######## block 1 ########
==> block_1/met1.png <==
Drawn at 1 px/um. Supply wires on this layer in grey.
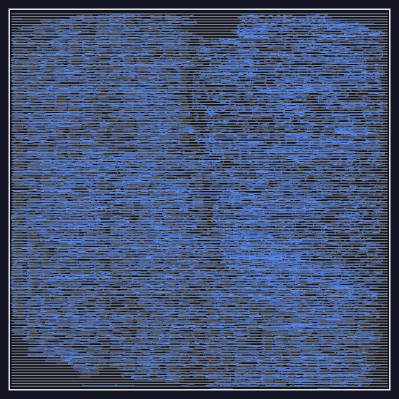
--- config.mk ---
export PLATFORM = sky130hd
export DESIGN_NAME = two_d_conv_s_p
export DESIGN_NICKNAME = d
export VERILOG_FILES = /design/src/rtl/two_d_conv_s_p.sv
export SDC_FILE = /design/constraint.sdc
export NUM_CORES = 2
export LEC_CHECK = 0
export CELL_PAD_IN_SITES_DETAIL_PLACEMENT = 1
export CELL_PAD_IN_SITES_GLOBAL_PLACEMENT = 2
export CORE_UTILIZATION = 48
export CTS_CLUSTER_SIZE = 28
export DETAILED_ROUTE_END_ITERATION = 6
export PLACE_DENSITY_LB_ADDON = 0.1
export SYNTH_ARGS = -nofsm -noshare
export SYNTH_HDL_FRONTEND = slang
export SYNTH_SLANG_ARGS = --single-unit
--- constraint.sdc ---
create_clock -name clk -period 16.7 [get_ports clk]
set_clock_uncertainty 0.15 [all_clocks]
set_input_delay 5.01 -clock clk [delete_from_list [all_inputs] [get_ports clk]]
set_output_delay 5.01 -clock clk [all_outputs]
set_load 0.005 [all_outputs]
--- src/rtl/two_d_conv_s_p.sv ---
// ----------------------------------------------------------------------------
// two_d_conv_s_p
//   Streaming 2-D convolution of an NxN signed fixed-point matrix with an MxM
//   kernel, with run-time stride and zero padding.  Both matrices arrive
//   serially during LOAD; the O*O results are then produced one at a time in
//   row-major order, each taking M*M multiply-accumulate cycles plus one emit
//   cycle.
//
//   Optional build macro: SATURATION_EN
//     defined   : results outside the Width-bit signed range clamp to max/min
//     undefined : results keep the low Width bits (two's-complement wrap)
//
// Parameters
//   Width  data width of a, b, out (Q(Width-FRAC).FRAC)
//   FRAC   fractional bits; accumulated products are shifted right by FRAC
//   MAX_N  largest supported input dimension
//   MAX_M  largest supported kernel dimension
//
// Ports
//   clk    clock, rising edge
//   rst_n  asynchronous active-low reset
//   a      input-matrix element stream (row-major, LOAD only)
//   b      kernel element stream (row-major, first M*M LOAD edges only)
//   n      input dimension          m  kernel dimension
//   s      stride                   p  zero padding per side
//   o      output dimension, (n+2p-m)/s+1, supplied by the user
//   out    registered result, held between emits
//   done   one-cycle strobe marking a new value on out
// ----------------------------------------------------------------------------
module two_d_conv_s_p #(
   parameter int unsigned Width = 16,
   parameter int unsigned FRAC  = 8,
   parameter int unsigned MAX_N = 8,
   parameter int unsigned MAX_M = 4
) (
   input  logic             clk,
   input  logic             rst_n,
   input  logic [Width-1:0] a,
   input  logic [Width-1:0] b,
   input  logic [5:0]       n,
   input  logic [5:0]       m,
   input  logic [5:0]       s,
   input  logic [5:0]       p,
   input  logic [5:0]       o,
   output logic [Width-1:0] out,
   output logic             done
);

   localparam int unsigned InDepth  = MAX_N * MAX_N;
   localparam int unsigned KerDepth = MAX_M * MAX_M;
   localparam int unsigned InAw     = (InDepth > 1) ? $clog2(InDepth) : 1;
   localparam int unsigned KerAw    = (KerDepth > 1) ? $clog2(KerDepth) : 1;
   localparam int unsigned AccW     = 2 * Width + 8;
   localparam logic [6:0]  MaxN7    = 7'(MAX_N);
   localparam logic [6:0]  MaxM7    = 7'(MAX_M);

   typedef enum logic [1:0] {StLoad, StCompute, StEmit, StFinish} state_e;

   state_e                 state_q, state_d;
   logic [11:0]            k_q, k_d;
   logic [5:0]             r_q, r_d, c_q, c_d;
   logic [5:0]             i_q, i_d, j_q, j_d;
   logic signed [AccW-1:0] acc_q, acc_d;
   logic [Width-1:0]       out_q, out_d;
   logic                   done_q, done_d;
   logic                   we_in, we_ker;

   logic [Width-1:0]       in_mem  [InDepth];
   logic [Width-1:0]       ker_mem [KerDepth];

   // Configuration derived terms
   logic [11:0] nn, mm;
   logic        cfg_bad;

   assign nn = n * n;
   assign mm = m * m;

   always_comb begin
      cfg_bad = (n == 6'd0) || (m == 6'd0) || (s == 6'd0) ||
                ({1'b0, n} > MaxN7) || ({1'b0, m} > MaxM7) ||
                ({2'b0, m} > ({2'b0, n} + {1'b0, p, 1'b0}));
   end

   // Source coordinates of the current MAC; signed so that the padded border
   // produces negative values instead of aliasing into the buffer.
   logic [11:0]             rs, cs;
   logic signed [15:0]      row, col;
   logic [15:0]             row_u, col_u, in_lin;
   logic [11:0]             ker_lin;
   logic                    pix_valid;
   logic [Width-1:0]        pixel, kval;
   logic signed [2*Width-1:0] prod;
   logic signed [AccW-1:0]  prod_ext;
   logic signed [AccW-1:0]  shifted;
   logic [Width-1:0]        emit_val;

   always_comb begin
      rs        = r_q * s;
      cs        = c_q * s;
      row       = $signed({4'b0, rs}) + $signed({10'b0, i_q}) - $signed({10'b0, p});
      col       = $signed({4'b0, cs}) + $signed({10'b0, j_q}) - $signed({10'b0, p});
      pix_valid = (row >= 16'sd0) && (row < $signed({10'b0, n})) &&
                  (col >= 16'sd0) && (col < $signed({10'b0, n}));
      row_u     = row;
      col_u     = col;
      in_lin    = row_u * {10'b0, n} + col_u;
      ker_lin   = i_q * m + {6'b0, j_q};
      pixel     = pix_valid ? in_mem[in_lin[InAw-1:0]] : '0;
      kval      = ker_mem[ker_lin[KerAw-1:0]];
      prod      = $signed(pixel) * $signed(kval);
      prod_ext  = {{(AccW - 2 * Width){prod[2*Width-1]}}, prod};
   end

   // Arithmetic shift rounds toward -inf.
   assign shifted = acc_q >>> FRAC;

`ifdef SATURATION_EN
   localparam logic signed [AccW-1:0] SatMax =
      {{(AccW - Width + 1){1'b0}}, {(Width - 1){1'b1}}};
   localparam logic signed [AccW-1:0] SatMin =
      {{(AccW - Width + 1){1'b1}}, {(Width - 1){1'b0}}};

   always_comb begin
      if (shifted > SatMax) begin
         emit_val = SatMax[Width-1:0];
      end else if (shifted < SatMin) begin
         emit_val = SatMin[Width-1:0];
      end else begin
         emit_val = shifted[Width-1:0];
      end
   end
`else
   assign emit_val = shifted[Width-1:0];
`endif

   // Next-state and datapath control
   always_comb begin
      state_d = state_q;
      k_d     = k_q;
      r_d     = r_q;
      c_d     = c_q;
      i_d     = i_q;
      j_d     = j_q;
      acc_d   = acc_q;
      out_d   = out_q;
      done_d  = 1'b0;
      we_in   = 1'b0;
      we_ker  = 1'b0;

      unique case (state_q)
         StLoad: begin
            // The config is only judged on the very first edge after reset.
            if ((k_q == 12'd0) && cfg_bad) begin
               state_d = StFinish;
            end else begin
               we_in  = 1'b1;
               we_ker = (k_q < mm);
               if (k_q == nn - 12'd1) begin
                  state_d = StCompute;
                  k_d     = '0;
                  r_d     = '0;
                  c_d     = '0;
                  i_d     = '0;
                  j_d     = '0;
                  acc_d   = '0;
               end else begin
                  k_d = k_q + 12'd1;
               end
            end
         end

         StCompute: begin
            acc_d = acc_q + prod_ext;
            if (j_q == m - 6'd1) begin
               j_d = '0;
               if (i_q == m - 6'd1) begin
                  i_d     = '0;
                  state_d = StEmit;
               end else begin
                  i_d = i_q + 6'd1;
               end
            end else begin
               j_d = j_q + 6'd1;
            end
         end

         StEmit: begin
            out_d  = emit_val;
            done_d = 1'b1;
            acc_d  = '0;
            if (c_q == o - 6'd1) begin
               c_d = '0;
               if (r_q == o - 6'd1) begin
                  state_d = StFinish;
               end else begin
                  r_d     = r_q + 6'd1;
                  state_d = StCompute;
               end
            end else begin
               c_d     = c_q + 6'd1;
               state_d = StCompute;
            end
         end

         StFinish: begin
            state_d = StFinish;
         end

         default: begin
            state_d = StLoad;
         end
      endcase
   end

   always_ff @(posedge clk or negedge rst_n) begin
      if (!rst_n) begin
         state_q <= StLoad;
         k_q     <= '0;
         r_q     <= '0;
         c_q     <= '0;
         i_q     <= '0;
         j_q     <= '0;
         acc_q   <= '0;
         out_q   <= '0;
         done_q  <= 1'b0;
      end else begin
         state_q <= state_d;
         k_q     <= k_d;
         r_q     <= r_d;
         c_q     <= c_d;
         i_q     <= i_d;
         j_q     <= j_d;
         acc_q   <= acc_d;
         out_q   <= out_d;
         done_q  <= done_d;
      end
   end

   // Buffers carry no reset; every location read is written during LOAD.
   always_ff @(posedge clk) begin
      if (we_in) begin
         in_mem[k_q[InAw-1:0]] <= a;
      end
      if (we_ker) begin
         ker_mem[k_q[KerAw-1:0]] <= b;
      end
   end

   assign out  = out_q;
   assign done = done_q;

   // High address bits are unused once the buffer index has been range-checked.
   logic unused_bits;
`ifdef SATURATION_EN
   assign unused_bits = ^{in_lin[15:InAw], ker_lin[11:KerAw]};
`else
   assign unused_bits = ^{in_lin[15:InAw], ker_lin[11:KerAw], shifted[AccW-1:Width]};
`endif

endmodule

==> impl_metrics.json <==
{
  "top_cells_by_area": "sky130_fd_sc_hd__edfxtp_1 56%, sky130_fd_sc_hd__mux4_2 12%, sky130_fd_sc_hd__fa_1 8.6%, sky130_fd_sc_hd__ha_1 4.6%, sky130_fd_sc_hd__dfrtp_1 2.9%",
  "number_of_nets_in_the_synthesized_netlist": 4838,
  "synthToLayoutAreaGrowth_pct": 16.04,
  "met3_length_um": 8479,
  "drc": 1,
  "yosys-stat-cells": 4231,
  "comb_cells": 2184,
  "mi_logic_area_sq_um": 25640,
  "postSynth.asyncResetShare_pct": 5.813,
  "seqCellArea_sq_um": 40410,
  "layout.cells.most_common_list": "1280 x sky130_fd_sc_hd__edfxtp_1, 500 x sky130_fd_sc_hd__inv_1, 369 x sky130_fd_sc_hd__mux4_2",
  "finalHoldViolCount": 0,
  "grt_busiest_layer": "met2",
  "dp_worst_setup_slack_ns": -1.193,
  "antenna_cells_inserted": 2,
  "inverters_excl_clock": 510,
  "status": "finished, violations left",
  "routed_via_density": 5.624,
  "seq_cell_count": 1359,
  "signal_arrival_time_at_the_worst_endpoint_ns": 16.80,
  "startpoint": "s[0]",
  "failed_checks": "design-rule violations",
  "crit_path_leading_delay_family": "adder cells"
}
About block_1/met1.png:
main direction: horizontal
wire length on this layer: 77.4 mm
share of all routed wire: 43%

-- metrics by stage --
stage               hold WS [ns]  instances  utilization, %
finish                    0.3223       6651           56.48
global route              0.3648       6649           56.47
CTS                       0.3264       6636           56.21
detailed placement        0.3122       6356           52.54
global placement          0.3115       6356           52.54
floorplan                 0.3063       4231               -

######## block 2 ########
==> block_2/met1.png <==
Drawn at 6 px/um. Supply wires on this layer in grey.
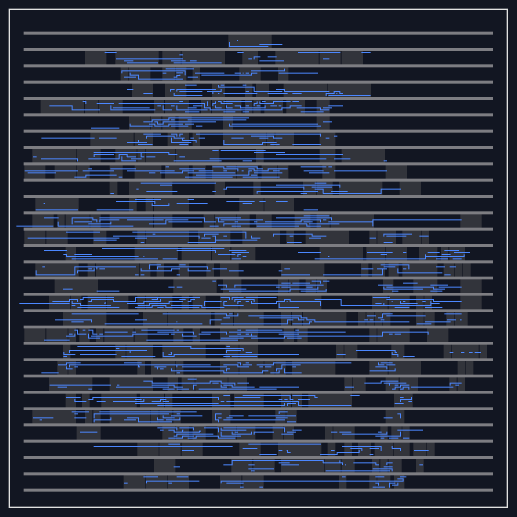
==> block_2/met2.png <==
Drawn at 6 px/um.
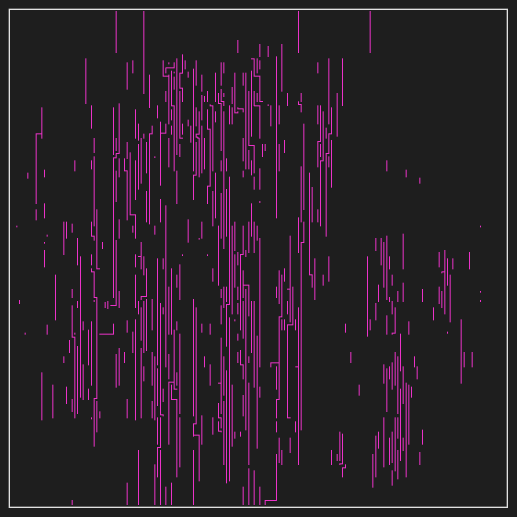
**config.mk**
```make
export PLATFORM = sky130hd
export DESIGN_NAME = lfsr_prbs_gen_flat
export DESIGN_NICKNAME = d
export VERILOG_FILES = /design/src/rtl/lfsr_prbs_gen_pkg.sv /design/src/rtl/lfsr_prbs_gen_if.sv /design/src/rtl/lfsr_prbs_gen_feedback.sv /design/src/rtl/lfsr_prbs_gen.sv /design/src/flat_wrapper.sv
export SDC_FILE = /design/constraint.sdc
export NUM_CORES = 1
export LEC_CHECK = 0
export ABC_CLOCK_PERIOD_IN_PS = 6900
export CORE_MARGIN = 2
export CORE_UTILIZATION = 35
export DETAILED_ROUTE_END_ITERATION = 10
export GPL_TIMING_DRIVEN = 0
export MAX_ROUTING_LAYER = met4
export PLACE_DENSITY = 0.6
export RECOVER_POWER = 25
export SLEW_MARGIN = 40
export SYNTH_ARGS = -nofsm -noshare
export SYNTH_HDL_FRONTEND = slang
export SYNTH_HIERARCHICAL = 1
export SYNTH_SLANG_ARGS = --single-unit
```
**constraint.sdc**
```tcl
create_clock -name i_clk -period 6.9 [get_ports i_clk]
set_input_delay 1.035 -clock i_clk [delete_from_list [all_inputs] [get_ports i_clk]]
set_output_delay 1.035 -clock i_clk [all_outputs]
set_load 0.01 [all_outputs]
```
**src/rtl/lfsr_prbs_gen_pkg.sv**
```systemverilog
// Shared constants for the LFSR/PRBS generator: legal width range,
// FSM state encoding and the per-width feedback tap table.
package lfsr_pkg;

  localparam int LFSR_MIN_N = 3;
  localparam int LFSR_MAX_N = 16;

  localparam logic [1:0] S_IDLE  = 2'd0;
  localparam logic [1:0] S_RUN   = 2'd1;
  localparam logic [1:0] S_FAULT = 2'd2;

  // Tap mask: register bit k (numbered N..1) maps to mask index k-1.
  // Upper bits beyond N are zero, so callers keep only [N-1:0].
  function automatic logic [15:0] lfsr_taps(input int n);
    logic [15:0] mask;
    case (n)
      3:       mask = 16'h0006;
      4:       mask = 16'h000C;
      5:       mask = 16'h0014;
      6:       mask = 16'h0030;
      7:       mask = 16'h0060;
      8:       mask = 16'h00B8;
      9:       mask = 16'h0110;
      10:      mask = 16'h0240;
      11:      mask = 16'h0500;
      12:      mask = 16'h0829;
      13:      mask = 16'h100D;
      14:      mask = 16'h2015;
      15:      mask = 16'h6000;
      16:      mask = 16'hD008;
      default: mask = 16'h0000;
    endcase
    return mask;
  endfunction

endpackage

```
**src/rtl/lfsr_prbs_gen_if.sv**
```systemverilog
// Seed handshake and sequence output bundle for lfsr_prbs_gen.
// master drives enable/seed, slave is the generator.
interface lfsr_prbs_gen_if #(parameter int N = 8);

  logic         i_ena;
  logic [N-1:0] i_seed_din;
  logic         i_seed_valid;
  logic         o_seed_ready;
  logic [N-1:0] o_lfsr_dout;
  logic         o_lfsr_valid;
  logic         o_lfsr_one_cycle;
  logic [N-1:0] o_period;
  logic         o_err;

  modport master (
    output i_ena, i_seed_din, i_seed_valid,
    input  o_seed_ready, o_lfsr_dout, o_lfsr_valid, o_lfsr_one_cycle, o_period, o_err
  );

  modport slave (
    input  i_ena, i_seed_din, i_seed_valid,
    output o_seed_ready, o_lfsr_dout, o_lfsr_valid, o_lfsr_one_cycle, o_period, o_err
  );

endinterface

```
**src/rtl/lfsr_prbs_gen_feedback.sv**
```systemverilog
// Combinational XNOR feedback for a Fibonacci LFSR: chains the tapped
// register bits through XNOR gates. The all-ones state maps to itself.
module lfsr_feedback #(
  parameter int N = 8
) (
  input  logic [N-1:0] lfsr,
  input  logic [N-1:0] taps,
  output logic         fb
);

  // XNOR chain over the tapped bits, lowest tap first
  always_comb begin
    logic first;
    fb    = 1'b0;
    first = 1'b1;
    for (int i = 0; i < N; i++) begin
      if (taps[i]) begin
        if (first) begin
          fb    = lfsr[i];
          first = 1'b0;
        end else begin
          fb = ~(fb ^ lfsr[i]);
        end
      end
    end
  end

endmodule

```
**src/rtl/lfsr_prbs_gen.sv**
```systemverilog
// XNOR Fibonacci LFSR/PRBS generator with seed handshake, lock-up seed
// rejection and measured-period output.
// Build option: LFSR_LOCKUP_RECOVER_EN replaces an all-ones seed with
// all-zeros instead of entering S_FAULT.
//
// state   | meaning
// S_IDLE  | out of reset, waiting for a first seed, no stepping
// S_RUN   | live sequence, steps on i_ena
// S_FAULT | lock-up seed offered, holding with o_err set
module lfsr_prbs_gen
  import lfsr_pkg::*;
#(
  parameter int N = 8
) (
  input logic            i_clk,
  input logic            i_rst,
  lfsr_prbs_gen_if.slave bus
);

  if (N < LFSR_MIN_N || N > LFSR_MAX_N) begin : g_bad_width
    $error("lfsr_prbs_gen: N must be within 3..16");
  end

  localparam logic [15:0]  TAPS_ALL = lfsr_taps(N);
  localparam logic [N-1:0] TAPS     = TAPS_ALL[N-1:0];

  logic [1:0]   state_q;
  logic [N-1:0] lfsr_q;
  logic [N-1:0] seed_q;
  logic [N-1:0] cnt_q;
  logic [N-1:0] period_q;
  logic         valid_q;
  logic         pulse_q;
  logic         err_q;
  logic         ready_q;

  logic         fb;
  logic [N-1:0] lfsr_next;
  logic         seed_acc;
  logic         seed_lockup;
  logic [N-1:0] seed_eff;

  lfsr_feedback #(.N(N)) u_feedback (
    .lfsr (lfsr_q),
    .taps (TAPS),
    .fb   (fb)
  );

  assign lfsr_next = {lfsr_q[N-2:0], fb};
  assign seed_acc  = bus.i_seed_valid & ready_q;

`ifdef LFSR_LOCKUP_RECOVER_EN
  // All-ones is swapped for all-zeros so the lock-up state never loads
  assign seed_lockup = 1'b0;
  assign seed_eff    = (&bus.i_seed_din) ? '0 : bus.i_seed_din;
`else
  assign seed_lockup = &bus.i_seed_din;
  assign seed_eff    = bus.i_seed_din;
`endif

  // Seed load, stepping, wrap detection and FSM transitions
  always_ff @(posedge i_clk) begin
    if (i_rst) begin
      state_q  <= S_IDLE;
      lfsr_q   <= '0;
      seed_q   <= '0;
      cnt_q    <= '0;
      period_q <= '0;
      valid_q  <= 1'b0;
      pulse_q  <= 1'b0;
      err_q    <= 1'b0;
      ready_q  <= 1'b0;
    end else begin
      ready_q <= 1'b1;
      pulse_q <= 1'b0;
      if (seed_acc) begin
        if (seed_lockup) begin
          state_q <= S_FAULT;
          valid_q <= 1'b0;
          err_q   <= 1'b1;
        end else begin
          state_q <= S_RUN;
          lfsr_q  <= seed_eff;
          seed_q  <= seed_eff;
          cnt_q   <= '0;
          valid_q <= 1'b1;
          err_q   <= 1'b0;
        end
      end else if (state_q == S_RUN && bus.i_ena) begin
        lfsr_q <= lfsr_next;
        if (lfsr_next == seed_q) begin
          pulse_q  <= 1'b1;
          period_q <= cnt_q + 1'b1;
          cnt_q    <= '0;
        end else begin
          cnt_q <= cnt_q + 1'b1;
        end
      end
    end
  end

  assign bus.o_seed_ready     = ready_q;
  assign bus.o_lfsr_dout      = lfsr_q;
  assign bus.o_lfsr_valid     = valid_q;
  assign bus.o_lfsr_one_cycle = pulse_q;
  assign bus.o_period         = period_q;
  assign bus.o_err            = err_q;

endmodule
```
**src/flat_wrapper.sv**
```systemverilog
// flat-port wrapper written by rule: the top's interface ports become plain ports
module lfsr_prbs_gen_flat import lfsr_pkg::*;
#(
  parameter int N = 8
)
  (i_clk, i_rst, bus_i_ena, bus_i_seed_din, bus_i_seed_valid, bus_o_seed_ready, bus_o_lfsr_dout, bus_o_lfsr_valid, bus_o_lfsr_one_cycle, bus_o_period, bus_o_err);
  lfsr_prbs_gen_if #(.N(N)) bus_i ();
  input logic i_clk;
  input logic i_rst;
  input wire logic [$bits(bus_i.i_ena)-1:0] bus_i_ena;
  input wire logic [$bits(bus_i.i_seed_din)-1:0] bus_i_seed_din;
  input wire logic [$bits(bus_i.i_seed_valid)-1:0] bus_i_seed_valid;
  output wire logic [$bits(bus_i.o_seed_ready)-1:0] bus_o_seed_ready;
  output wire logic [$bits(bus_i.o_lfsr_dout)-1:0] bus_o_lfsr_dout;
  output wire logic [$bits(bus_i.o_lfsr_valid)-1:0] bus_o_lfsr_valid;
  output wire logic [$bits(bus_i.o_lfsr_one_cycle)-1:0] bus_o_lfsr_one_cycle;
  output wire logic [$bits(bus_i.o_period)-1:0] bus_o_period;
  output wire logic [$bits(bus_i.o_err)-1:0] bus_o_err;
  assign bus_i.i_ena = bus_i_ena;
  assign bus_i.i_seed_din = bus_i_seed_din;
  assign bus_i.i_seed_valid = bus_i_seed_valid;
  assign bus_o_seed_ready = bus_i.o_seed_ready;
  assign bus_o_lfsr_dout = bus_i.o_lfsr_dout;
  assign bus_o_lfsr_valid = bus_i.o_lfsr_valid;
  assign bus_o_lfsr_one_cycle = bus_i.o_lfsr_one_cycle;
  assign bus_o_period = bus_i.o_period;
  assign bus_o_err = bus_i.o_err;
  lfsr_prbs_gen #(.N(N)) u_core (.i_clk(i_clk), .i_rst(i_rst), .bus(bus_i));
endmodule
```
==> impl_metrics.json <==
{
  "startpoint": "u_core/bus.o_lfsr_dout[5]$_SDFFE_PP0P_",
  "power.share.sequential_pct": 44.6,
  "critical_path.reg2reg.startpoint": "u_core/bus.o_lfsr_dout[5]$_SDFFE_PP0P_",
  "top_power_group": "registers",
  "switchingPower_uw": 150.1,
  "area_dominant_class": "multi-input combinational cells",
  "taps": 75,
  "critPathKind": "reg2reg",
  "finalSetupViolCount": 0,
  "fin_tns_setup_ns": 0,
  "achievable-frequency_mhz": 331.6,
  "status": "finished, final reports clean",
  "top_layer": "met4",
  "cts_max_path_buffers": 2,
  "mi_logic_area_sq_um": 1415,
  "placedCellCount": 370,
  "place.detailed.hpwl_um": 3926,
  "critical_path.slowest_cell": "sky130_fd_sc_hd__dfxtp_1",
  "holdBufCountCts": 0,
  "n_fill_cell": 612,
  "timing.hold.worst_path_depth": 2,
  "warnings": 26,
  "wire_per_inst_um": 13.89,
  "wire_length_of_the_first_global_routing_pass_um": 8769,
  "bufAreaShareNonClock_pct": 15.76,
  "met3_length_um": 213,
  "comb_cells": 213,
  "timing.critical_path.depth": 11,
  "drtIter0Drc": 89,
  "finalClockSkew_ns": 0.004701,
  "clock-root-buffer": "sky130_fd_sc_hd__clkbuf_8",
  "drive_gt1_share_pct": 13.20,
  "core_area_sq_um": 5956,
  "numCtsBuffers": 5,
  "detailedRoute.firstPassIterationCount": 4,
  "clockNetworkPower_uw": 156,
  "clk_latency_ns": 0.29,
  "ys.flop_type": "sky130_fd_sc_hd__dfxtp_1",
  "die.size.y_um": 82.76,
  "grt_setup_unrepaired": "false"
}
Notes on block_2/met1.png above:
share of all routed wire: 51%
main direction: horizontal
nets with wire on the layer: 289
wire length on this layer: 2660 um

Notes on block_2/met2.png above:
wire length on this layer: 2310 um
nets with wire on the layer: 250

## kinds of logic after synthesis
family / count (synthesis) / synth area share, %
flops: 36 / 33.20
xor+xnor: 13 / 5.591
other cells: 2 / 0.3460
fa+ha+maj: 1 / 0.5763
simple gates: 102 / 27.72
mux: 6 / 3.170
buf+inv: 15 / 6.109
compound gates: 63 / 23.29
## sequential cells by signal (all words and copies together) (netlist names)
signal and count:
u_core/cnt_q 8, u_core/bus.o_err 1, u_core/state_q 1, u_core/seed_q 8
u_core/bus.o_seed_ready 1, u_core/bus.o_lfsr_one_cycle 1, u_core/bus.o_period 8, u_core/bus.o_lfsr_dout 8

######## block 3 ########
==> block_3/met1.png <==
Drawn at 4 px/um. Supply wires on this layer in grey.
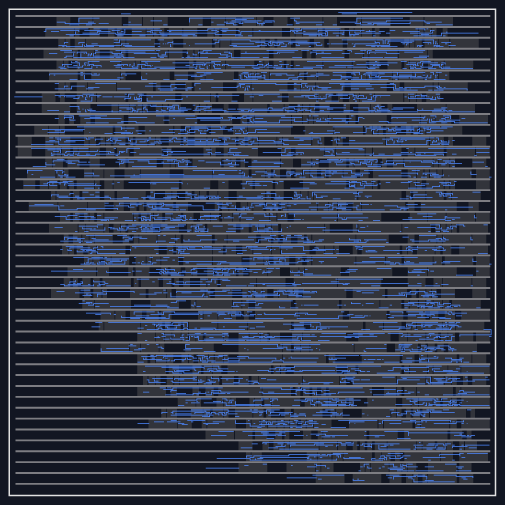
==> block_3/met2.png <==
Drawn at 4 px/um.
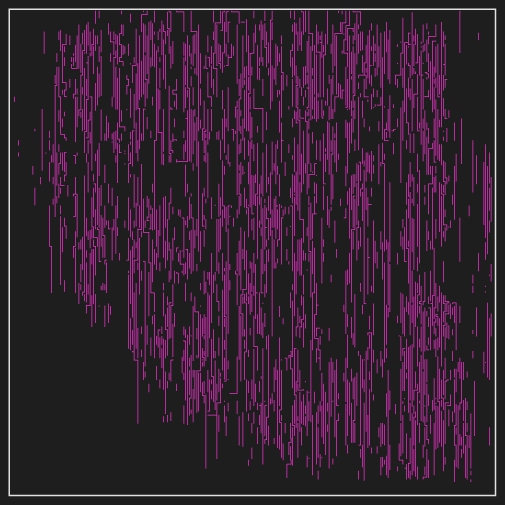
### config.mk
export PLATFORM = sky130hd
export DESIGN_NAME = display_scanner
export DESIGN_NICKNAME = d
export VERILOG_FILES = /design/src/rtl/display_scanner.sv
export SDC_FILE = /design/constraint.sdc
export NUM_CORES = 1
export LEC_CHECK = 0
export ABC_CLOCK_PERIOD_IN_PS = 2500
export CAP_MARGIN = 20
export CORE_UTILIZATION = 59
export CTS_CLUSTER_DIAMETER = 150
export DETAILED_ROUTE_END_ITERATION = 10
export PLACE_DENSITY = 0.86
export SLEW_MARGIN = 20
export SYNTH_ARGS = -nofsm -noshare
export SYNTH_HDL_FRONTEND = slang
export SYNTH_SLANG_ARGS = --single-unit
### constraint.sdc
create_clock -name clk -period 2.5 [get_ports clk]
set_input_delay 0.5 -clock clk [delete_from_list [all_inputs] [get_ports clk]]
set_output_delay 0.5 -clock clk [all_outputs]
set_load 0.05 [all_outputs]
### src/rtl/display_scanner.sv
// Seven-segment scanner with a sequential double-dabble BCD converter.
// Optional leading-zero blanking: define DISPLAY_LZB_EN.
module display_scanner #(
  parameter int NUM_DIGITS  = 8,
  parameter int REFRESH_DIV = 50000
) (
  input  logic                  clk,
  input  logic                  reset,
  input  logic [31:0]           value_in,
  input  logic                  load,
  output logic                  busy,
  output logic [6:0]            segments,
  output logic [NUM_DIGITS-1:0] anodes
);

  localparam int RW = (REFRESH_DIV > 1) ? $clog2(REFRESH_DIV) : 1;
  localparam int DW = (NUM_DIGITS > 1) ? $clog2(NUM_DIGITS) : 1;

  localparam logic [RW-1:0] RLAST = RW'(REFRESH_DIV - 1);
  localparam logic [DW-1:0] DLAST = DW'(NUM_DIGITS - 1);

  // Display symbols: 0..9 are digits, the rest are glyphs.
  localparam logic [3:0] SYM_BLANK = 4'hA;
  localparam logic [3:0] SYM_DASH  = 4'hB;

  typedef enum logic [1:0] {
    IDLE,
    CONVERT,
    COMMIT
  } state_t;

  state_t      state;
  state_t      state_nx;

  logic [31:0] bin;
  logic [31:0] bin_nx;
  logic [39:0] bcd;
  logic [39:0] bcd_nx;
  logic [39:0] adj;
  logic [4:0]  step;
  logic [4:0]  step_nx;

  logic        pend;
  logic        pend_nx;
  logic [31:0] pend_val;
  logic [31:0] pend_val_nx;

  logic [3:0]  disp    [NUM_DIGITS];
  logic [3:0]  disp_nx [NUM_DIGITS];
  logic        disp_we;
  logic        ovf;
  logic [3:0]  nib;
`ifdef DISPLAY_LZB_EN
  logic        lead;
`endif

  logic [RW-1:0] rcnt;
  logic [DW-1:0] dig;

  function automatic logic [6:0] decode(input logic [3:0] s);
    logic [6:0] r;
    r = 7'h7F;
    unique case (s)
      4'd0:     r = 7'h40;
      4'd1:     r = 7'h79;
      4'd2:     r = 7'h24;
      4'd3:     r = 7'h30;
      4'd4:     r = 7'h19;
      4'd5:     r = 7'h12;
      4'd6:     r = 7'h02;
      4'd7:     r = 7'h78;
      4'd8:     r = 7'h00;
      4'd9:     r = 7'h18;
      SYM_DASH: r = 7'h3F;
      default:  r = 7'h7F;
    endcase
    return r;
  endfunction

  // Add-3 correction of every BCD nibble before the shift.
  always_comb begin
    adj = bcd;
    for (int i = 0; i < 10; i++) begin
      if (bcd[4*i +: 4] >= 4'd5) begin
        adj[4*i +: 4] = bcd[4*i +: 4] + 4'd3;
      end
    end
  end

  // Conversion FSM: next state, datapath updates, pending capture.
  always_comb begin
    state_nx    = state;
    bin_nx      = bin;
    bcd_nx      = bcd;
    step_nx     = step;
    pend_nx     = pend;
    pend_val_nx = pend_val;
    disp_we     = 1'b0;
    unique case (state)
      IDLE: begin
        if (load) begin
          state_nx = CONVERT;
          bin_nx   = value_in;
          bcd_nx   = '0;
          step_nx  = '0;
        end
      end
      CONVERT: begin
        {bcd_nx, bin_nx} = {adj, bin} << 1;
        step_nx = step + 5'd1;
        if (step == 5'd31) begin
          state_nx = COMMIT;
        end
        if (load) begin
          pend_nx     = 1'b1;
          pend_val_nx = value_in;
        end
      end
      COMMIT: begin
        disp_we = 1'b1;
        if (load || pend) begin
          state_nx = CONVERT;
          bin_nx   = load ? value_in : pend_val;
          bcd_nx   = '0;
          step_nx  = '0;
          pend_nx  = 1'b0;
        end else begin
          state_nx = IDLE;
        end
      end
      default: begin
        state_nx = IDLE;
      end
    endcase
  end

  // Conversion state and datapath registers.
  always_ff @(posedge clk) begin
    if (reset) begin
      state    <= IDLE;
      bin      <= '0;
      bcd      <= '0;
      step     <= '0;
      pend     <= 1'b0;
      pend_val <= '0;
    end else begin
      state    <= state_nx;
      bin      <= bin_nx;
      bcd      <= bcd_nx;
      step     <= step_nx;
      pend     <= pend_nx;
      pend_val <= pend_val_nx;
    end
  end

  assign busy = (state != IDLE) | pend;

  // Symbols committed from the finished BCD result.
  always_comb begin
    ovf = 1'b0;
    nib = '0;
`ifdef DISPLAY_LZB_EN
    lead = 1'b1;
`endif
    for (int i = 0; i < 10; i++) begin
      if (i >= NUM_DIGITS && bcd[4*i +: 4] != 4'd0) begin
        ovf = 1'b1;
      end
    end
    for (int i = NUM_DIGITS - 1; i >= 0; i--) begin
      nib = bcd[4*i +: 4];
`ifdef DISPLAY_LZB_EN
      if (nib != 4'd0 || i == 0) begin
        lead = 1'b0;
      end
      disp_nx[i] = ovf ? SYM_DASH : (lead ? SYM_BLANK : nib);
`else
      disp_nx[i] = ovf ? SYM_DASH : nib;
`endif
    end
  end

  // Display register, written only in the commit cycle.
  always_ff @(posedge clk) begin
    if (reset) begin
      for (int i = 0; i < NUM_DIGITS; i++) begin
        disp[i] <= SYM_BLANK;
      end
    end else if (disp_we) begin
      for (int i = 0; i < NUM_DIGITS; i++) begin
        disp[i] <= disp_nx[i];
      end
    end
  end

  // Refresh divider and lit-digit index.
  always_ff @(posedge clk) begin
    if (reset) begin
      rcnt <= '0;
      dig  <= '0;
    end else if (rcnt == RLAST) begin
      rcnt <= '0;
      dig  <= (dig == DLAST) ? '0 : dig + DW'(1);
    end else begin
      rcnt <= rcnt + RW'(1);
    end
  end

  // Registered segment and anode drive for the lit digit.
  always_ff @(posedge clk) begin
    if (reset) begin
      segments <= 7'h7F;
      anodes   <= '1;
    end else begin
      segments <= decode(disp[dig]);
      anodes   <= ~(NUM_DIGITS'(1) << dig);
    end
  end

endmodule
==> impl_metrics.json <==
{
  "ioPinCount": 51,
  "clock-root-buffer": "sky130_fd_sc_hd__clkbuf_16",
  "finalHoldViolCount": 0,
  "worstPathCellList": "mux4_1 > mux2i_1 > inv_1 > ha_1 > mux2i_1 > a21oi_1",
  "synth_cell_type_count": 52,
  "min_delay_worst_endpoint": "bcd[26]$_SDFFE_PP0P_",
  "bufAreaShareNonClock_pct": 6.976,
  "setup_slack_ns": 0.2116,
  "crit_path_max_fanout": 8,
  "cts_max_path_buffers": 2,
  "timing.critical_path.slowest_cell_delay_ns": 0.61,
  "status": "finished, final reports clean",
  "synth_adder_area_share_pct": 6.120,
  "syn_area_cell_sq_um": 9.140,
  "core_area_sq_um": 13880,
  "postCtsResizedCells": 1,
  "initial_core_util_pct": 60.38,
  "antenna_cells_inserted": 0,
  "route.vias.total": 6781,
  "p_leak_nw": 3.445,
  "detail_route.wirelength.met1_um": 7756,
  "drv.max_cap_violation_count": 0,
  "power.share.switching_pct": 25.27,
  "inverters_excl_clock": 33,
  "fin_tns_setup_ns": 0,
  "cts_setup_buffers": 0,
  "drtIter0Drc": 662,
  "sh_seq_area_pct": 40.95,
  "max-slew-margin-rel_pct": 34.27,
  "totalWireLength_um": 18100
}
## Picture notes: block_3/met1.png
wire length on this layer: 7760 um
main direction: horizontal
share of all routed wire: 43%

## Picture notes: block_3/met2.png
wire length on this layer: 9060 um
main direction: vertical
nets with wire on the layer: 821
share of all routed wire: 50%
longest straight run: 35.7 um

[sequential cells by signal, summed over array words and instances, names as in the netlist, named ones only]
signal	count
rcnt	16
dig	3
state	2
bcd	40
step	5
bin	32
segments	7
disp	32
pend_val	32
anodes	8
pend	1
[routing by layer]
| layer | track usage [%] | vias up |
|---|---|---|
| met5 | 0 | - |
| met3 | 5.216 | 27 |
| met2 | 42.93 | 229 |
| met4 | 9.954 | 0 |
| met1 | 33.17 | 3239 |
| li1 | - | 3286 |

######## block 4 ########
`src/rtl/debug_host_master_pkg.sv`:
```
// Shared constants and types for the UART debug protocol host.
// Optional RX inactivity timeout is enabled by defining DEBUG_HOST_RX_TIMEOUT_EN.
package debug_host_master_pkg;

  localparam int unsigned NB_CMD = 8;

  localparam logic [NB_CMD-1:0] CMD_LOAD = 8'h4C;
  localparam logic [NB_CMD-1:0] CMD_RUN  = 8'h52;
  localparam logic [NB_CMD-1:0] CMD_STEP = 8'h53;

  typedef enum logic [2:0] {
    IDLE    = 3'd0,
    TX_CMD  = 3'd1,
    TX_LEN  = 3'd2,
    FETCH   = 3'd3,
    TX_WORD = 3'd4,
    TX_EXEC = 3'd5,
    RX_DUMP = 3'd6,
    FINISH  = 3'd7
  } host_state_e;

  // Dump is PC, then the register bank, then data memory.
  function automatic int unsigned dump_words(input int unsigned n_regs,
                                             input int unsigned n_dm);
    return 1 + n_regs + n_dm;
  endfunction

endpackage

```
`src/rtl/debug_host_master_if.sv`:
```
// Session control, program source, UART and dump-output signals of the debug host.
interface debug_host_master_if #(
  parameter int unsigned NB_DATA = 32,
  parameter int unsigned NB_BYTE = 8,
  parameter int unsigned NB_ADDR = 8
);

  logic               i_cmd_start;
  logic               i_cmd_step;
  logic [NB_ADDR-1:0] i_prog_len;
  logic [NB_ADDR-1:0] o_prog_addr;
  logic [NB_DATA-1:0] i_prog_data;
  logic [NB_BYTE-1:0] o_tx_data;
  logic               o_tx_start;
  logic               i_tx_done;
  logic [NB_BYTE-1:0] i_rx_data;
  logic               i_rx_done;
  logic [NB_DATA-1:0] o_word;
  logic               o_word_valid;
  logic [7:0]         o_word_idx;
  logic               o_busy;
  logic               o_done;
  logic               o_error;

  modport master (
    input  i_cmd_start, i_cmd_step, i_prog_len, i_prog_data,
           i_tx_done, i_rx_data, i_rx_done,
    output o_prog_addr, o_tx_data, o_tx_start, o_word, o_word_valid,
           o_word_idx, o_busy, o_done, o_error
  );

  modport slave (
    output i_cmd_start, i_cmd_step, i_prog_len, i_prog_data,
           i_tx_done, i_rx_data, i_rx_done,
    input  o_prog_addr, o_tx_data, o_tx_start, o_word, o_word_valid,
           o_word_idx, o_busy, o_done, o_error
  );

endinterface

```
`src/rtl/debug_word_deser.sv`:
```
// MSB-first byte-to-word assembler with a running word index and one-cycle valid strobe.
module debug_word_deser #(
  parameter int unsigned NB_DATA = 32,
  parameter int unsigned NB_BYTE = 8,
  parameter int unsigned NB_IDX  = 8
) (
  input  logic               clk,
  input  logic               rst_n,
  input  logic               clr_i,
  input  logic               byte_valid_i,
  input  logic [NB_BYTE-1:0] byte_i,
  output logic [NB_DATA-1:0] word_o,
  output logic               word_valid_o,
  output logic [NB_IDX-1:0]  word_idx_o
);

  localparam int unsigned BYTES_PER_WORD = NB_DATA / NB_BYTE;
  localparam int unsigned NB_BCNT = (BYTES_PER_WORD > 1) ? $clog2(BYTES_PER_WORD) : 1;
  localparam int unsigned NB_ACC  = NB_DATA - NB_BYTE;
  localparam logic [NB_BCNT-1:0] LAST_BYTE = NB_BCNT'(BYTES_PER_WORD - 1);

  // Only the leading bytes of a word need holding; the last byte completes it directly.
  logic [NB_ACC-1:0]  acc_q, acc_d;
  logic [NB_DATA-1:0] acc_shift_c;
  logic [NB_BCNT-1:0] bcnt_q, bcnt_d;
  logic [NB_IDX-1:0]  idx_q, idx_d;
  logic [NB_DATA-1:0] word_q, word_d;
  logic               valid_q, valid_d;
  logic [NB_IDX-1:0]  word_idx_q, word_idx_d;

  assign acc_shift_c = {acc_q, byte_i};

  always_comb begin
    acc_d      = acc_q;
    bcnt_d     = bcnt_q;
    idx_d      = idx_q;
    word_d     = word_q;
    valid_d    = 1'b0;
    word_idx_d = word_idx_q;
    if (clr_i) begin
      acc_d  = '0;
      bcnt_d = '0;
      idx_d  = '0;
    end else if (byte_valid_i) begin
      acc_d = acc_shift_c[NB_ACC-1:0];
      if (bcnt_q == LAST_BYTE) begin
        bcnt_d     = '0;
        word_d     = acc_shift_c;
        valid_d    = 1'b1;
        word_idx_d = idx_q;
        idx_d      = idx_q + NB_IDX'(1);
      end else begin
        bcnt_d = bcnt_q + NB_BCNT'(1);
      end
    end
  end

  always_ff @(posedge clk or negedge rst_n) begin
    if (!rst_n) begin
      acc_q      <= '0;
      bcnt_q     <= '0;
      idx_q      <= '0;
      word_q     <= '0;
      valid_q    <= 1'b0;
      word_idx_q <= '0;
    end else begin
      acc_q      <= acc_d;
      bcnt_q     <= bcnt_d;
      idx_q      <= idx_d;
      word_q     <= word_d;
      valid_q    <= valid_d;
      word_idx_q <= word_idx_d;
    end
  end

  assign word_o       = word_q;
  assign word_valid_o = valid_q;
  assign word_idx_o   = word_idx_q;

endmodule

```
`src/rtl/debug_host_master.sv`:
```
// Host side of the UART debug protocol: program download, RUN/STEP, dump reassembly.
// Defining DEBUG_HOST_RX_TIMEOUT_EN adds an RX inactivity timeout that raises o_error.
module debug_host_master
  import debug_host_master_pkg::*;
#(
  parameter int unsigned NB_DATA    = 32,
  parameter int unsigned NB_BYTE    = 8,
  parameter int unsigned NB_ADDR    = 8,
  parameter int unsigned N_REGS     = 32,
  parameter int unsigned N_DM_WORDS = 16
`ifdef DEBUG_HOST_RX_TIMEOUT_EN
  , parameter int unsigned TIMEOUT_CYCLES = 1000000
`endif
) (
  input  logic                 i_clock,
  input  logic                 i_reset,
  debug_host_master_if.master  bus
);

  localparam int unsigned BYTES_PER_WORD = NB_DATA / NB_BYTE;
  localparam int unsigned NB_BCNT = (BYTES_PER_WORD > 1) ? $clog2(BYTES_PER_WORD) : 1;
  localparam int unsigned NB_WCNT = NB_ADDR + 1;
  localparam logic [NB_BCNT-1:0] LAST_BYTE = NB_BCNT'(BYTES_PER_WORD - 1);
  localparam logic [7:0] LAST_IDX = 8'(dump_words(N_REGS, N_DM_WORDS) - 1);

  host_state_e        state_q;
  logic               step_q;
  logic [NB_ADDR-1:0] len_q;
  // One extra bit so a full-range length compares before the counter can wrap.
  logic [NB_WCNT-1:0] word_cnt_q;
  logic [NB_WCNT-1:0] wcnt_nxt_c;
  logic [NB_BCNT-1:0] byte_cnt_q;
  logic [NB_DATA-1:0] shreg_q;
  logic               tx_pend_q;
  logic               fetch_wait_q;
  logic [NB_BYTE-1:0] tx_data_q;
  logic               tx_start_q;
  logic               busy_q;
  logic               done_q;

  logic               tx_state_c;
  logic [NB_BYTE-1:0] send_byte_c;
  logic               tx_ack_c;
  logic               sess_start_c;
  logic               rx_byte_c;
  logic               word_valid_c;
  logic [7:0]         word_idx_c;

`ifdef DEBUG_HOST_RX_TIMEOUT_EN
  localparam int unsigned NB_TMO = $clog2(TIMEOUT_CYCLES + 1);
  logic [NB_TMO-1:0] tmo_cnt_q;
  logic              error_q;
  assign bus.o_error = error_q;
`else
  assign bus.o_error = 1'b0;
`endif

  // Byte offered to the UART by each sending state.
  always_comb begin
    tx_state_c  = 1'b1;
    send_byte_c = '0;
    case (state_q)
      TX_CMD:  send_byte_c = NB_BYTE'(CMD_LOAD);
      TX_LEN:  send_byte_c = NB_BYTE'(len_q);
      TX_WORD: send_byte_c = shreg_q[NB_DATA-1 -: NB_BYTE];
      TX_EXEC: send_byte_c = step_q ? NB_BYTE'(CMD_STEP) : NB_BYTE'(CMD_RUN);
      default: tx_state_c = 1'b0;
    endcase
  end

  assign tx_ack_c     = tx_state_c && tx_pend_q && bus.i_tx_done;
  assign sess_start_c = (state_q == IDLE) && bus.i_cmd_start;
  assign rx_byte_c    = (state_q == RX_DUMP) && bus.i_rx_done;
  assign wcnt_nxt_c   = word_cnt_q + NB_WCNT'(1);

  always_ff @(posedge i_clock or negedge i_reset) begin
    if (!i_reset) begin
      state_q      <= IDLE;
      step_q       <= 1'b0;
      len_q        <= '0;
      word_cnt_q   <= '0;
      byte_cnt_q   <= '0;
      shreg_q      <= '0;
      tx_pend_q    <= 1'b0;
      fetch_wait_q <= 1'b0;
      tx_data_q    <= '0;
      tx_start_q   <= 1'b0;
      busy_q       <= 1'b0;
      done_q       <= 1'b0;
`ifdef DEBUG_HOST_RX_TIMEOUT_EN
      tmo_cnt_q    <= '0;
      error_q      <= 1'b0;
`endif
    end else begin
      tx_start_q <= 1'b0;
      done_q     <= 1'b0;

      // One start per byte; tx_done only counts while a byte is outstanding.
      if (tx_state_c && !tx_pend_q) begin
        tx_data_q  <= send_byte_c;
        tx_start_q <= 1'b1;
        tx_pend_q  <= 1'b1;
      end else if (tx_ack_c) begin
        tx_pend_q <= 1'b0;
      end

      case (state_q)
        IDLE: begin
          if (bus.i_cmd_start) begin
            step_q     <= bus.i_cmd_step;
            len_q      <= bus.i_prog_len;
            word_cnt_q <= '0;
            byte_cnt_q <= '0;
            busy_q     <= 1'b1;
`ifdef DEBUG_HOST_RX_TIMEOUT_EN
            error_q    <= 1'b0;
`endif
            state_q    <= (bus.i_prog_len == '0) ? TX_EXEC : TX_CMD;
          end
        end
        TX_CMD: if (tx_ack_c) state_q <= TX_LEN;
        TX_LEN: begin
          if (tx_ack_c) begin
            fetch_wait_q <= 1'b1;
            state_q      <= FETCH;
          end
        end
        FETCH: begin
          if (fetch_wait_q) begin
            fetch_wait_q <= 1'b0;
          end else begin
            shreg_q    <= bus.i_prog_data;
            byte_cnt_q <= '0;
            state_q    <= TX_WORD;
          end
        end
        TX_WORD: begin
          if (tx_ack_c) begin
            shreg_q <= {shreg_q[NB_DATA-NB_BYTE-1:0], NB_BYTE'(0)};
            if (byte_cnt_q == LAST_BYTE) begin
              byte_cnt_q <= '0;
              word_cnt_q <= wcnt_nxt_c;
              if (wcnt_nxt_c < {1'b0, len_q}) begin
                fetch_wait_q <= 1'b1;
                state_q      <= FETCH;
              end else begin
                state_q <= TX_EXEC;
              end
            end else begin
              byte_cnt_q <= byte_cnt_q + NB_BCNT'(1);
            end
          end
        end
        TX_EXEC: begin
          if (tx_ack_c) begin
            state_q <= RX_DUMP;
`ifdef DEBUG_HOST_RX_TIMEOUT_EN
            tmo_cnt_q <= '0;
`endif
          end
        end
        RX_DUMP: begin
          if (word_valid_c && (word_idx_c == LAST_IDX)) begin
            state_q <= FINISH;
          end
`ifdef DEBUG_HOST_RX_TIMEOUT_EN
          else if (rx_byte_c) begin
            tmo_cnt_q <= '0;
          end else if (tmo_cnt_q == NB_TMO'(TIMEOUT_CYCLES - 1)) begin
            error_q <= 1'b1;
            state_q <= FINISH;
          end else begin
            tmo_cnt_q <= tmo_cnt_q + NB_TMO'(1);
          end
`endif
        end
        FINISH: begin
          busy_q  <= 1'b0;
`ifdef DEBUG_HOST_RX_TIMEOUT_EN
          done_q  <= !error_q;
`else
          done_q  <= 1'b1;
`endif
          state_q <= IDLE;
        end
        default: state_q <= IDLE;
      endcase
    end
  end

  debug_word_deser #(
    .NB_DATA (NB_DATA),
    .NB_BYTE (NB_BYTE),
    .NB_IDX  (8)
  ) u_deser (
    .clk          (i_clock),
    .rst_n        (i_reset),
    .clr_i        (sess_start_c),
    .byte_valid_i (rx_byte_c),
    .byte_i       (bus.i_rx_data),
    .word_o       (bus.o_word),
    .word_valid_o (word_valid_c),
    .word_idx_o   (word_idx_c)
  );

  assign bus.o_prog_addr  = word_cnt_q[NB_ADDR-1:0];
  assign bus.o_tx_data    = tx_data_q;
  assign bus.o_tx_start   = tx_start_q;
  assign bus.o_word_valid = word_valid_c;
  assign bus.o_word_idx   = word_idx_c;
  assign bus.o_busy       = busy_q;
  assign bus.o_done       = done_q;

endmodule

```
`src/flat_wrapper.sv`:
```
// flat-port wrapper written by rule: the top's interface ports become plain ports
module debug_host_master_flat import debug_host_master_pkg::*;
#(
  parameter int unsigned NB_DATA    = 32,
  parameter int unsigned NB_BYTE    = 8,
  parameter int unsigned NB_ADDR    = 8,
  parameter int unsigned N_REGS     = 32,
  parameter int unsigned N_DM_WORDS = 16

)
  (i_clock, i_reset, bus_i_cmd_start, bus_i_cmd_step, bus_i_prog_len, bus_i_prog_data, bus_i_tx_done, bus_i_rx_data, bus_i_rx_done, bus_o_prog_addr, bus_o_tx_data, bus_o_tx_start, bus_o_word, bus_o_word_valid, bus_o_word_idx, bus_o_busy, bus_o_done, bus_o_error);
  debug_host_master_if #(.NB_DATA(NB_DATA), .NB_BYTE(NB_BYTE), .NB_ADDR(NB_ADDR)) bus_i ();
  input  logic i_clock;
  input  logic i_reset;
  input wire logic [$bits(bus_i.i_cmd_start)-1:0] bus_i_cmd_start;
  input wire logic [$bits(bus_i.i_cmd_step)-1:0] bus_i_cmd_step;
  input wire logic [$bits(bus_i.i_prog_len)-1:0] bus_i_prog_len;
  input wire logic [$bits(bus_i.i_prog_data)-1:0] bus_i_prog_data;
  input wire logic [$bits(bus_i.i_tx_done)-1:0] bus_i_tx_done;
  input wire logic [$bits(bus_i.i_rx_data)-1:0] bus_i_rx_data;
  input wire logic [$bits(bus_i.i_rx_done)-1:0] bus_i_rx_done;
  output wire logic [$bits(bus_i.o_prog_addr)-1:0] bus_o_prog_addr;
  output wire logic [$bits(bus_i.o_tx_data)-1:0] bus_o_tx_data;
  output wire logic [$bits(bus_i.o_tx_start)-1:0] bus_o_tx_start;
  output wire logic [$bits(bus_i.o_word)-1:0] bus_o_word;
  output wire logic [$bits(bus_i.o_word_valid)-1:0] bus_o_word_valid;
  output wire logic [$bits(bus_i.o_word_idx)-1:0] bus_o_word_idx;
  output wire logic [$bits(bus_i.o_busy)-1:0] bus_o_busy;
  output wire logic [$bits(bus_i.o_done)-1:0] bus_o_done;
  output wire logic [$bits(bus_i.o_error)-1:0] bus_o_error;
  assign bus_i.i_cmd_start = bus_i_cmd_start;
  assign bus_i.i_cmd_step = bus_i_cmd_step;
  assign bus_i.i_prog_len = bus_i_prog_len;
  assign bus_i.i_prog_data = bus_i_prog_data;
  assign bus_i.i_tx_done = bus_i_tx_done;
  assign bus_i.i_rx_data = bus_i_rx_data;
  assign bus_i.i_rx_done = bus_i_rx_done;
  assign bus_o_prog_addr = bus_i.o_prog_addr;
  assign bus_o_tx_data = bus_i.o_tx_data;
  assign bus_o_tx_start = bus_i.o_tx_start;
  assign bus_o_word = bus_i.o_word;
  assign bus_o_word_valid = bus_i.o_word_valid;
  assign bus_o_word_idx = bus_i.o_word_idx;
  assign bus_o_busy = bus_i.o_busy;
  assign bus_o_done = bus_i.o_done;
  assign bus_o_error = bus_i.o_error;
  debug_host_master #(.NB_DATA(NB_DATA), .NB_BYTE(NB_BYTE), .NB_ADDR(NB_ADDR), .N_REGS(N_REGS), .N_DM_WORDS(N_DM_WORDS)) u_core (.i_clock(i_clock), .i_reset(i_reset), .bus(bus_i));
endmodule
```
`config.mk`:
```
export PLATFORM = sky130hd
export DESIGN_NAME = debug_host_master_flat
export DESIGN_NICKNAME = d
export VERILOG_FILES = /design/src/rtl/debug_host_master_pkg.sv /design/src/rtl/debug_host_master_if.sv /design/src/rtl/debug_word_deser.sv /design/src/rtl/debug_host_master.sv /design/src/flat_wrapper.sv
export SDC_FILE = /design/constraint.sdc
export NUM_CORES = 1
export LEC_CHECK = 0
export CORE_MARGIN = 2
export CORE_UTILIZATION = 45
export CTS_CLUSTER_SIZE = 10
export DETAILED_ROUTE_END_ITERATION = 16
export GPL_TIMING_DRIVEN = 0
export PLACE_DENSITY = 0.7
export SLEW_MARGIN = 15
export SYNTH_ARGS = -nofsm -noshare
export SYNTH_HDL_FRONTEND = slang
export SYNTH_SLANG_ARGS = --single-unit
```
`constraint.sdc`:
```
create_clock -name i_clock -period 3.96 [get_ports i_clock]
set_input_delay 0.99 -clock i_clock [delete_from_list [all_inputs] [get_ports i_clock]]
set_output_delay 0.99 -clock i_clock [all_outputs]
set_load 0.02 [all_outputs]
```
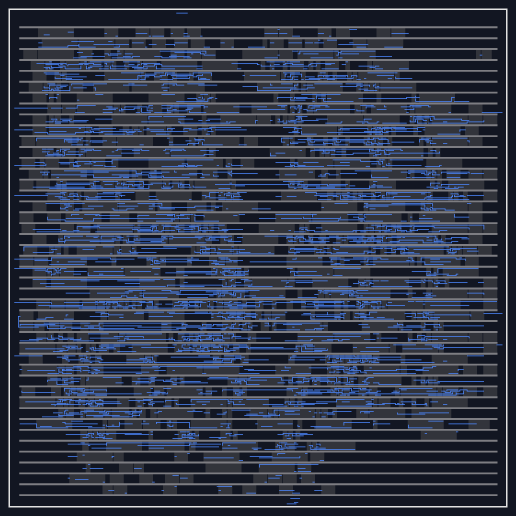
(block_4/met1.png)
Drawn at 4 px/um. Supply wires on this layer in grey.
wire length on this layer: 7090 um
main direction: horizontal
nets with wire on the layer: 808

==> impl_metrics.json <==
{
  "synth_top_area_share_pct": 55.21,
  "finalSetupViolCount": 0,
  "worst_setup_hold_path_clk_slew_ns": 0.06,
  "chipWidth_um": 124.0,
  "max-slew-margin-rel_pct": 45.60,
  "postSynth.asyncResetShare_pct": 100.0,
  "clock-root-buffer": "sky130_fd_sc_hd__clkbuf_16",
  "timing.critical_path.slowest_cell_delay_ns": 0.54,
  "totalWireLength_um": 15790,
  "muxShareOfSynthArea_pct": 4.382,
  "yosys-stat-cells": 716,
  "warnings": 28,
  "top_cells_by_area": "sky130_fd_sc_hd__dfrtp_1 55%, sky130_fd_sc_hd__nand2_1 14%, sky130_fd_sc_hd__o21ai_0 5.1%, sky130_fd_sc_hd__mux2i_1 3.9%, sky130_fd_sc_hd__ha_1 2.1%",
  "track_usage_pct": 22.00,
  "critical_path.slowest_cell": "sky130_fd_sc_hd__or4_1",
  "die.size.y_um": 124.0,
  "ioPinCount": 115,
  "status": "finished, final reports clean",
  "postCtsResizedCells": 0,
  "initial_core_util_pct": 46.33,
  "fin_tns_setup_ns": 0,
  "place.detailed.hpwl_um": 11320,
  "numCtsBuffers": 17,
  "crit_path_max_fanout": 7,
  "syn_area_cell_sq_um": 9.052,
  "area_leader_netlist": "sky130_fd_sc_hd__dfrtp_1",
  "synthSimpleGateAreaFrac_pct": 20.50,
  "placementRows": 43,
  "core_area_sq_um": 13990,
  "fin_util_pct": 60.11,
  "timing.critical_path.depth": 11,
  "antenna_cells_inserted": 0,
  "final_cell_count_no_fill": 1041,
  "route.vias.total": 5461
}
-- power by group --
part           internal, mW  leakage, nW  switching (mW)  total, mW
sequential             1.93         1.87           0.323       2.26
combinational         0.805         1.81            1.13       1.93
clock                 0.874        0.269           0.577       1.45
total                  3.61         3.95            2.03       5.64
-- layer usage --
layer  GRT usage [%]  part of all wire (%)
met2           35.06                    47
met1           29.75                    45
met4           8.427                   2.4
met5               0                     0
met3           4.533                   5.7

######## block 5 ########
==> block_5/met1.png <==
Drawn at 3 px/um. Supply wires on this layer in grey.
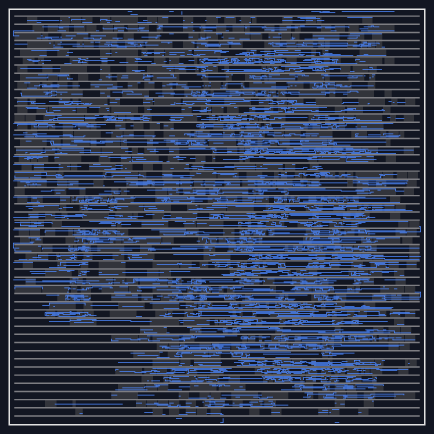
==> block_5/met2.png <==
Drawn at 3 px/um.
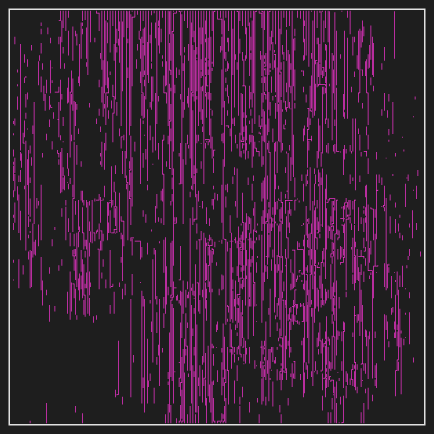
File: src/rtl/mc_mem_bridge_pkg.sv
// Shared types for the load/store bridge between the core memory stage and the
// req/gnt/rvalid memory bus.
package mc_mem_bridge_pkg;

    typedef enum logic [1:0] {
        MEM_B = 2'd0,
        MEM_H = 2'd1,
        MEM_W = 2'd2,
        MEM_D = 2'd3
    } mem_size_e;

    typedef enum logic [2:0] {
        MEM_IDLE = 3'd0,
        MEM_REQ  = 3'd1,
        MEM_WAIT = 3'd2,
        MEM_DONE = 3'd3,
        MEM_ERR  = 3'd4
    } mem_state_t;

    localparam int MEM_TIMEOUT_DEFAULT = 16;

    // Number of significant bits carried by an access of the given size.
    function automatic int unsigned mem_size_bits(input mem_size_e size, input int unsigned xlen);
        int unsigned bits;
        case (size)
            MEM_B:   bits = 8;
            MEM_H:   bits = 16;
            MEM_W:   bits = 32;
            default: bits = xlen;
        endcase
        return bits;
    endfunction

endpackage

File: src/rtl/mc_mem_bridge_if.sv
// Memory-side bus of the bridge: request/grant handshake plus read-data return.
interface mc_mem_bridge_if #(
    parameter int XLEN = 32
);
    localparam int BE_W = XLEN / 8;

    logic            req;
    logic            we;
    logic [XLEN-1:0] addr;
    logic [BE_W-1:0] be;
    logic [XLEN-1:0] wdata;
    logic            gnt;
    logic            rvalid;
    logic [XLEN-1:0] rdata;

    modport master (
        output req, we, addr, be, wdata,
        input  gnt, rvalid, rdata
    );

    modport slave (
        input  req, we, addr, be, wdata,
        output gnt, rvalid, rdata
    );

endinterface

File: src/rtl/mc_mem_bridge_mem_lane_align.sv
// Purely combinational lane steering: byte enables, store replication, load
// extraction/extension and alignment checking for one access.
module mc_mem_bridge_mem_lane_align
    import mc_mem_bridge_pkg::*;
#(
    parameter  int XLEN  = 32,
    localparam int BE_W  = XLEN / 8,
    localparam int OFF_W = $clog2(BE_W),
    localparam int SH_W  = OFF_W + 3
) (
    input  mem_size_e        size_i,
    input  logic [OFF_W-1:0] off_i,
    input  logic             unsigned_i,
    input  logic [XLEN-1:0]  wdata_i,
    input  logic [XLEN-1:0]  rdata_i,
    output logic [BE_W-1:0]  be_o,
    output logic [XLEN-1:0]  wdata_o,
    output logic [XLEN-1:0]  rdata_o,
    output logic             misaligned_o,
    output logic             illegal_o
);

    logic [SH_W-1:0] lane_sh;
    logic [SH_W-1:0] keep_sh;
    logic [XLEN-1:0] shifted;
    logic [XLEN-1:0] left;

    always_comb begin
        // NOTE: every output gets a default before the case so no path leaves
        // a value unassigned, which would otherwise infer a latch.
        be_o         = '0;
        wdata_o      = wdata_i;
        misaligned_o = 1'b0;
        case (size_i)
            MEM_B: begin
                be_o    = BE_W'(1) << off_i;
                wdata_o = {BE_W{wdata_i[7:0]}};
            end
            MEM_H: begin
                be_o         = BE_W'(3) << off_i;
                wdata_o      = {(BE_W / 2){wdata_i[15:0]}};
                misaligned_o = off_i[0];
            end
            MEM_W: begin
                be_o         = BE_W'(15) << off_i;
                wdata_o      = {(BE_W / 4){wdata_i[31:0]}};
                misaligned_o = |off_i[1:0];
            end
            default: begin
                be_o         = '1;
                wdata_o      = wdata_i;
                misaligned_o = |off_i;
            end
        endcase
    end

    assign illegal_o = (size_i == MEM_D) && (XLEN != 64);

    // Move the addressed lane to bit 0, park its top bit at the MSB, then shift
    // back down logically or arithmetically to zero- or sign-extend.
    always_comb begin
        lane_sh = {off_i, 3'b000};
        shifted = rdata_i >> lane_sh;
        keep_sh = SH_W'(XLEN - mem_size_bits(size_i, XLEN));
        left    = shifted << keep_sh;
        rdata_o = unsigned_i ? (left >> keep_sh) : XLEN'($signed(left) >>> keep_sh);
    end

endmodule

File: src/rtl/mc_mem_bridge.sv
// Load/store bridge: turns a core memory request into a stalled req/gnt/rvalid
// bus transaction with sub-word lanes, misalignment trapping and a bus timeout.
module mc_mem_bridge
    import mc_mem_bridge_pkg::*;
#(
    parameter int XLEN           = 32,
    parameter int TIMEOUT_CYCLES = MEM_TIMEOUT_DEFAULT
) (
    input  logic            clk_i,
    input  logic            rstn_i,
    input  logic            core_req_i,
    input  logic            core_we_i,
    input  logic [XLEN-1:0] core_addr_i,
    input  logic [XLEN-1:0] core_wdata_i,
    input  logic [1:0]      core_size_i,
    input  logic            core_unsigned_i,
    output logic            core_stall_o,
    output logic [XLEN-1:0] core_rdata_o,
    output logic            core_err_o,
    mc_mem_bridge_if.master bus
);

    localparam int BE_W  = XLEN / 8;
    localparam int OFF_W = $clog2(BE_W);
    localparam int CNT_W = $clog2(TIMEOUT_CYCLES + 1);

    mem_state_t      state_q, state_d;
    logic [CNT_W-1:0] cnt_q, cnt_d;
    logic            we_q, we_d;
    logic [XLEN-1:0] addr_q, addr_d;
    logic [XLEN-1:0] wdata_q, wdata_d;
    mem_size_e       size_q, size_d;
    logic            uns_q, uns_d;
    logic [XLEN-1:0] rdata_q, rdata_d;

    mem_size_e        al_size;
    logic [OFF_W-1:0] al_off;
    logic [BE_W-1:0]  al_be;
    logic [XLEN-1:0]  al_wdata;
    logic [XLEN-1:0]  al_rdata;
    logic             al_misaligned;
    logic             al_illegal;
    logic             in_req;
    logic             cnt_expired;

    // In IDLE the checker looks at the live request; afterwards at the latched one.
    assign al_size = (state_q == MEM_IDLE) ? mem_size_e'(core_size_i) : size_q;
    assign al_off  = (state_q == MEM_IDLE) ? core_addr_i[OFF_W-1:0] : addr_q[OFF_W-1:0];

    mc_mem_bridge_mem_lane_align #(
        .XLEN (XLEN)
    ) u_lane_align (
        .size_i       (al_size),
        .off_i        (al_off),
        .unsigned_i   (uns_q),
        .wdata_i      (wdata_q),
        .rdata_i      (bus.rdata),
        .be_o         (al_be),
        .wdata_o      (al_wdata),
        .rdata_o      (al_rdata),
        .misaligned_o (al_misaligned),
        .illegal_o    (al_illegal)
    );

    // A grant on the last budget cycle still counts, so WAIT tests with >=.
    assign cnt_expired = (cnt_q >= CNT_W'(TIMEOUT_CYCLES - 1));

    always_comb begin
        state_d = state_q;
        cnt_d   = cnt_q;
        we_d    = we_q;
        addr_d  = addr_q;
        wdata_d = wdata_q;
        size_d  = size_q;
        uns_d   = uns_q;
        rdata_d = rdata_q;
        case (state_q)
            MEM_IDLE: begin
                if (core_req_i) begin
                    we_d    = core_we_i;
                    addr_d  = core_addr_i;
                    wdata_d = core_wdata_i;
                    size_d  = mem_size_e'(core_size_i);
                    uns_d   = core_unsigned_i;
                    if (al_misaligned || al_illegal) begin
                        state_d = MEM_ERR;
                    end else begin
                        state_d = MEM_REQ;
                        cnt_d   = '0;
                    end
                end
            end
            MEM_REQ: begin
                cnt_d = cnt_q + 1'b1;
                if (bus.gnt) begin
                    state_d = we_q ? MEM_DONE : MEM_WAIT;
                end else if (cnt_expired) begin
                    state_d = MEM_ERR;
                end
            end
            MEM_WAIT: begin
                cnt_d = cnt_q + 1'b1;
                if (bus.rvalid) begin
                    rdata_d = al_rdata;
                    state_d = MEM_DONE;
                end else if (cnt_expired) begin
                    state_d = MEM_ERR;
                end
            end
            MEM_DONE: state_d = MEM_IDLE;
            MEM_ERR:  state_d = MEM_IDLE;
            default:  state_d = MEM_IDLE;
        endcase
    end

    always_ff @(posedge clk_i or negedge rstn_i) begin
        if (!rstn_i) begin
            state_q <= MEM_IDLE;
            cnt_q   <= '0;
            we_q    <= 1'b0;
            addr_q  <= '0;
            wdata_q <= '0;
            size_q  <= MEM_B;
            uns_q   <= 1'b0;
            rdata_q <= '0;
        end else begin
            // NOTE: non-blocking updates so every register samples the values
            // from before this edge, independent of statement order.
            state_q <= state_d;
            cnt_q   <= cnt_d;
            we_q    <= we_d;
            addr_q  <= addr_d;
            wdata_q <= wdata_d;
            size_q  <= size_d;
            uns_q   <= uns_d;
            rdata_q <= rdata_d;
        end
    end

    // Bus fields are forced to zero outside REQ so the bus is quiet when idle.
    assign in_req    = (state_q == MEM_REQ);
    assign bus.req   = in_req;
    assign bus.we    = in_req & we_q;
    assign bus.addr  = in_req ? {addr_q[XLEN-1:OFF_W], {OFF_W{1'b0}}} : '0;
    assign bus.be    = in_req ? al_be : '0;
    assign bus.wdata = in_req ? al_wdata : '0;

    assign core_stall_o = ((state_q == MEM_IDLE) && core_req_i) ||
                          (state_q == MEM_REQ) || (state_q == MEM_WAIT);
    assign core_err_o   = (state_q == MEM_ERR);
    assign core_rdata_o = rdata_q;

endmodule

File: src/flat_wrapper.sv
// flat-port wrapper written by rule: the top's interface ports become plain ports
module mc_mem_bridge_flat import mc_mem_bridge_pkg::*;
#(
    parameter int XLEN           = 32,
    parameter int TIMEOUT_CYCLES = MEM_TIMEOUT_DEFAULT
)
  (clk_i, rstn_i, core_req_i, core_we_i, core_addr_i, core_wdata_i, core_size_i, core_unsigned_i, core_stall_o, core_rdata_o, core_err_o, bus_req, bus_we, bus_addr, bus_be, bus_wdata, bus_gnt, bus_rvalid, bus_rdata);
  mc_mem_bridge_if #(.XLEN(XLEN)) bus_i ();
  input  logic clk_i;
  input  logic rstn_i;
  input  logic core_req_i;
  input  logic core_we_i;
  input  logic [XLEN-1:0] core_addr_i;
  input  logic [XLEN-1:0] core_wdata_i;
  input  logic [1:0] core_size_i;
  input  logic core_unsigned_i;
  output logic core_stall_o;
  output logic [XLEN-1:0] core_rdata_o;
  output logic core_err_o;
  output wire logic [$bits(bus_i.req)-1:0] bus_req;
  output wire logic [$bits(bus_i.we)-1:0] bus_we;
  output wire logic [$bits(bus_i.addr)-1:0] bus_addr;
  output wire logic [$bits(bus_i.be)-1:0] bus_be;
  output wire logic [$bits(bus_i.wdata)-1:0] bus_wdata;
  input wire logic [$bits(bus_i.gnt)-1:0] bus_gnt;
  input wire logic [$bits(bus_i.rvalid)-1:0] bus_rvalid;
  input wire logic [$bits(bus_i.rdata)-1:0] bus_rdata;
  assign bus_req = bus_i.req;
  assign bus_we = bus_i.we;
  assign bus_addr = bus_i.addr;
  assign bus_be = bus_i.be;
  assign bus_wdata = bus_i.wdata;
  assign bus_i.gnt = bus_gnt;
  assign bus_i.rvalid = bus_rvalid;
  assign bus_i.rdata = bus_rdata;
  mc_mem_bridge #(.XLEN(XLEN), .TIMEOUT_CYCLES(TIMEOUT_CYCLES)) u_core (.clk_i(clk_i), .rstn_i(rstn_i), .core_req_i(core_req_i), .core_we_i(core_we_i), .core_addr_i(core_addr_i), .core_wdata_i(core_wdata_i), .core_size_i(core_size_i), .core_unsigned_i(core_unsigned_i), .core_stall_o(core_stall_o), .core_rdata_o(core_rdata_o), .core_err_o(core_err_o), .bus(bus_i));
endmodule
File: config.mk
export PLATFORM = sky130hd
export DESIGN_NAME = mc_mem_bridge_flat
export DESIGN_NICKNAME = d
export VERILOG_FILES = /design/src/rtl/mc_mem_bridge_pkg.sv /design/src/rtl/mc_mem_bridge_if.sv /design/src/rtl/mc_mem_bridge_mem_lane_align.sv /design/src/rtl/mc_mem_bridge.sv /design/src/flat_wrapper.sv
export SDC_FILE = /design/constraint.sdc
export NUM_CORES = 1
export LEC_CHECK = 0
export CAP_MARGIN = 20
export CORE_UTILIZATION = 40
export DETAILED_ROUTE_END_ITERATION = 16
export GPL_TIMING_DRIVEN = 0
export PLACE_DENSITY = 0.67
export SLEW_MARGIN = 0
export SYNTH_ARGS = -nofsm -noshare
export SYNTH_HDL_FRONTEND = slang
export SYNTH_HIERARCHICAL = 1
export SYNTH_SLANG_ARGS = --single-unit
File: constraint.sdc
create_clock -name clk_i -period 4.8 [get_ports clk_i]
set_input_delay 0.96 -clock clk_i [delete_from_list [all_inputs] [get_ports clk_i]]
set_output_delay 0.96 -clock clk_i [all_outputs]
set_load 0.05 [all_outputs]
==> impl_metrics.json <==
{
  "status": "finished, final reports clean",
  "bufAreaShareNonClock_pct": 25.00,
  "setup.worst_path.start_class": "input port",
  "synth-warning-count": 6,
  "taps": 229,
  "complex_gate_fraction_of_the_synthesized_area_pct": 16.78,
  "finalSetupViolCount": 0,
  "placementRows": 49,
  "p_comb_mw": 6.01,
  "cp_num_buf_inv": 7,
  "ys.flop_type": "sky130_fd_sc_hd__dfrtp_1",
  "sequential_share_of_the_synthesized_area_pct": 36.51,
  "top_cells_by_area": "sky130_fd_sc_hd__dfrtp_1 37%, sky130_fd_sc_hd__mux2_2 15%, sky130_fd_sc_hd__and2_1 6.2%, sky130_fd_sc_hd__mux2_4 4.7%, sky130_fd_sc_hd__o21ai_0 2.9%",
  "core_area_sq_um": 18020,
  "die.size.y_um": 138.0,
  "top_power_group": "combinational cells",
  "non_clock_buffer_count": 270,
  "finalHoldViolCount": 0,
  "number_of_global_route_vias_before_repair": 6177,
  "place_congestion": 0.8856,
  "inverters_excl_clock": 13,
  "detailed_place.area_sq_um": 9783,
  "critPathKind": "in2out",
  "critPathCaptureType": "output pin",
  "p_int_mw": 4.216,
  "fin_tns_setup_ns": 0,
  "drtIter0Drc": 438,
  "crit_path_frequent_cell": "sky130_fd_sc_hd__ha_2",
  "detailroute.wirelength.met2_um": 10310,
  "crit_path_max_fanout": 10,
  "holdBufCountCts": 0,
  "detail_route.wirelength.met1_um": 10380
}
About block_5/met1.png:
share of all routed wire: 46%
main direction: horizontal
wire length on this layer: 10400 um

About block_5/met2.png:
longest straight run: 62.0 um
wire length on this layer: 10300 um
nets with wire on the layer: 902
main direction: vertical

-- worst paths after layout --
path	slack [ns]	cells after the start	end
setup / recovery	0.16	12	bus_wdata[24]
hold / removal	0.50	1	u_core/addr_q[31]$_DFFE_PN0P_
setup reg to reg	0.75	15	u_core/core_rdata_o[8]$_DFFE_PN0P_
hold reg to reg	0.50	1	u_core/addr_q[31]$_DFFE_PN0P_
max in group asynchronous	3.59	2	u_core/wdata_q[4]$_DFFE_PN0P_
min in group asynchronous	0.55	1	u_core/core_rdata_o[25]$_DFFE_PN0P_

######## block 6 ########
==> block_6/met1.png <==
Drawn at 6 px/um. Supply wires on this layer in grey.
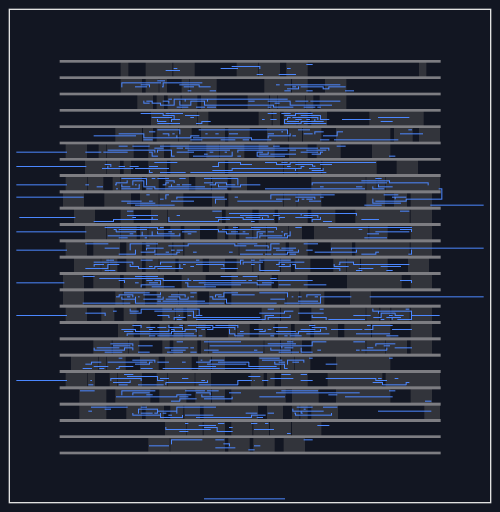
==> block_6/met3.png <==
Drawn at 6 px/um.
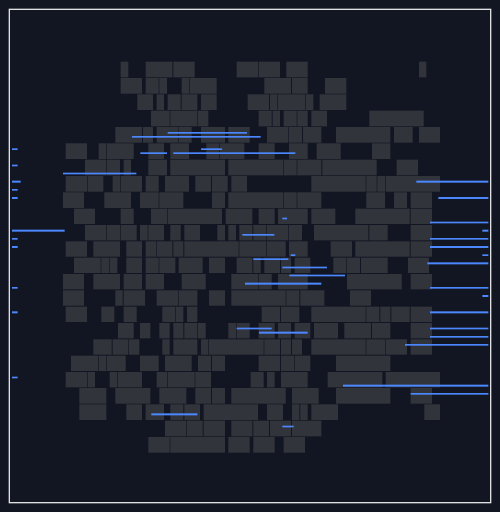
### src/rtl/logic_op_pkg.sv
// Shared opcode definitions for the registered bitwise logic unit.
// Included by the ALU, the interface and the top level.
package logic_op_pkg;

    localparam int OPCODE_W = 3;

    typedef enum logic [OPCODE_W-1:0] {
        OP_AND  = 3'd0,
        OP_OR   = 3'd1,
        OP_XOR  = 3'd2,
        OP_NAND = 3'd3,
        OP_NOR  = 3'd4,
        OP_XNOR = 3'd5,
        OP_ANDN = 3'd6,
        OP_NOTA = 3'd7
    } op_e;

endpackage

### src/rtl/logic_op_unit_if.sv
// Operand/result handshake bundle for logic_op_unit.
// master drives operands and out_ready; slave is the unit.
interface logic_op_unit_if
    import logic_op_pkg::*;
#(
    parameter int WIDTH = 8,
    parameter int CNT_W = 8
);

    logic                in_valid;
    logic                in_ready;
    logic [WIDTH-1:0]    in_a;
    logic [WIDTH-1:0]    in_b;
    logic [OPCODE_W-1:0] in_op;
    logic                in_acc;
    logic                acc_clr;
    logic                out_valid;
    logic                out_ready;
    logic [WIDTH-1:0]    out_data;
    logic [CNT_W-1:0]    txn_cnt;
    logic                out_zero;
    logic                out_parity;

    modport master (
        output in_valid, in_a, in_b, in_op, in_acc, acc_clr, out_ready,
        input  in_ready, out_valid, out_data, txn_cnt, out_zero, out_parity
    );

    modport slave (
        input  in_valid, in_a, in_b, in_op, in_acc, acc_clr, out_ready,
        output in_ready, out_valid, out_data, txn_cnt, out_zero, out_parity
    );

endinterface

### src/rtl/logic_op_alu.sv
// Combinational WIDTH-bit bitwise operation select.
// Pure function of (a, b, op); no state.
module logic_op_alu
    import logic_op_pkg::*;
#(
    parameter int WIDTH = 8
) (
    input  logic [WIDTH-1:0] a_i,
    input  logic [WIDTH-1:0] b_i,
    input  op_e              op_i,
    output logic [WIDTH-1:0] y_o
);

    always_comb begin
        y_o = '0;
        unique case (op_i)
            OP_AND:  y_o = a_i & b_i;
            OP_OR:   y_o = a_i | b_i;
            OP_XOR:  y_o = a_i ^ b_i;
            OP_NAND: y_o = ~(a_i & b_i);
            OP_NOR:  y_o = ~(a_i | b_i);
            OP_XNOR: y_o = ~(a_i ^ b_i);
            OP_ANDN: y_o = a_i & ~b_i;
            OP_NOTA: y_o = ~a_i;
        endcase
    end

endmodule

### src/rtl/logic_op_unit.sv
// Registered bitwise logic unit with accumulator and transfer counter.
// Define LOGIC_OP_FLAGS_EN to build the registered zero/parity flags.
module logic_op_unit
    import logic_op_pkg::*;
#(
    parameter int WIDTH = 8,
    parameter int CNT_W = 8
) (
    input logic            clk,
    input logic            rst_n,
    logic_op_unit_if.slave bus
);

    localparam logic ST_EMPTY = 1'b0;
    localparam logic ST_FULL  = 1'b1;

    logic             state_q, state_d;
    logic [WIDTH-1:0] data_q, data_d;
    logic [WIDTH-1:0] acc_q, acc_d;
    logic [CNT_W-1:0] cnt_q, cnt_d;
    logic [WIDTH-1:0] op_a;
    logic [WIDTH-1:0] result;
    logic             accept;
    logic             xfer;

    assign bus.in_ready = (state_q == ST_EMPTY) || bus.out_ready;
    assign accept       = bus.in_valid && bus.in_ready;
    assign xfer         = (state_q == ST_FULL) && bus.out_ready;

    // A same-cycle clear makes a chained operation start from zero.
    always_comb begin
        op_a = bus.in_a;
        if (bus.in_acc) begin
            op_a = bus.acc_clr ? '0 : acc_q;
        end
    end

    logic_op_alu #(
        .WIDTH(WIDTH)
    ) u_alu (
        .a_i (op_a),
        .b_i (bus.in_b),
        .op_i(op_e'(bus.in_op)),
        .y_o (result)
    );

    always_comb begin
        state_d = state_q;
        data_d  = data_q;
        acc_d   = acc_q;
        if (accept) begin
            state_d = ST_FULL;
            data_d  = result;
            acc_d   = result;
        end else begin
            if (xfer) begin
                state_d = ST_EMPTY;
            end
            if (bus.acc_clr) begin
                acc_d = '0;
            end
        end
    end

    assign cnt_d = cnt_q + CNT_W'(xfer);

    always_ff @(posedge clk or negedge rst_n) begin
        if (!rst_n) begin
            state_q <= ST_EMPTY;
            data_q  <= '0;
            acc_q   <= '0;
            cnt_q   <= '0;
        end else begin
            state_q <= state_d;
            data_q  <= data_d;
            acc_q   <= acc_d;
            cnt_q   <= cnt_d;
        end
    end

    assign bus.out_valid = (state_q == ST_FULL);
    assign bus.out_data  = data_q;
    assign bus.txn_cnt   = cnt_q;

`ifdef LOGIC_OP_FLAGS_EN
    logic zero_q, zero_d;
    logic par_q, par_d;

    assign zero_d = accept ? (result == '0) : zero_q;
    assign par_d  = accept ? (^result) : par_q;

    always_ff @(posedge clk or negedge rst_n) begin
        if (!rst_n) begin
            zero_q <= 1'b0;
            par_q  <= 1'b0;
        end else begin
            zero_q <= zero_d;
            par_q  <= par_d;
        end
    end

    assign bus.out_zero   = zero_q;
    assign bus.out_parity = par_q;
`else
    assign bus.out_zero   = 1'b0;
    assign bus.out_parity = 1'b0;
`endif

endmodule

### src/flat_wrapper.sv
// flat-port wrapper written by rule: the top's interface ports become plain ports
module logic_op_unit_flat import logic_op_pkg::*;
#(
    parameter int WIDTH = 8,
    parameter int CNT_W = 8
)
  (clk, rst_n, bus_in_valid, bus_in_a, bus_in_b, bus_in_op, bus_in_acc, bus_acc_clr, bus_out_ready, bus_in_ready, bus_out_valid, bus_out_data, bus_txn_cnt, bus_out_zero, bus_out_parity);
  logic_op_unit_if #(.WIDTH(WIDTH), .CNT_W(CNT_W)) bus_i ();
  input logic clk;
  input logic rst_n;
  input wire logic [$bits(bus_i.in_valid)-1:0] bus_in_valid;
  input wire logic [$bits(bus_i.in_a)-1:0] bus_in_a;
  input wire logic [$bits(bus_i.in_b)-1:0] bus_in_b;
  input wire logic [$bits(bus_i.in_op)-1:0] bus_in_op;
  input wire logic [$bits(bus_i.in_acc)-1:0] bus_in_acc;
  input wire logic [$bits(bus_i.acc_clr)-1:0] bus_acc_clr;
  input wire logic [$bits(bus_i.out_ready)-1:0] bus_out_ready;
  output wire logic [$bits(bus_i.in_ready)-1:0] bus_in_ready;
  output wire logic [$bits(bus_i.out_valid)-1:0] bus_out_valid;
  output wire logic [$bits(bus_i.out_data)-1:0] bus_out_data;
  output wire logic [$bits(bus_i.txn_cnt)-1:0] bus_txn_cnt;
  output wire logic [$bits(bus_i.out_zero)-1:0] bus_out_zero;
  output wire logic [$bits(bus_i.out_parity)-1:0] bus_out_parity;
  assign bus_i.in_valid = bus_in_valid;
  assign bus_i.in_a = bus_in_a;
  assign bus_i.in_b = bus_in_b;
  assign bus_i.in_op = bus_in_op;
  assign bus_i.in_acc = bus_in_acc;
  assign bus_i.acc_clr = bus_acc_clr;
  assign bus_i.out_ready = bus_out_ready;
  assign bus_in_ready = bus_i.in_ready;
  assign bus_out_valid = bus_i.out_valid;
  assign bus_out_data = bus_i.out_data;
  assign bus_txn_cnt = bus_i.txn_cnt;
  assign bus_out_zero = bus_i.out_zero;
  assign bus_out_parity = bus_i.out_parity;
  logic_op_unit #(.WIDTH(WIDTH), .CNT_W(CNT_W)) u_core (.clk(clk), .rst_n(rst_n), .bus(bus_i));
endmodule
### config.mk
export PLATFORM = sky130hd
export DESIGN_NAME = logic_op_unit_flat
export DESIGN_NICKNAME = d
export VERILOG_FILES = /design/src/rtl/logic_op_pkg.sv /design/src/rtl/logic_op_unit_if.sv /design/src/rtl/logic_op_alu.sv /design/src/rtl/logic_op_unit.sv /design/src/flat_wrapper.sv
export SDC_FILE = /design/constraint.sdc
export NUM_CORES = 1
export LEC_CHECK = 0
export CORE_AREA = 8 8 72 74
export DETAILED_ROUTE_END_ITERATION = 12
export DIE_AREA = 0 0 80 82
export PLACE_DENSITY = 0.83
export SYNTH_ARGS = -nofsm -noshare
export SYNTH_HDL_FRONTEND = slang
export SYNTH_SLANG_ARGS = --single-unit
export TNS_END_PERCENT = 20
### constraint.sdc
create_clock -name clk -period 2.7 [get_ports clk]
set_input_delay 0.27 -clock clk [delete_from_list [all_inputs] [get_ports clk]]
set_output_delay 0.27 -clock clk [all_outputs]
set_load 0.02 [all_outputs]
==> impl_metrics.json <==
{
  "status": "finished, final reports clean",
  "holdBufCountCts": 0,
  "placementRows": 24,
  "syn_area_cell_sq_um": 9.552,
  "antenna_cells_inserted": 0,
  "drc": 0,
  "p_comb_uw": 546,
  "complex_gate_fraction_of_the_synthesized_area_pct": 19.39,
  "synth.comb.largest_family": "simple AND/OR/NAND/NOR gates",
  "seqCellArea_sq_um": 625.6,
  "critical_path.slowest_cell": "sky130_fd_sc_hd__clkdlybuf4s50_1",
  "placedCellCount": 312,
  "n_fill_cell": 363,
  "final_cell_count_no_fill": 316,
  "power_density_nw_per_um2": 487.3,
  "postSynthCellCount": 227,
  "timing.final.crit_share_pct": 78.94,
  "detailed_place.area_sq_um": 2601,
  "die.size.y_um": 82
}
About block_6/met1.png:
main direction: horizontal
longest straight run: 25.3 um
wire length on this layer: 2190 um

About block_6/met3.png:
main direction: horizontal
nets with wire on the layer: 38
longest straight run: 23.9 um

[critical path: cells and delay by family]
family / cells / cell delay (ns)
and+or+nand+nor: 4 / 0.89
buffers and inverters: 3 / 0.71
AOI/OAI and AO/OA: 2 / 0.24
adders and majority gates: 1 / 0.18
[final cells by class]
class / instances / share of cell area, %
Clock buffer: 3 / 1.560
Clock inverter: 1 / 0.1890
Inverter: 17 / 2.410
Multi-Input combinational cell: 166 / 51.04
Sequential cell: 25 / 23.63
Tap cell: 52 / 2.457
Timing Repair Buffer: 52 / 18.71

######## block 7 ########
==> block_7/met4.png <==
Drawn at 1 px/um. Supply wires on this layer in grey.
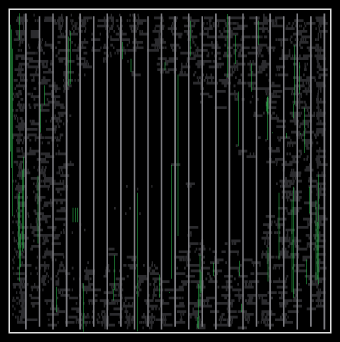
--- config.mk ---
export PLATFORM = sky130hd
export DESIGN_NAME = dmem_arbiter
export DESIGN_NICKNAME = d
export VERILOG_FILES = /design/src/rtl/dmem_arbiter.sv
export SDC_FILE = /design/constraint.sdc
export NUM_CORES = 1
export LEC_CHECK = 0
export ABC_AREA = 1
export CORE_AREA = 2 2 318 320
export CTS_BUF_LIST = sky130_fd_sc_hd__clkbuf_16
export DETAILED_ROUTE_END_ITERATION = 12
export DIE_AREA = 0 0 320 322
export DONT_BUFFER_PORTS = 1
export GPL_TIMING_DRIVEN = 0
export PLACE_DENSITY_LB_ADDON = 0.12
export SYNTH_ARGS = -nofsm -noshare
export SYNTH_HDL_FRONTEND = slang
export SYNTH_SLANG_ARGS = --single-unit
--- constraint.sdc ---
create_clock -name clk -period 41.4 [get_ports clk]
set_input_delay 10.35 -clock clk [delete_from_list [all_inputs] [get_ports clk]]
set_output_delay 10.35 -clock clk [all_outputs]
set_load 0.05 [all_outputs]
--- src/rtl/dmem_arbiter.sv ---
// rtl/dmem_arbiter.sv - two-port round-robin arbiter/sequencer in front of the 128-bit DMEM
// Optional response watchdog enabled by defining DMEM_ARB_TIMEOUT_EN.
module dmem_arbiter #(
    parameter int ADDR_WIDTH     = 8,
    parameter int DATA_WIDTH     = 128,
    parameter int TIMEOUT_CYCLES = 64
) (
    input  logic                  clk,
    input  logic                  rst,
    input  logic                  req0,
    input  logic                  req1,
    input  logic                  we0,
    input  logic                  we1,
    input  logic [ADDR_WIDTH-1:0] addr0,
    input  logic [ADDR_WIDTH-1:0] addr1,
    input  logic [DATA_WIDTH-1:0] wdata0,
    input  logic [DATA_WIDTH-1:0] wdata1,
    output logic                  gnt0,
    output logic                  gnt1,
    output logic                  done0,
    output logic                  done1,
    output logic [DATA_WIDTH-1:0] rdata0,
    output logic [DATA_WIDTH-1:0] rdata1,
    output logic                  err,
    output logic                  mem_read_enable,
    output logic                  mem_write_enable,
    output logic [ADDR_WIDTH-1:0] mem_addr,
    output logic [DATA_WIDTH-1:0] mem_write_data,
    input  logic [DATA_WIDTH-1:0] mem_read_data,
    input  logic                  mem_data_ready
);

    localparam logic [1:0] ST_IDLE   = 2'd0;
    localparam logic [1:0] ST_ACCESS = 2'd1;
    localparam logic [1:0] ST_RESP   = 2'd2;

    logic [1:0] state;
    logic       last;
    logic       sel;
    logic       wr;
    logic       pick;
    logic       pick_we;
    logic       timeout;

    // On contention the requester that was not granted last wins.
    always_comb begin
        pick    = (req0 && req1) ? ~last : req1;
        pick_we = pick ? we1 : we0;
    end

`ifdef DMEM_ARB_TIMEOUT_EN
    localparam int CW = $clog2(TIMEOUT_CYCLES + 1);
    logic [CW-1:0] cnt;

    assign timeout = (cnt == CW'(TIMEOUT_CYCLES - 1));

    always_ff @(posedge clk or posedge rst) begin
        if (rst) begin
            cnt <= '0;
            err <= 1'b0;
        end else begin
            err <= (state == ST_ACCESS) && !mem_data_ready && timeout;
            if (state == ST_ACCESS && !mem_data_ready)
                cnt <= cnt + 1'b1;
            else
                cnt <= '0;
        end
    end
`else
    assign timeout = 1'b0;
    assign err     = 1'b0;
`endif

    always_ff @(posedge clk or posedge rst) begin
        if (rst) begin
            state            <= ST_IDLE;
            last             <= 1'b1;
            sel              <= 1'b0;
            wr               <= 1'b0;
            gnt0             <= 1'b0;
            gnt1             <= 1'b0;
            done0            <= 1'b0;
            done1            <= 1'b0;
            rdata0           <= '0;
            rdata1           <= '0;
            mem_read_enable  <= 1'b0;
            mem_write_enable <= 1'b0;
            mem_addr         <= '0;
            mem_write_data   <= '0;
        end else begin
            done0 <= 1'b0;
            done1 <= 1'b0;
            case (state)
                ST_IDLE: begin
                    if (req0 || req1) begin
                        sel              <= pick;
                        last             <= pick;
                        wr               <= pick_we;
                        gnt0             <= !pick;
                        gnt1             <= pick;
                        mem_addr         <= pick ? addr1 : addr0;
                        mem_write_data   <= pick ? wdata1 : wdata0;
                        mem_read_enable  <= !pick_we;
                        mem_write_enable <= pick_we;
                        state            <= ST_ACCESS;
                    end
                end
                ST_ACCESS: begin
                    if (mem_data_ready || timeout) begin
                        if (mem_data_ready && !wr) begin
                            if (sel)
                                rdata1 <= mem_read_data;
                            else
                                rdata0 <= mem_read_data;
                        end
                        mem_read_enable  <= 1'b0;
                        mem_write_enable <= 1'b0;
                        done0            <= !sel;
                        done1            <= sel;
                        state            <= ST_RESP;
                    end
                end
                ST_RESP: begin
                    // Wait for DMEM to drop ready to close the four-phase handshake.
                    if (!mem_data_ready) begin
                        gnt0  <= 1'b0;
                        gnt1  <= 1'b0;
                        state <= ST_IDLE;
                    end
                end
                default: state <= ST_IDLE;
            endcase
        end
    end

endmodule

==> impl_metrics.json <==
{
  "status": "finished, final reports clean",
  "number_of_nets_in_the_synthesized_netlist": 2744,
  "clk_share_pct": 6.853,
  "ys_top_cells_by_count": "942 x sky130_fd_sc_hd__nand2_1, 539 x sky130_fd_sc_hd__nand3_1, 402 x sky130_fd_sc_hd__dfrtp_1",
  "power.share.sequential_pct": 61.2,
  "finalSetupViolCount": 0,
  "met1_usage_pct": 16.94,
  "r2r_cells": 7,
  "sequential_share_of_the_synthesized_area_pct": 55.12,
  "switchingPower_mw": 1.256,
  "critPathKind": "reg2out",
  "synthToLayoutAreaGrowth_pct": 17.65,
  "stdcell_area_sq_um": 21530,
  "worst_setup_hold_path_clk_slew_ns": 0.06,
  "fin_util_pct": 21.62,
  "tritoncts_num_sinks": 403,
  "die_area_sq_um": 103000,
  "detailed_place.area_sq_um": 20040,
  "drv.max_cap_violation_count": 0,
  "placedCellCount": 3639,
  "drive_gt1_share_pct": 7.695,
  "synthSimpleGateAreaFrac_pct": 34.29,
  "fin_crit_ns": 11.85
}
About block_7/met4.png:
nets with wire on the layer: 39
wire length on this layer: 2880 um
main direction: vertical
share of all routed wire: 3.4%
longest straight run: 167 um

final timing paths:
check / start / end / slack, ns
max: mem_write_data[127]$_DFFE_PP0P_ / mem_write_data[127] / 29.55
min: last$_DFFE_PP1P_ / last$_DFFE_PP1P_ / 0.48
max reg2reg: last$_DFFE_PP1P_ / mem_write_data[88]$_DFFE_PP0P_ / 39.46
min reg2reg: last$_DFFE_PP1P_ / last$_DFFE_PP1P_ / 0.48
max in group asynchronous: rst / rdata1[119]$_DFFE_PP0P_ / 30.48
min in group asynchronous: rst / mem_write_data[43]$_DFFE_PP0P_ / 9.53

######## block 8 ########
File: src/rtl/uart_pkg.sv
// Shared definitions for the word-oriented UART transmitter.
// Contents: default bit-time length, frame geometry, serializer state
// encoding and the helper that maps a serializer state to a line level.
package uart_pkg;

    // Clock cycles per bit time: 200 gives 0.5 MBd from a 100 MHz clock.
    localparam int SERIAL_WCNT         = 200;
    // Start bit + 8 data bits + 1 stop bit.
    localparam int UART_BITS_PER_FRAME = 10;
    localparam int UART_DATA_BITS      = 8;
    localparam int UART_BYTES_PER_WORD = 4;

    typedef enum logic [1:0] {
        ST_IDLE  = 2'd0,
        ST_START = 2'd1,
        ST_DATA  = 2'd2,
        ST_STOP  = 2'd3
    } tx_state_e;

    // Line level for a given serializer state; the line idles high.
    function automatic logic line_level(input tx_state_e st, input logic data_bit);
        logic lvl;
        case (st)
            ST_START: lvl = 1'b0;
            ST_DATA:  lvl = data_bit;
            default:  lvl = 1'b1;
        endcase
        return lvl;
    endfunction

endpackage

File: src/rtl/uart_word_fifo.sv
// Synchronous word FIFO feeding the UART serializer.
// Ports:
//   clk, i_rst          clock and synchronous active-high reset
//   i_push, i_data      write request and word (ignored while full)
//   i_pop               read request (ignored while empty)
//   o_head              word at the read pointer
//   o_count             occupancy, 0..DEPTH
//   o_full, o_empty     occupancy flags, derived from registers only
module uart_word_fifo #(
    parameter int DEPTH = 4,
    parameter int WIDTH = 32
) (
    input  logic                     clk,
    input  logic                     i_rst,
    input  logic                     i_push,
    input  logic [WIDTH-1:0]         i_data,
    input  logic                     i_pop,
    output logic [WIDTH-1:0]         o_head,
    output logic [$clog2(DEPTH):0]   o_count,
    output logic                     o_full,
    output logic                     o_empty
);

    localparam int PTR_W = $clog2(DEPTH);
    localparam int CNT_W = $clog2(DEPTH) + 1;

    logic [WIDTH-1:0] mem_q [DEPTH];
    logic [PTR_W-1:0] wr_ptr_q, wr_ptr_d;
    logic [PTR_W-1:0] rd_ptr_q, rd_ptr_d;
    logic [CNT_W-1:0] count_q, count_d;
    logic             push_ok;
    logic             pop_ok;

    // Full refuses a push even when a pop happens on the same edge.
    assign push_ok = i_push && !o_full;
    assign pop_ok  = i_pop && !o_empty;

    assign o_full  = (count_q == CNT_W'(DEPTH));
    assign o_empty = (count_q == CNT_W'(0));
    assign o_count = count_q;
    assign o_head  = mem_q[rd_ptr_q];

    // Next pointer and occupancy values; pointers wrap modulo DEPTH.
    always_comb begin
        wr_ptr_d = wr_ptr_q;
        rd_ptr_d = rd_ptr_q;
        count_d  = count_q;
        if (push_ok) begin
            wr_ptr_d = wr_ptr_q + PTR_W'(1);
        end else begin
            wr_ptr_d = wr_ptr_q;
        end
        if (pop_ok) begin
            rd_ptr_d = rd_ptr_q + PTR_W'(1);
        end else begin
            rd_ptr_d = rd_ptr_q;
        end
        case ({push_ok, pop_ok})
            2'b10:   count_d = count_q + CNT_W'(1);
            2'b01:   count_d = count_q - CNT_W'(1);
            default: count_d = count_q;
        endcase
    end

    // Pointer and occupancy registers; reset discards all queued words.
    always_ff @(posedge clk) begin
        if (i_rst) begin
            wr_ptr_q <= PTR_W'(0);
            rd_ptr_q <= PTR_W'(0);
            count_q  <= CNT_W'(0);
        end else begin
            wr_ptr_q <= wr_ptr_d;
            rd_ptr_q <= rd_ptr_d;
            count_q  <= count_d;
        end
    end

    // Storage array; contents are only meaningful between the pointers.
    always_ff @(posedge clk) begin
        if (push_ok) begin
            mem_q[wr_ptr_q] <= i_data;
        end
    end

endmodule

File: src/rtl/uart_word_tx.sv
// Buffered UART transmitter: queues 32-bit words and sends each as four
// 8N1 frames, least-significant byte first, each bit lasting WAIT_CNT clks.
// Ports:
//   clk, i_rst          clock and synchronous active-high reset
//   i_data, i_valid     word source; a push happens when i_valid && o_ready
//   o_ready             FIFO not full (register-derived)
//   o_txd               serial line, idles high
//   o_busy              low only when idle with an empty FIFO (registered)
//   o_count             FIFO occupancy
module uart_word_tx
    import uart_pkg::*;
#(
    parameter int WAIT_CNT   = SERIAL_WCNT,
    parameter int FIFO_DEPTH = 4
) (
    input  logic                        clk,
    input  logic                        i_rst,
    input  logic [31:0]                 i_data,
    input  logic                        i_valid,
    output logic                        o_ready,
    output logic                        o_txd,
    output logic                        o_busy,
    output logic [$clog2(FIFO_DEPTH):0] o_count
);

    localparam int WCNT_W = $clog2(WAIT_CNT + 1);

    tx_state_e         state_q, state_d;
    logic [31:0]       shreg_q, shreg_d;
    logic [2:0]        bit_idx_q, bit_idx_d;
    logic [1:0]        byte_idx_q, byte_idx_d;
    logic [WCNT_W-1:0] wait_q, wait_d;
    logic              txd_q, txd_d;
    logic              busy_q, busy_d;

    logic              fifo_pop;
    logic [31:0]       fifo_head;
    logic              fifo_full;
    logic              fifo_empty;
    logic              bit_done;

    uart_word_fifo #(
        .DEPTH (FIFO_DEPTH),
        .WIDTH (32)
    ) u_fifo (
        .clk     (clk),
        .i_rst   (i_rst),
        .i_push  (i_valid),
        .i_data  (i_data),
        .i_pop   (fifo_pop),
        .o_head  (fifo_head),
        .o_count (o_count),
        .o_full  (fifo_full),
        .o_empty (fifo_empty)
    );

    assign o_ready  = !fifo_full;
    assign o_txd    = txd_q;
    assign o_busy   = busy_q;
    // The counter runs 1..WAIT_CNT inside every bit time.
    assign bit_done = (wait_q == WCNT_W'(WAIT_CNT));

    // Serializer next state, byte sequencing and FIFO pop.
    always_comb begin
        state_d    = state_q;
        shreg_d    = shreg_q;
        bit_idx_d  = bit_idx_q;
        byte_idx_d = byte_idx_q;
        wait_d     = wait_q;
        fifo_pop   = 1'b0;
        case (state_q)
            ST_IDLE: begin
                if (!fifo_empty) begin
                    fifo_pop   = 1'b1;
                    shreg_d    = fifo_head;
                    byte_idx_d = 2'd0;
                    bit_idx_d  = 3'd0;
                    wait_d     = WCNT_W'(1);
                    state_d    = ST_START;
                end else begin
                    wait_d = WCNT_W'(0);
                end
            end
            ST_START: begin
                if (bit_done) begin
                    wait_d    = WCNT_W'(1);
                    bit_idx_d = 3'd0;
                    state_d   = ST_DATA;
                end else begin
                    wait_d = wait_q + WCNT_W'(1);
                end
            end
            ST_DATA: begin
                if (bit_done) begin
                    wait_d  = WCNT_W'(1);
                    // Shifting the whole word leaves the next byte in [7:0].
                    shreg_d = {1'b0, shreg_q[31:1]};
                    if (bit_idx_q == 3'(UART_DATA_BITS - 1)) begin
                        state_d = ST_STOP;
                    end else begin
                        bit_idx_d = bit_idx_q + 3'd1;
                    end
                end else begin
                    wait_d = wait_q + WCNT_W'(1);
                end
            end
            ST_STOP: begin
                if (bit_done) begin
                    wait_d = WCNT_W'(1);
                    if (byte_idx_q != 2'(UART_BYTES_PER_WORD - 1)) begin
                        byte_idx_d = byte_idx_q + 2'd1;
                        state_d    = ST_START;
                    end else if (!fifo_empty) begin
                        // Pop on the last stop cycle so the next start bit follows directly.
                        fifo_pop   = 1'b1;
                        shreg_d    = fifo_head;
                        byte_idx_d = 2'd0;
                        state_d    = ST_START;
                    end else begin
                        wait_d  = WCNT_W'(0);
                        state_d = ST_IDLE;
                    end
                end else begin
                    wait_d = wait_q + WCNT_W'(1);
                end
            end
            default: begin
                wait_d  = WCNT_W'(0);
                state_d = ST_IDLE;
            end
        endcase
        // The line lags the state by one cycle, hence start bit at t+2 after a push at t.
        txd_d  = line_level(state_q, shreg_q[0]);
        busy_d = !((state_q == ST_IDLE) && fifo_empty);
    end

    // Serializer registers; reset aborts any frame in progress.
    always_ff @(posedge clk) begin
        if (i_rst) begin
            state_q    <= ST_IDLE;
            shreg_q    <= 32'd0;
            bit_idx_q  <= 3'd0;
            byte_idx_q <= 2'd0;
            wait_q     <= WCNT_W'(0);
            txd_q      <= 1'b1;
            busy_q     <= 1'b0;
        end else begin
            state_q    <= state_d;
            shreg_q    <= shreg_d;
            bit_idx_q  <= bit_idx_d;
            byte_idx_q <= byte_idx_d;
            wait_q     <= wait_d;
            txd_q      <= txd_d;
            busy_q     <= busy_d;
        end
    end

endmodule

File: config.mk
export PLATFORM = sky130hd
export DESIGN_NAME = uart_word_tx
export DESIGN_NICKNAME = d
export VERILOG_FILES = /design/src/rtl/uart_pkg.sv /design/src/rtl/uart_word_fifo.sv /design/src/rtl/uart_word_tx.sv
export SDC_FILE = /design/constraint.sdc
export NUM_CORES = 1
export LEC_CHECK = 0
export CAP_MARGIN = 20
export CORE_MARGIN = 2
export CORE_UTILIZATION = 60
export DETAILED_ROUTE_END_ITERATION = 7
export GPL_TIMING_DRIVEN = 1
export PLACE_DENSITY = 0.75
export SYNTH_ARGS = -nofsm -noshare
export SYNTH_HDL_FRONTEND = slang
export SYNTH_SLANG_ARGS = --single-unit
File: constraint.sdc
create_clock -name clk -period 3.4 [get_ports clk]
set_input_delay 0.34 -clock clk [delete_from_list [all_inputs] [get_ports clk]]
set_output_delay 0.34 -clock clk [all_outputs]
set_load 0.01 [all_outputs]
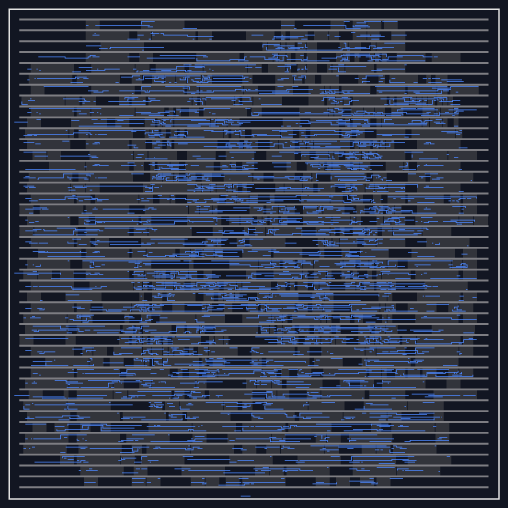
(block_8/met1.png)
Drawn at 4 px/um. Supply wires on this layer in grey.
share of all routed wire: 42%
main direction: horizontal

==> impl_metrics.json <==
{
  "status": "finished, final reports clean",
  "pg_seq_mw": 3.00,
  "critical_path.reg2reg.endpoint": "u_fifo.o_count[2]$_SDFFE_PP0P_",
  "core_area_sq_um": 13720,
  "cts_setup_buffers": 0,
  "yosys.stat.chipArea_sq_um": 8359,
  "bufAreaShareNonClock_pct": 5.882,
  "cp_num_buf_inv": 2,
  "max-slew-margin-rel_pct": 38.32,
  "power_density_nw_per_um2": 834.4,
  "postCtsResizedCells": 0,
  "clockNetworkPower_mw": 1.99,
  "mi_logic_area_sq_um": 2973,
  "cts_max_path_buffers": 2,
  "p_comb_mw": 2.96,
  "placementRows": 43,
  "inverters_excl_clock": 43,
  "place_congestion": 0.8278,
  "cell_area_after_synthesis_sq_um": 8359,
  "min-delay-start": "byte_idx_q[1]$_SDFFE_PP0P_",
  "detailedRoute.firstPassIterationCount": 5,
  "setup.worst_path.start_class": "flip-flop",
  "number_of_global_route_vias_before_repair": 5586,
  "power.share.sequential_pct": 37.7,
  "power_mw": 7.951,
  "non_clock_buffer_count": 58,
  "startpoint": "state_q[1]$_SDFFE_PP0P_",
  "warnings": 35,
  "num-clock-buffers": 19,
  "fin_tns_setup_ns": 0,
  "ys_top_cells_by_count": "128 x sky130_fd_sc_hd__edfxtp_1, 64 x sky130_fd_sc_hd__mux2i_1, 58 x sky130_fd_sc_hd__dfxtp_1",
  "port_buffers": 40,
  "stdcell_area_sq_um": 9529,
  "drt.antenna.violating_nets": 0,
  "achievable-frequency_mhz": 347.6,
  "worst_setup_hold_path_clk_slew_ns": 0.07,
  "finalNetCount": 766
}
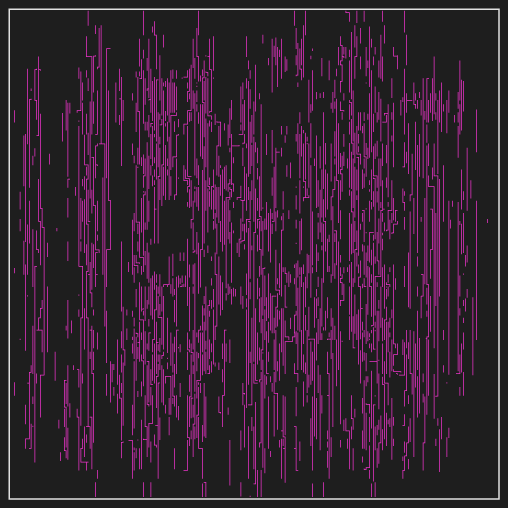
(block_8/met2.png)
Drawn at 4 px/um.
wire length on this layer: 8690 um
main direction: vertical
longest straight run: 55.1 um

logic make-up after synthesis:
family / synth area share [%]
and+or+nand+nor: 9.295
AOI/OAI and AO/OA: 14.26
adders and majority gates: 2.634
buffers and inverters: 4.655
DFF: 59.87
xor gates and xnor gates: 0.9429
muxes: 8.337
per-layer routing:
| layer | routed length [um] | vias to the layer above | GRT usage (%) |
|---|---|---|---|
| met4 | 310 | 0 | 9.052 |
| li1 | - | 2653 | - |
| met1 | 7120 | 2762 | 29.98 |
| met5 | 0 | - | 0 |
| met3 | 935 | 27 | 6.133 |
| met2 | 8691 | 162 | 41.86 |

######## block 9 ########
==> block_9/met1.png <==
Drawn at 3 px/um. Supply wires on this layer in grey.
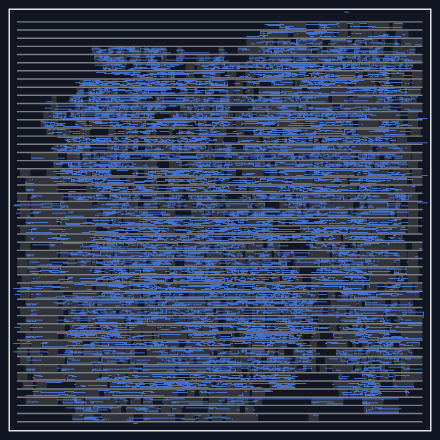
==> block_9/met2.png <==
Drawn at 3 px/um.
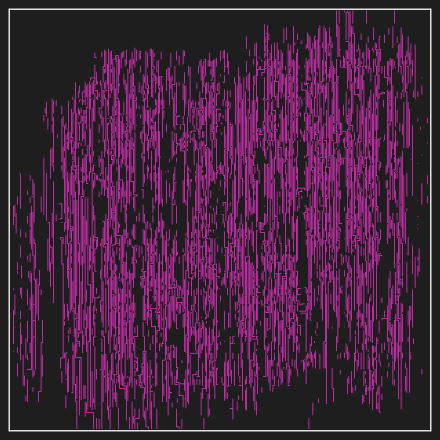
==> block_9/met3.png <==
Drawn at 4 px/um.
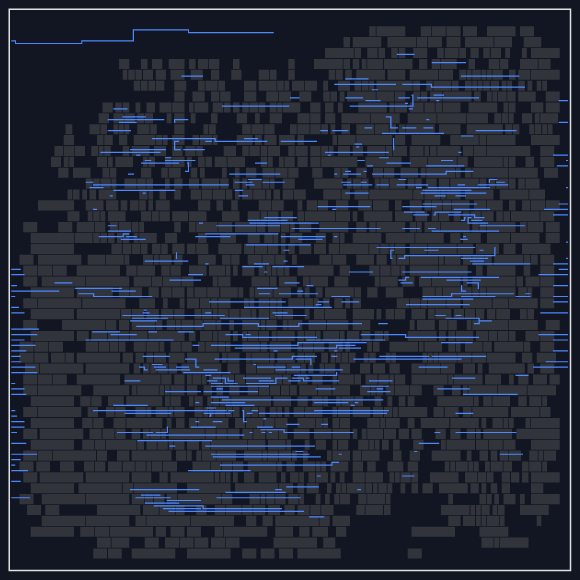
==> config.mk <==
export PLATFORM = sky130hd
export DESIGN_NAME = voice_volume_classifier
export DESIGN_NICKNAME = d
export VERILOG_FILES = /design/src/rtl/voice_volume_classifier.sv
export SDC_FILE = /design/constraint.sdc
export NUM_CORES = 1
export LEC_CHECK = 0
export CAP_MARGIN = 20
export CORE_MARGIN = 2
export CORE_UTILIZATION = 54
export CTS_CLUSTER_SIZE = 14
export DETAILED_ROUTE_END_ITERATION = 10
export PLACE_DENSITY = 0.78
export SYNTH_ARGS = -nofsm -noshare
export SYNTH_HDL_FRONTEND = slang
export SYNTH_SLANG_ARGS = --single-unit
==> constraint.sdc <==
create_clock -name clk_50 -period 6.9 [get_ports clk_50]
set_clock_uncertainty 0.1 [all_clocks]
set_input_delay 1.38 -clock clk_50 [delete_from_list [all_inputs] [get_ports clk_50]]
set_output_delay 1.38 -clock clk_50 [all_outputs]
set_load 0.01 [all_outputs]
==> src/rtl/voice_volume_classifier.sv <==
// Stereo volume classifier: handshakes codec samples, reduces each frame to a
// saturated absolute peak and drives walk/jump through a hysteresis FSM.
module voice_volume_classifier #(
    parameter int           W         = 24,
    parameter int           FRAME_LEN = 800,
    parameter logic [W-1:0] WALK_ON   = 24'h002fff,
    parameter logic [W-1:0] WALK_OFF  = 24'h001fff,
    parameter logic [W-1:0] JUMP_ON   = 24'h0100ff,
    parameter logic [W-1:0] JUMP_OFF  = 24'h00c000,
    parameter int           JUMP_HOLD = 6
) (
    input  logic         clk_50,
    input  logic         resetn,
    input  logic [W-1:0] left,
    input  logic [W-1:0] right,
    input  logic         read_ready,
    input  logic [1:0]   mode,
    output logic         read,
    output logic         walk,
    output logic         jump,
    output logic [W-1:0] peak,
    output logic         frame_done
);

    localparam logic [15:0] LAST_IDX = 16'(FRAME_LEN - 1);
    localparam logic [3:0]  HOLD_LD  = 4'(JUMP_HOLD);

    typedef enum logic [1:0] {ST_IDLE, ST_WALK, ST_JUMP} state_t;

    function automatic logic [W-1:0] abs_sat(input logic signed [W-1:0] x);
        if (x == {1'b1, {(W-1){1'b0}}})
            return {1'b0, {(W-1){1'b1}}};
        else if (x < 0)
            return -x;
        else
            return x;
    endfunction

    function automatic logic [W-1:0] umax(input logic [W-1:0] a, input logic [W-1:0] b);
        return (a > b) ? a : b;
    endfunction

    logic signed [W-1:0] r_left_p0, r_right_p0;
    logic [1:0]          r_mode_p0;
    logic                r_vld_p0;
    logic [W-1:0]        r_run_p1, r_peak_p1;
    logic [15:0]         r_cnt_p1;
    logic                r_vld_p1;
    state_t              r_state_p2, w_state_nxt;
    logic [3:0]          r_hold_p2, w_hold_nxt;

    logic signed [W:0]   w_sum;
    logic signed [W-1:0] w_avg;
    logic [W-1:0]        w_abs_l, w_abs_r, w_mag, w_run_max;
    logic                w_accept;

    assign w_accept = read_ready && !r_vld_p0;

    // Stage 0: capture the sample pair and mode on accept
    always_ff @(posedge clk_50) begin
        if (w_accept) begin
            r_left_p0  <= left;
            r_right_p0 <= right;
            r_mode_p0  <= mode;
        end
    end

    // Stage 1: magnitude per captured mode, running max and frame counter
    // Bits [W:1] of the widened sum are the arithmetic shift right by one.
    assign w_sum   = {r_left_p0[W-1], r_left_p0} + {r_right_p0[W-1], r_right_p0};
    assign w_avg   = w_sum[W:1];
    assign w_abs_l = abs_sat(r_left_p0);
    assign w_abs_r = abs_sat(r_right_p0);

    always_comb begin
        w_mag = w_abs_l;
        case (r_mode_p0)
            2'b00:   w_mag = w_abs_l;
            2'b01:   w_mag = w_abs_r;
            2'b10:   w_mag = umax(w_abs_l, w_abs_r);
            default: w_mag = abs_sat(w_avg);
        endcase
    end

    assign w_run_max = umax(r_run_p1, w_mag);

    always_ff @(posedge clk_50) begin
        if (!resetn) begin
            r_vld_p0  <= 1'b0;
            r_vld_p1  <= 1'b0;
            r_run_p1  <= '0;
            r_cnt_p1  <= '0;
            r_peak_p1 <= '0;
        end else begin
            r_vld_p0 <= w_accept;
            r_vld_p1 <= 1'b0;
            if (r_vld_p0) begin
                if (r_cnt_p1 == LAST_IDX) begin
                    r_peak_p1 <= w_run_max;
                    r_run_p1  <= '0;
                    r_cnt_p1  <= '0;
                    r_vld_p1  <= 1'b1;
                end else begin
                    r_run_p1 <= w_run_max;
                    r_cnt_p1 <= r_cnt_p1 + 16'd1;
                end
            end
        end
    end

    // Stage 2: hysteresis FSM, evaluated only when a new peak lands
    always_ff @(posedge clk_50) begin
        if (!resetn) begin
            r_state_p2 <= ST_IDLE;
            r_hold_p2  <= '0;
        end else begin
            r_state_p2 <= w_state_nxt;
            r_hold_p2  <= w_hold_nxt;
        end
    end

    always_comb begin
        w_state_nxt = r_state_p2;
        w_hold_nxt  = r_hold_p2;
        if (r_vld_p1) begin
            case (r_state_p2)
                ST_IDLE: begin
                    if (r_peak_p1 >= JUMP_ON) begin
                        w_state_nxt = ST_JUMP;
                        w_hold_nxt  = HOLD_LD;
                    end else if (r_peak_p1 >= WALK_ON) begin
                        w_state_nxt = ST_WALK;
                    end
                end
                ST_WALK: begin
                    if (r_peak_p1 >= JUMP_ON) begin
                        w_state_nxt = ST_JUMP;
                        w_hold_nxt  = HOLD_LD;
                    end else if (r_peak_p1 < WALK_OFF) begin
                        w_state_nxt = ST_IDLE;
                    end
                end
                ST_JUMP: begin
                    if (r_peak_p1 >= JUMP_ON) begin
                        w_hold_nxt = HOLD_LD;
                    end else if (r_hold_p2 != 4'd0) begin
                        w_hold_nxt = r_hold_p2 - 4'd1;
                    end else if (r_peak_p1 < JUMP_OFF) begin
                        w_state_nxt = (r_peak_p1 >= WALK_OFF) ? ST_WALK : ST_IDLE;
                    end
                end
                default: w_state_nxt = ST_IDLE;
            endcase
        end
    end

    assign read       = r_vld_p0;
    assign frame_done = r_vld_p1;
    assign peak       = r_peak_p1;
    assign walk       = (r_state_p2 == ST_WALK) || (r_state_p2 == ST_JUMP);
    assign jump       = (r_state_p2 == ST_JUMP);

endmodule

==> impl_metrics.json <==
{
  "status": "finished, violations left",
  "failed_checks": "negative setup slack",
  "fin_crit_ns": 7.224,
  "top_layer": "met5",
  "p_int_mw": 1.798,
  "finalSetupViolCount": 48,
  "clk_latency_ns": 0.43,
  "dp_worst_setup_slack_ns": -0.2812,
  "detail_route.wirelength.met1_um": 13180,
  "synth_cell_type_count": 86,
  "postSynth.asyncResetShare_pct": 0,
  "timing.critical_path.slowest_cell_delay_ns": 0.56,
  "synth-warning-count": 0,
  "timing.hold.worst_path_depth": 2,
  "min_delay_worst_endpoint": "r_hold_p2[2]$_SDFFE_PN0P_",
  "synthSimpleGateAreaFrac_pct": 19.92,
  "setup_slack_ns": -0.3237,
  "grt_max_degree": 52,
  "ioPinCount": 81,
  "yosysMostFrequentCell": "sky130_fd_sc_hd__nand2_1",
  "sequential_share_of_the_synthesized_area_pct": 29.48,
  "drt.antenna.violating_nets": 0,
  "tritoncts_num_sinks": 122,
  "drv_slew": 0
}
Notes on block_9/met1.png above:
wire length on this layer: 13200 um
main direction: horizontal
longest straight run: 57.0 um
share of all routed wire: 39%
nets with wire on the layer: 1434

Notes on block_9/met2.png above:
main direction: vertical
share of all routed wire: 47%

Notes on block_9/met3.png above:
wire length on this layer: 2750 um
nets with wire on the layer: 265
main direction: horizontal

layout make-up:
| cell class | count | area [sq um] | area share, % |
|---|---|---|---|
| inverter | 43 | 165.2 | 1.269 |
| multi-input combinational | 980 | 7138 | 54.83 |
| clock buffer | 21 | 493.0 | 3.787 |
| tap | 229 | 286.5 | 2.201 |
| clock inverter | 10 | 148.9 | 1.144 |
| sequential | 122 | 2943 | 22.61 |
| timing repair buffer | 214 | 1843 | 14.16 |
per-layer routing:
layer / up-vias / GRT usage (%)
li1: 4885 / -
met1: 4952 / 40.78
met2: 609 / 53.02
met3: 142 / 6.085
met4: 2 / 20.05
met5: - / 0

######## block 10 ########
==> block_10/met1.png <==
Drawn at 4 px/um. Supply wires on this layer in grey.
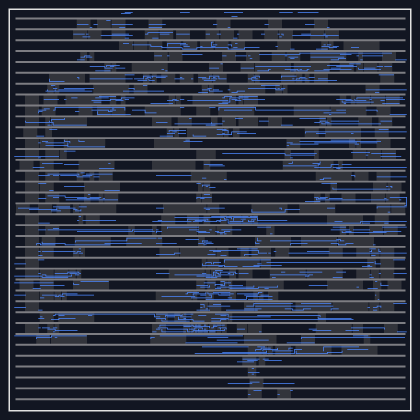
**config.mk**
```make
export PLATFORM = sky130hd
export DESIGN_NAME = mips_burst_arbiter
export DESIGN_NICKNAME = d
export VERILOG_FILES = /design/src/rtl/mips_arb_pkg.sv /design/src/rtl/mips_tag_pipe.sv /design/src/rtl/mips_burst_arbiter.sv
export SDC_FILE = /design/constraint.sdc
export NUM_CORES = 1
export LEC_CHECK = 0
export CAP_MARGIN = 20
export CELL_PAD_IN_SITES_DETAIL_PLACEMENT = 0
export CELL_PAD_IN_SITES_GLOBAL_PLACEMENT = 1
export CORE_UTILIZATION = 25
export CTS_CLUSTER_SIZE = 12
export DETAILED_ROUTE_END_ITERATION = 8
export PLACE_DENSITY_LB_ADDON = 0.3
export SLEW_MARGIN = 25
export SYNTH_ARGS = -nofsm -noshare
export SYNTH_HDL_FRONTEND = slang
export SYNTH_SLANG_ARGS = --single-unit
```
**constraint.sdc**
```tcl
create_clock -name clk -period 4.6 [get_ports clk]
set_input_delay 0.92 -clock clk [delete_from_list [all_inputs] [get_ports clk]]
set_output_delay 0.92 -clock clk [all_outputs]
set_load 0.005 [all_outputs]
```
**src/rtl/mips_arb_pkg.sv**
```systemverilog
// Shared types and constants for the MIPS burst arbiter slice.
package mips_arb_pkg;

    typedef enum logic [1:0] {
        IDLE,
        BURST,
        GAP
    } arb_state_t;

    typedef struct packed {
        logic valid;
        logic id;
        logic last;
    } tag_t;

    localparam logic [5:0] R_TYPE = 6'b000000;
    localparam logic [5:0] ADDI   = 6'b001000;

endpackage

```
**src/rtl/mips_tag_pipe.sv**
```systemverilog
// Tag shift register tracking issued beats; its tail lines up with core_out_valid
// and routes each core result back to the issuing requester.
module mips_tag_pipe
    import mips_arb_pkg::*;
#(
    parameter int unsigned CORE_LAT = 2
) (
    input  logic clk,
    input  logic rst_n,
    input  logic push_valid,
    input  logic push_id,
    input  logic push_last,
    input  logic core_out_valid,
    input  logic core_instruction_fail,
    output logic rsp_valid,
    output logic rsp_id,
    output logic rsp_fail,
    output logic rsp_last,
    output logic err_orphan
);

    tag_t pipe [CORE_LAT+1];
    tag_t tail;

    always_ff @(posedge clk or negedge rst_n) begin
        if (!rst_n) begin
            for (int unsigned i = 0; i <= CORE_LAT; i++) begin
                pipe[i] <= '0;
            end
            err_orphan <= 1'b0;
        end else begin
            pipe[0] <= '{valid: push_valid, id: push_id, last: push_last};
            for (int unsigned i = 1; i <= CORE_LAT; i++) begin
                pipe[i] <= pipe[i-1];
            end
            if (core_out_valid && !tail.valid) begin
                err_orphan <= 1'b1;
            end
        end
    end

    // A tail entry with no matching core_out_valid simply falls off the end.
    always_comb begin
        tail      = pipe[CORE_LAT];
        rsp_valid = core_out_valid && tail.valid;
        rsp_id    = rsp_valid && tail.id;
        rsp_last  = rsp_valid && tail.last;
        rsp_fail  = rsp_valid && core_instruction_fail;
    end

endmodule

```
**src/rtl/mips_burst_arbiter.sv**
```systemverilog
// Two-requester burst arbiter feeding a MIPS execute core with gap cycles between bursts.
// Define FIXED_PRIO_EN to replace round-robin with fixed priority for requester 0.
module mips_burst_arbiter
    import mips_arb_pkg::*;
#(
    parameter int unsigned CORE_LAT   = 2,
    parameter int unsigned GAP_CYCLES = 1,
    parameter int unsigned MAX_BURST  = 16
) (
    input  logic        clk,
    input  logic        rst_n,
    input  logic        req0_valid,
    input  logic [31:0] req0_instr,
    input  logic        req0_last,
    output logic        req0_ready,
    input  logic        req1_valid,
    input  logic [31:0] req1_instr,
    input  logic        req1_last,
    output logic        req1_ready,
    output logic        core_in_valid,
    output logic [31:0] core_instruction,
    input  logic        core_out_valid,
    input  logic        core_instruction_fail,
    output logic        rsp_valid,
    output logic        rsp_id,
    output logic        rsp_fail,
    output logic        rsp_last,
    output logic        err_break,
    output logic        err_orphan
);

    localparam int unsigned CNT_W = $clog2(MAX_BURST + 1);
    localparam int unsigned GAP_W = (GAP_CYCLES > 1) ? $clog2(GAP_CYCLES) : 1;
    localparam logic [CNT_W-1:0] BURST_MAX = CNT_W'(MAX_BURST);
    localparam logic [GAP_W-1:0] GAP_LAST  = GAP_W'(GAP_CYCLES - 1);

    arb_state_t       state;
    logic             owner;
    logic [CNT_W-1:0] beat_cnt;
    logic [CNT_W-1:0] cnt_next;
    logic [GAP_W-1:0] gap_cnt;
    logic             grant_id;
    logic             owner_valid;
    logic             accept;
    logic             acc_id;
    logic             acc_last;
    logic [31:0]      acc_instr;
    logic             beat_end;
    logic             burst_done;

`ifdef FIXED_PRIO_EN
    always_comb grant_id = !req0_valid;
`else
    logic rr_ptr;

    always_comb grant_id = (req0_valid && req1_valid) ? rr_ptr : !req0_valid;

    always_ff @(posedge clk or negedge rst_n) begin
        if (!rst_n) begin
            rr_ptr <= 1'b0;
        end else if (burst_done) begin
            rr_ptr <= !acc_id;
        end
    end
`endif

    // In IDLE the granted beat is accepted immediately and counts as beat 1.
    always_comb begin
        owner_valid = owner ? req1_valid : req0_valid;
        acc_id      = (state == IDLE) ? grant_id : owner;
        accept      = ((state == IDLE) && (req0_valid || req1_valid)) ||
                      ((state == BURST) && owner_valid);
        acc_last    = acc_id ? req1_last : req0_last;
        acc_instr   = acc_id ? req1_instr : req0_instr;
        cnt_next    = (state == IDLE) ? CNT_W'(1) : beat_cnt + 1'b1;
        beat_end    = acc_last || (cnt_next == BURST_MAX);
        burst_done  = (accept && beat_end) || ((state == BURST) && !owner_valid);
        req0_ready  = rst_n && accept && !acc_id;
        req1_ready  = rst_n && accept && acc_id;
    end

    always_ff @(posedge clk or negedge rst_n) begin
        if (!rst_n) begin
            state            <= IDLE;
            owner            <= 1'b0;
            beat_cnt         <= '0;
            gap_cnt          <= '0;
            core_in_valid    <= 1'b0;
            core_instruction <= '0;
            err_break        <= 1'b0;
        end else begin
            core_in_valid <= accept;
            if (accept) begin
                core_instruction <= acc_instr;
                beat_cnt         <= cnt_next;
            end
            if (burst_done) begin
                gap_cnt <= '0;
            end
            case (state)
                IDLE: begin
                    if (accept) begin
                        owner <= acc_id;
                        state <= beat_end ? GAP : BURST;
                    end
                end
                BURST: begin
                    if (!owner_valid) begin
                        err_break <= 1'b1;
                    end
                    if (burst_done) begin
                        state <= GAP;
                    end
                end
                GAP: begin
                    if (gap_cnt == GAP_LAST) begin
                        state <= IDLE;
                    end else begin
                        gap_cnt <= gap_cnt + 1'b1;
                    end
                end
                default: state <= IDLE;
            endcase
        end
    end

    mips_tag_pipe #(
        .CORE_LAT(CORE_LAT)
    ) u_tag_pipe (
        .clk                   (clk),
        .rst_n                 (rst_n),
        .push_valid            (accept),
        .push_id               (acc_id),
        .push_last             (beat_end),
        .core_out_valid        (core_out_valid),
        .core_instruction_fail (core_instruction_fail),
        .rsp_valid             (rsp_valid),
        .rsp_id                (rsp_id),
        .rsp_fail              (rsp_fail),
        .rsp_last              (rsp_last),
        .err_orphan            (err_orphan)
    );

endmodule

```
==> impl_metrics.json <==
{
  "largest_register_ffs": 32,
  "p_int_mw": 1.490,
  "non_clock_buffer_count": 116,
  "worstPathCellList": "clkdlybuf4s50_1 > mux2i_1 > a2bb2oi_4 > inv_1 > and3_1 > clkdlybuf4s50_1",
  "p_comb_mw": 1.10,
  "fin_tns_setup_ns": 0,
  "routed_via_density": 4.215,
  "endpoint": "req0_ready",
  "place_congestion": 0.7664,
  "number_of_enable_type_register_cells_in_the_synthesized_netlist": 0,
  "place.detailed.hpwl_um": 4391,
  "critical_path.reg2reg.startpoint": "state[1]$_DFFE_PN0P_",
  "mi_logic_area_sq_um": 1016,
  "cts_tree": "built",
  "final_cell_count_no_fill": 465,
  "status": "finished, final reports clean",
  "bufAreaShareNonClock_pct": 30.17,
  "top_power_group": "combinational cells",
  "grt_max_degree": 75,
  "cts_max_path_buffers": 2
}
Notes on block_10/met1.png above:
wire length on this layer: 2680 um
longest straight run: 33.1 um
main direction: horizontal
nets with wire on the layer: 348

==> Yosys cell counts, drive strengths merged (3+ instances only) <==
master / n / area share (%)
mux2i: 34 / 14
inv: 4 / 0.62
nand2: 40 / 6.2
buf: 10 / 2.8
dfrtp: 53 / 55
o21ai: 35 / 7.3
nor2: 5 / 0.78
and3: 5 / 1.3
nand3: 5 / 1.0
nand2b: 3 / 0.78
a21oi: 3 / 0.62


## Gallery

Clock wires, drivers and flops.
Drawn at 3 px/um.
(a)
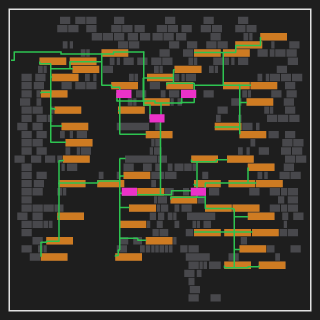
(b)
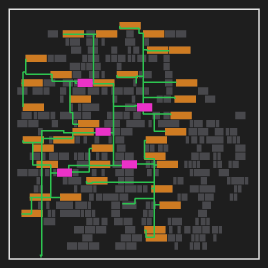
(c)
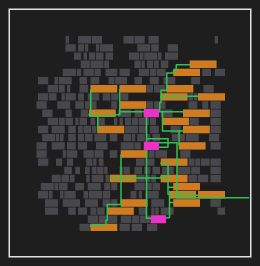
| from | picture |
|---|---|
| block 2 | (b) |
| block 10 | (a) |
| block 6 | (c) |
- most sequential cells: (a)
- largest die: (a)

Key to (a):
legend:
  green:
    item: clock wires
    length: 652 um
  orange:
    item: flip-flops
    count: 53
  magenta:
    item: cells driving clock nets
    count: 5
routed clock nets: 6


==> gallery <==
The metal 3 layer.
panel A
Drawn at 2 px/um.
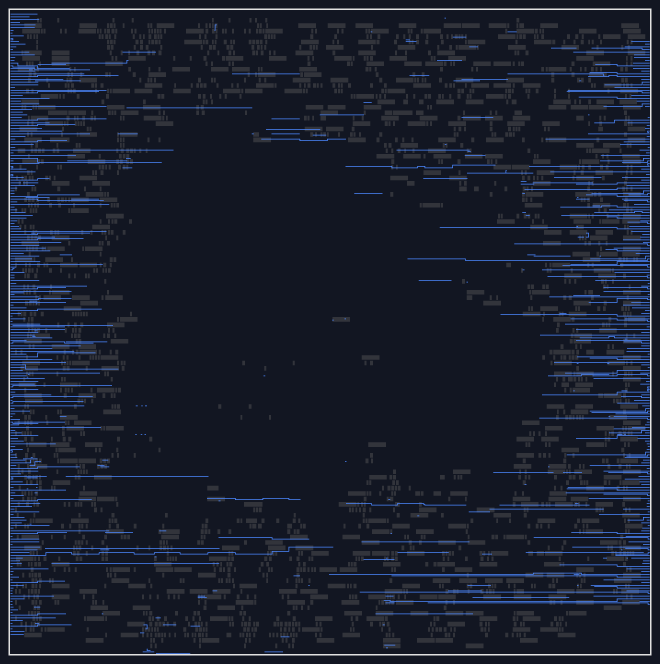
panel B
Drawn at 4 px/um.
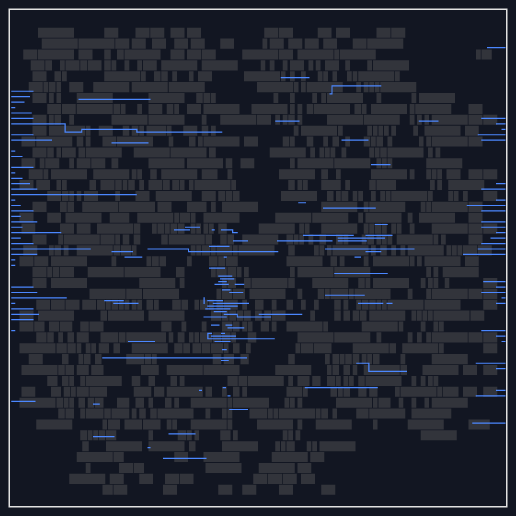
panel C
Drawn at 6 px/um.
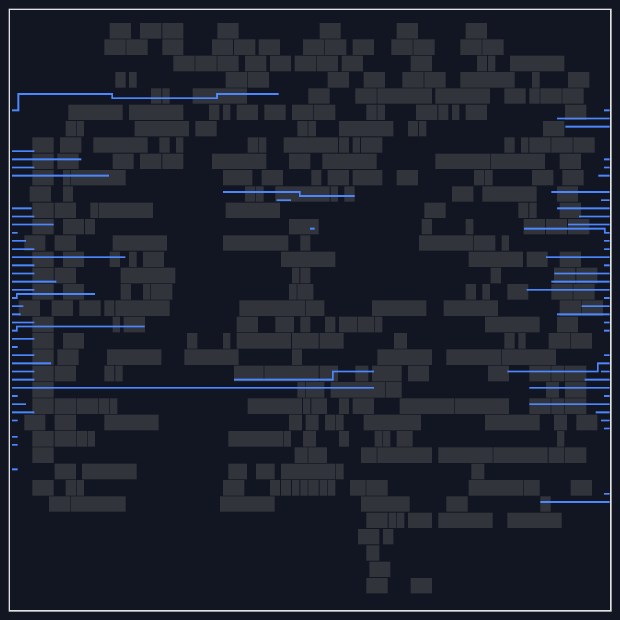
panel D
Drawn at 4 px/um.
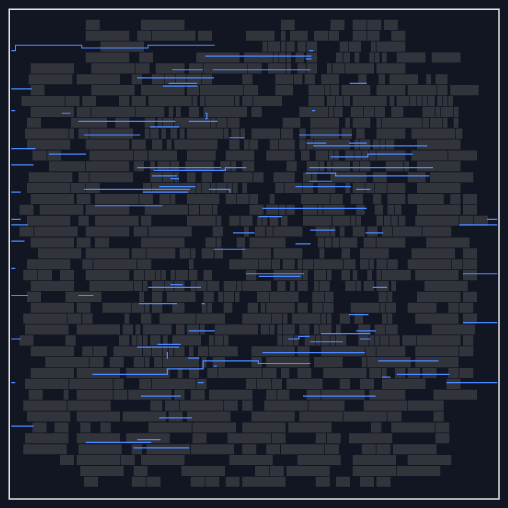
panel E
Drawn at 4 px/um.
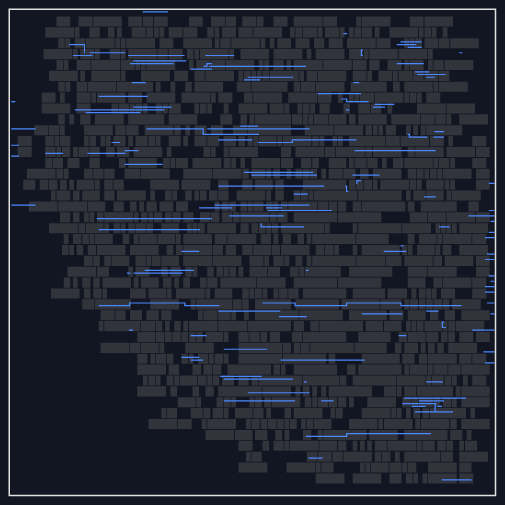
panel F
Drawn at 6 px/um.
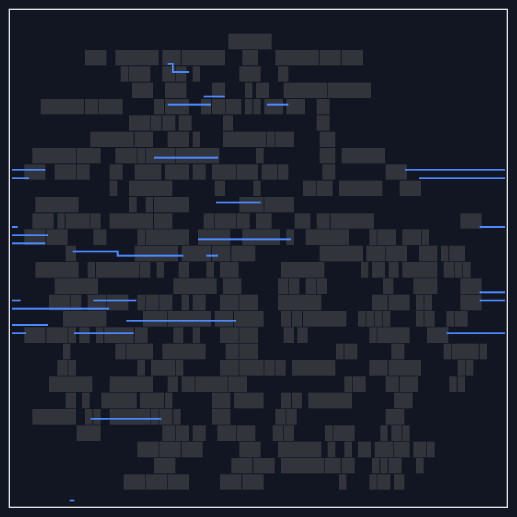
block 8 -> panel D
block 7 -> panel A
block 3 -> panel E
block 2 -> panel F
block 4 -> panel B
block 10 -> panel C
The one with the largest die is panel A.
The one with the smallest die is panel F.

Key to panel F:
share of all routed wire: 4.1%
wire length on this layer: 213 um
main direction: horizontal

Power is estimated from default activity; no workload was simulated.
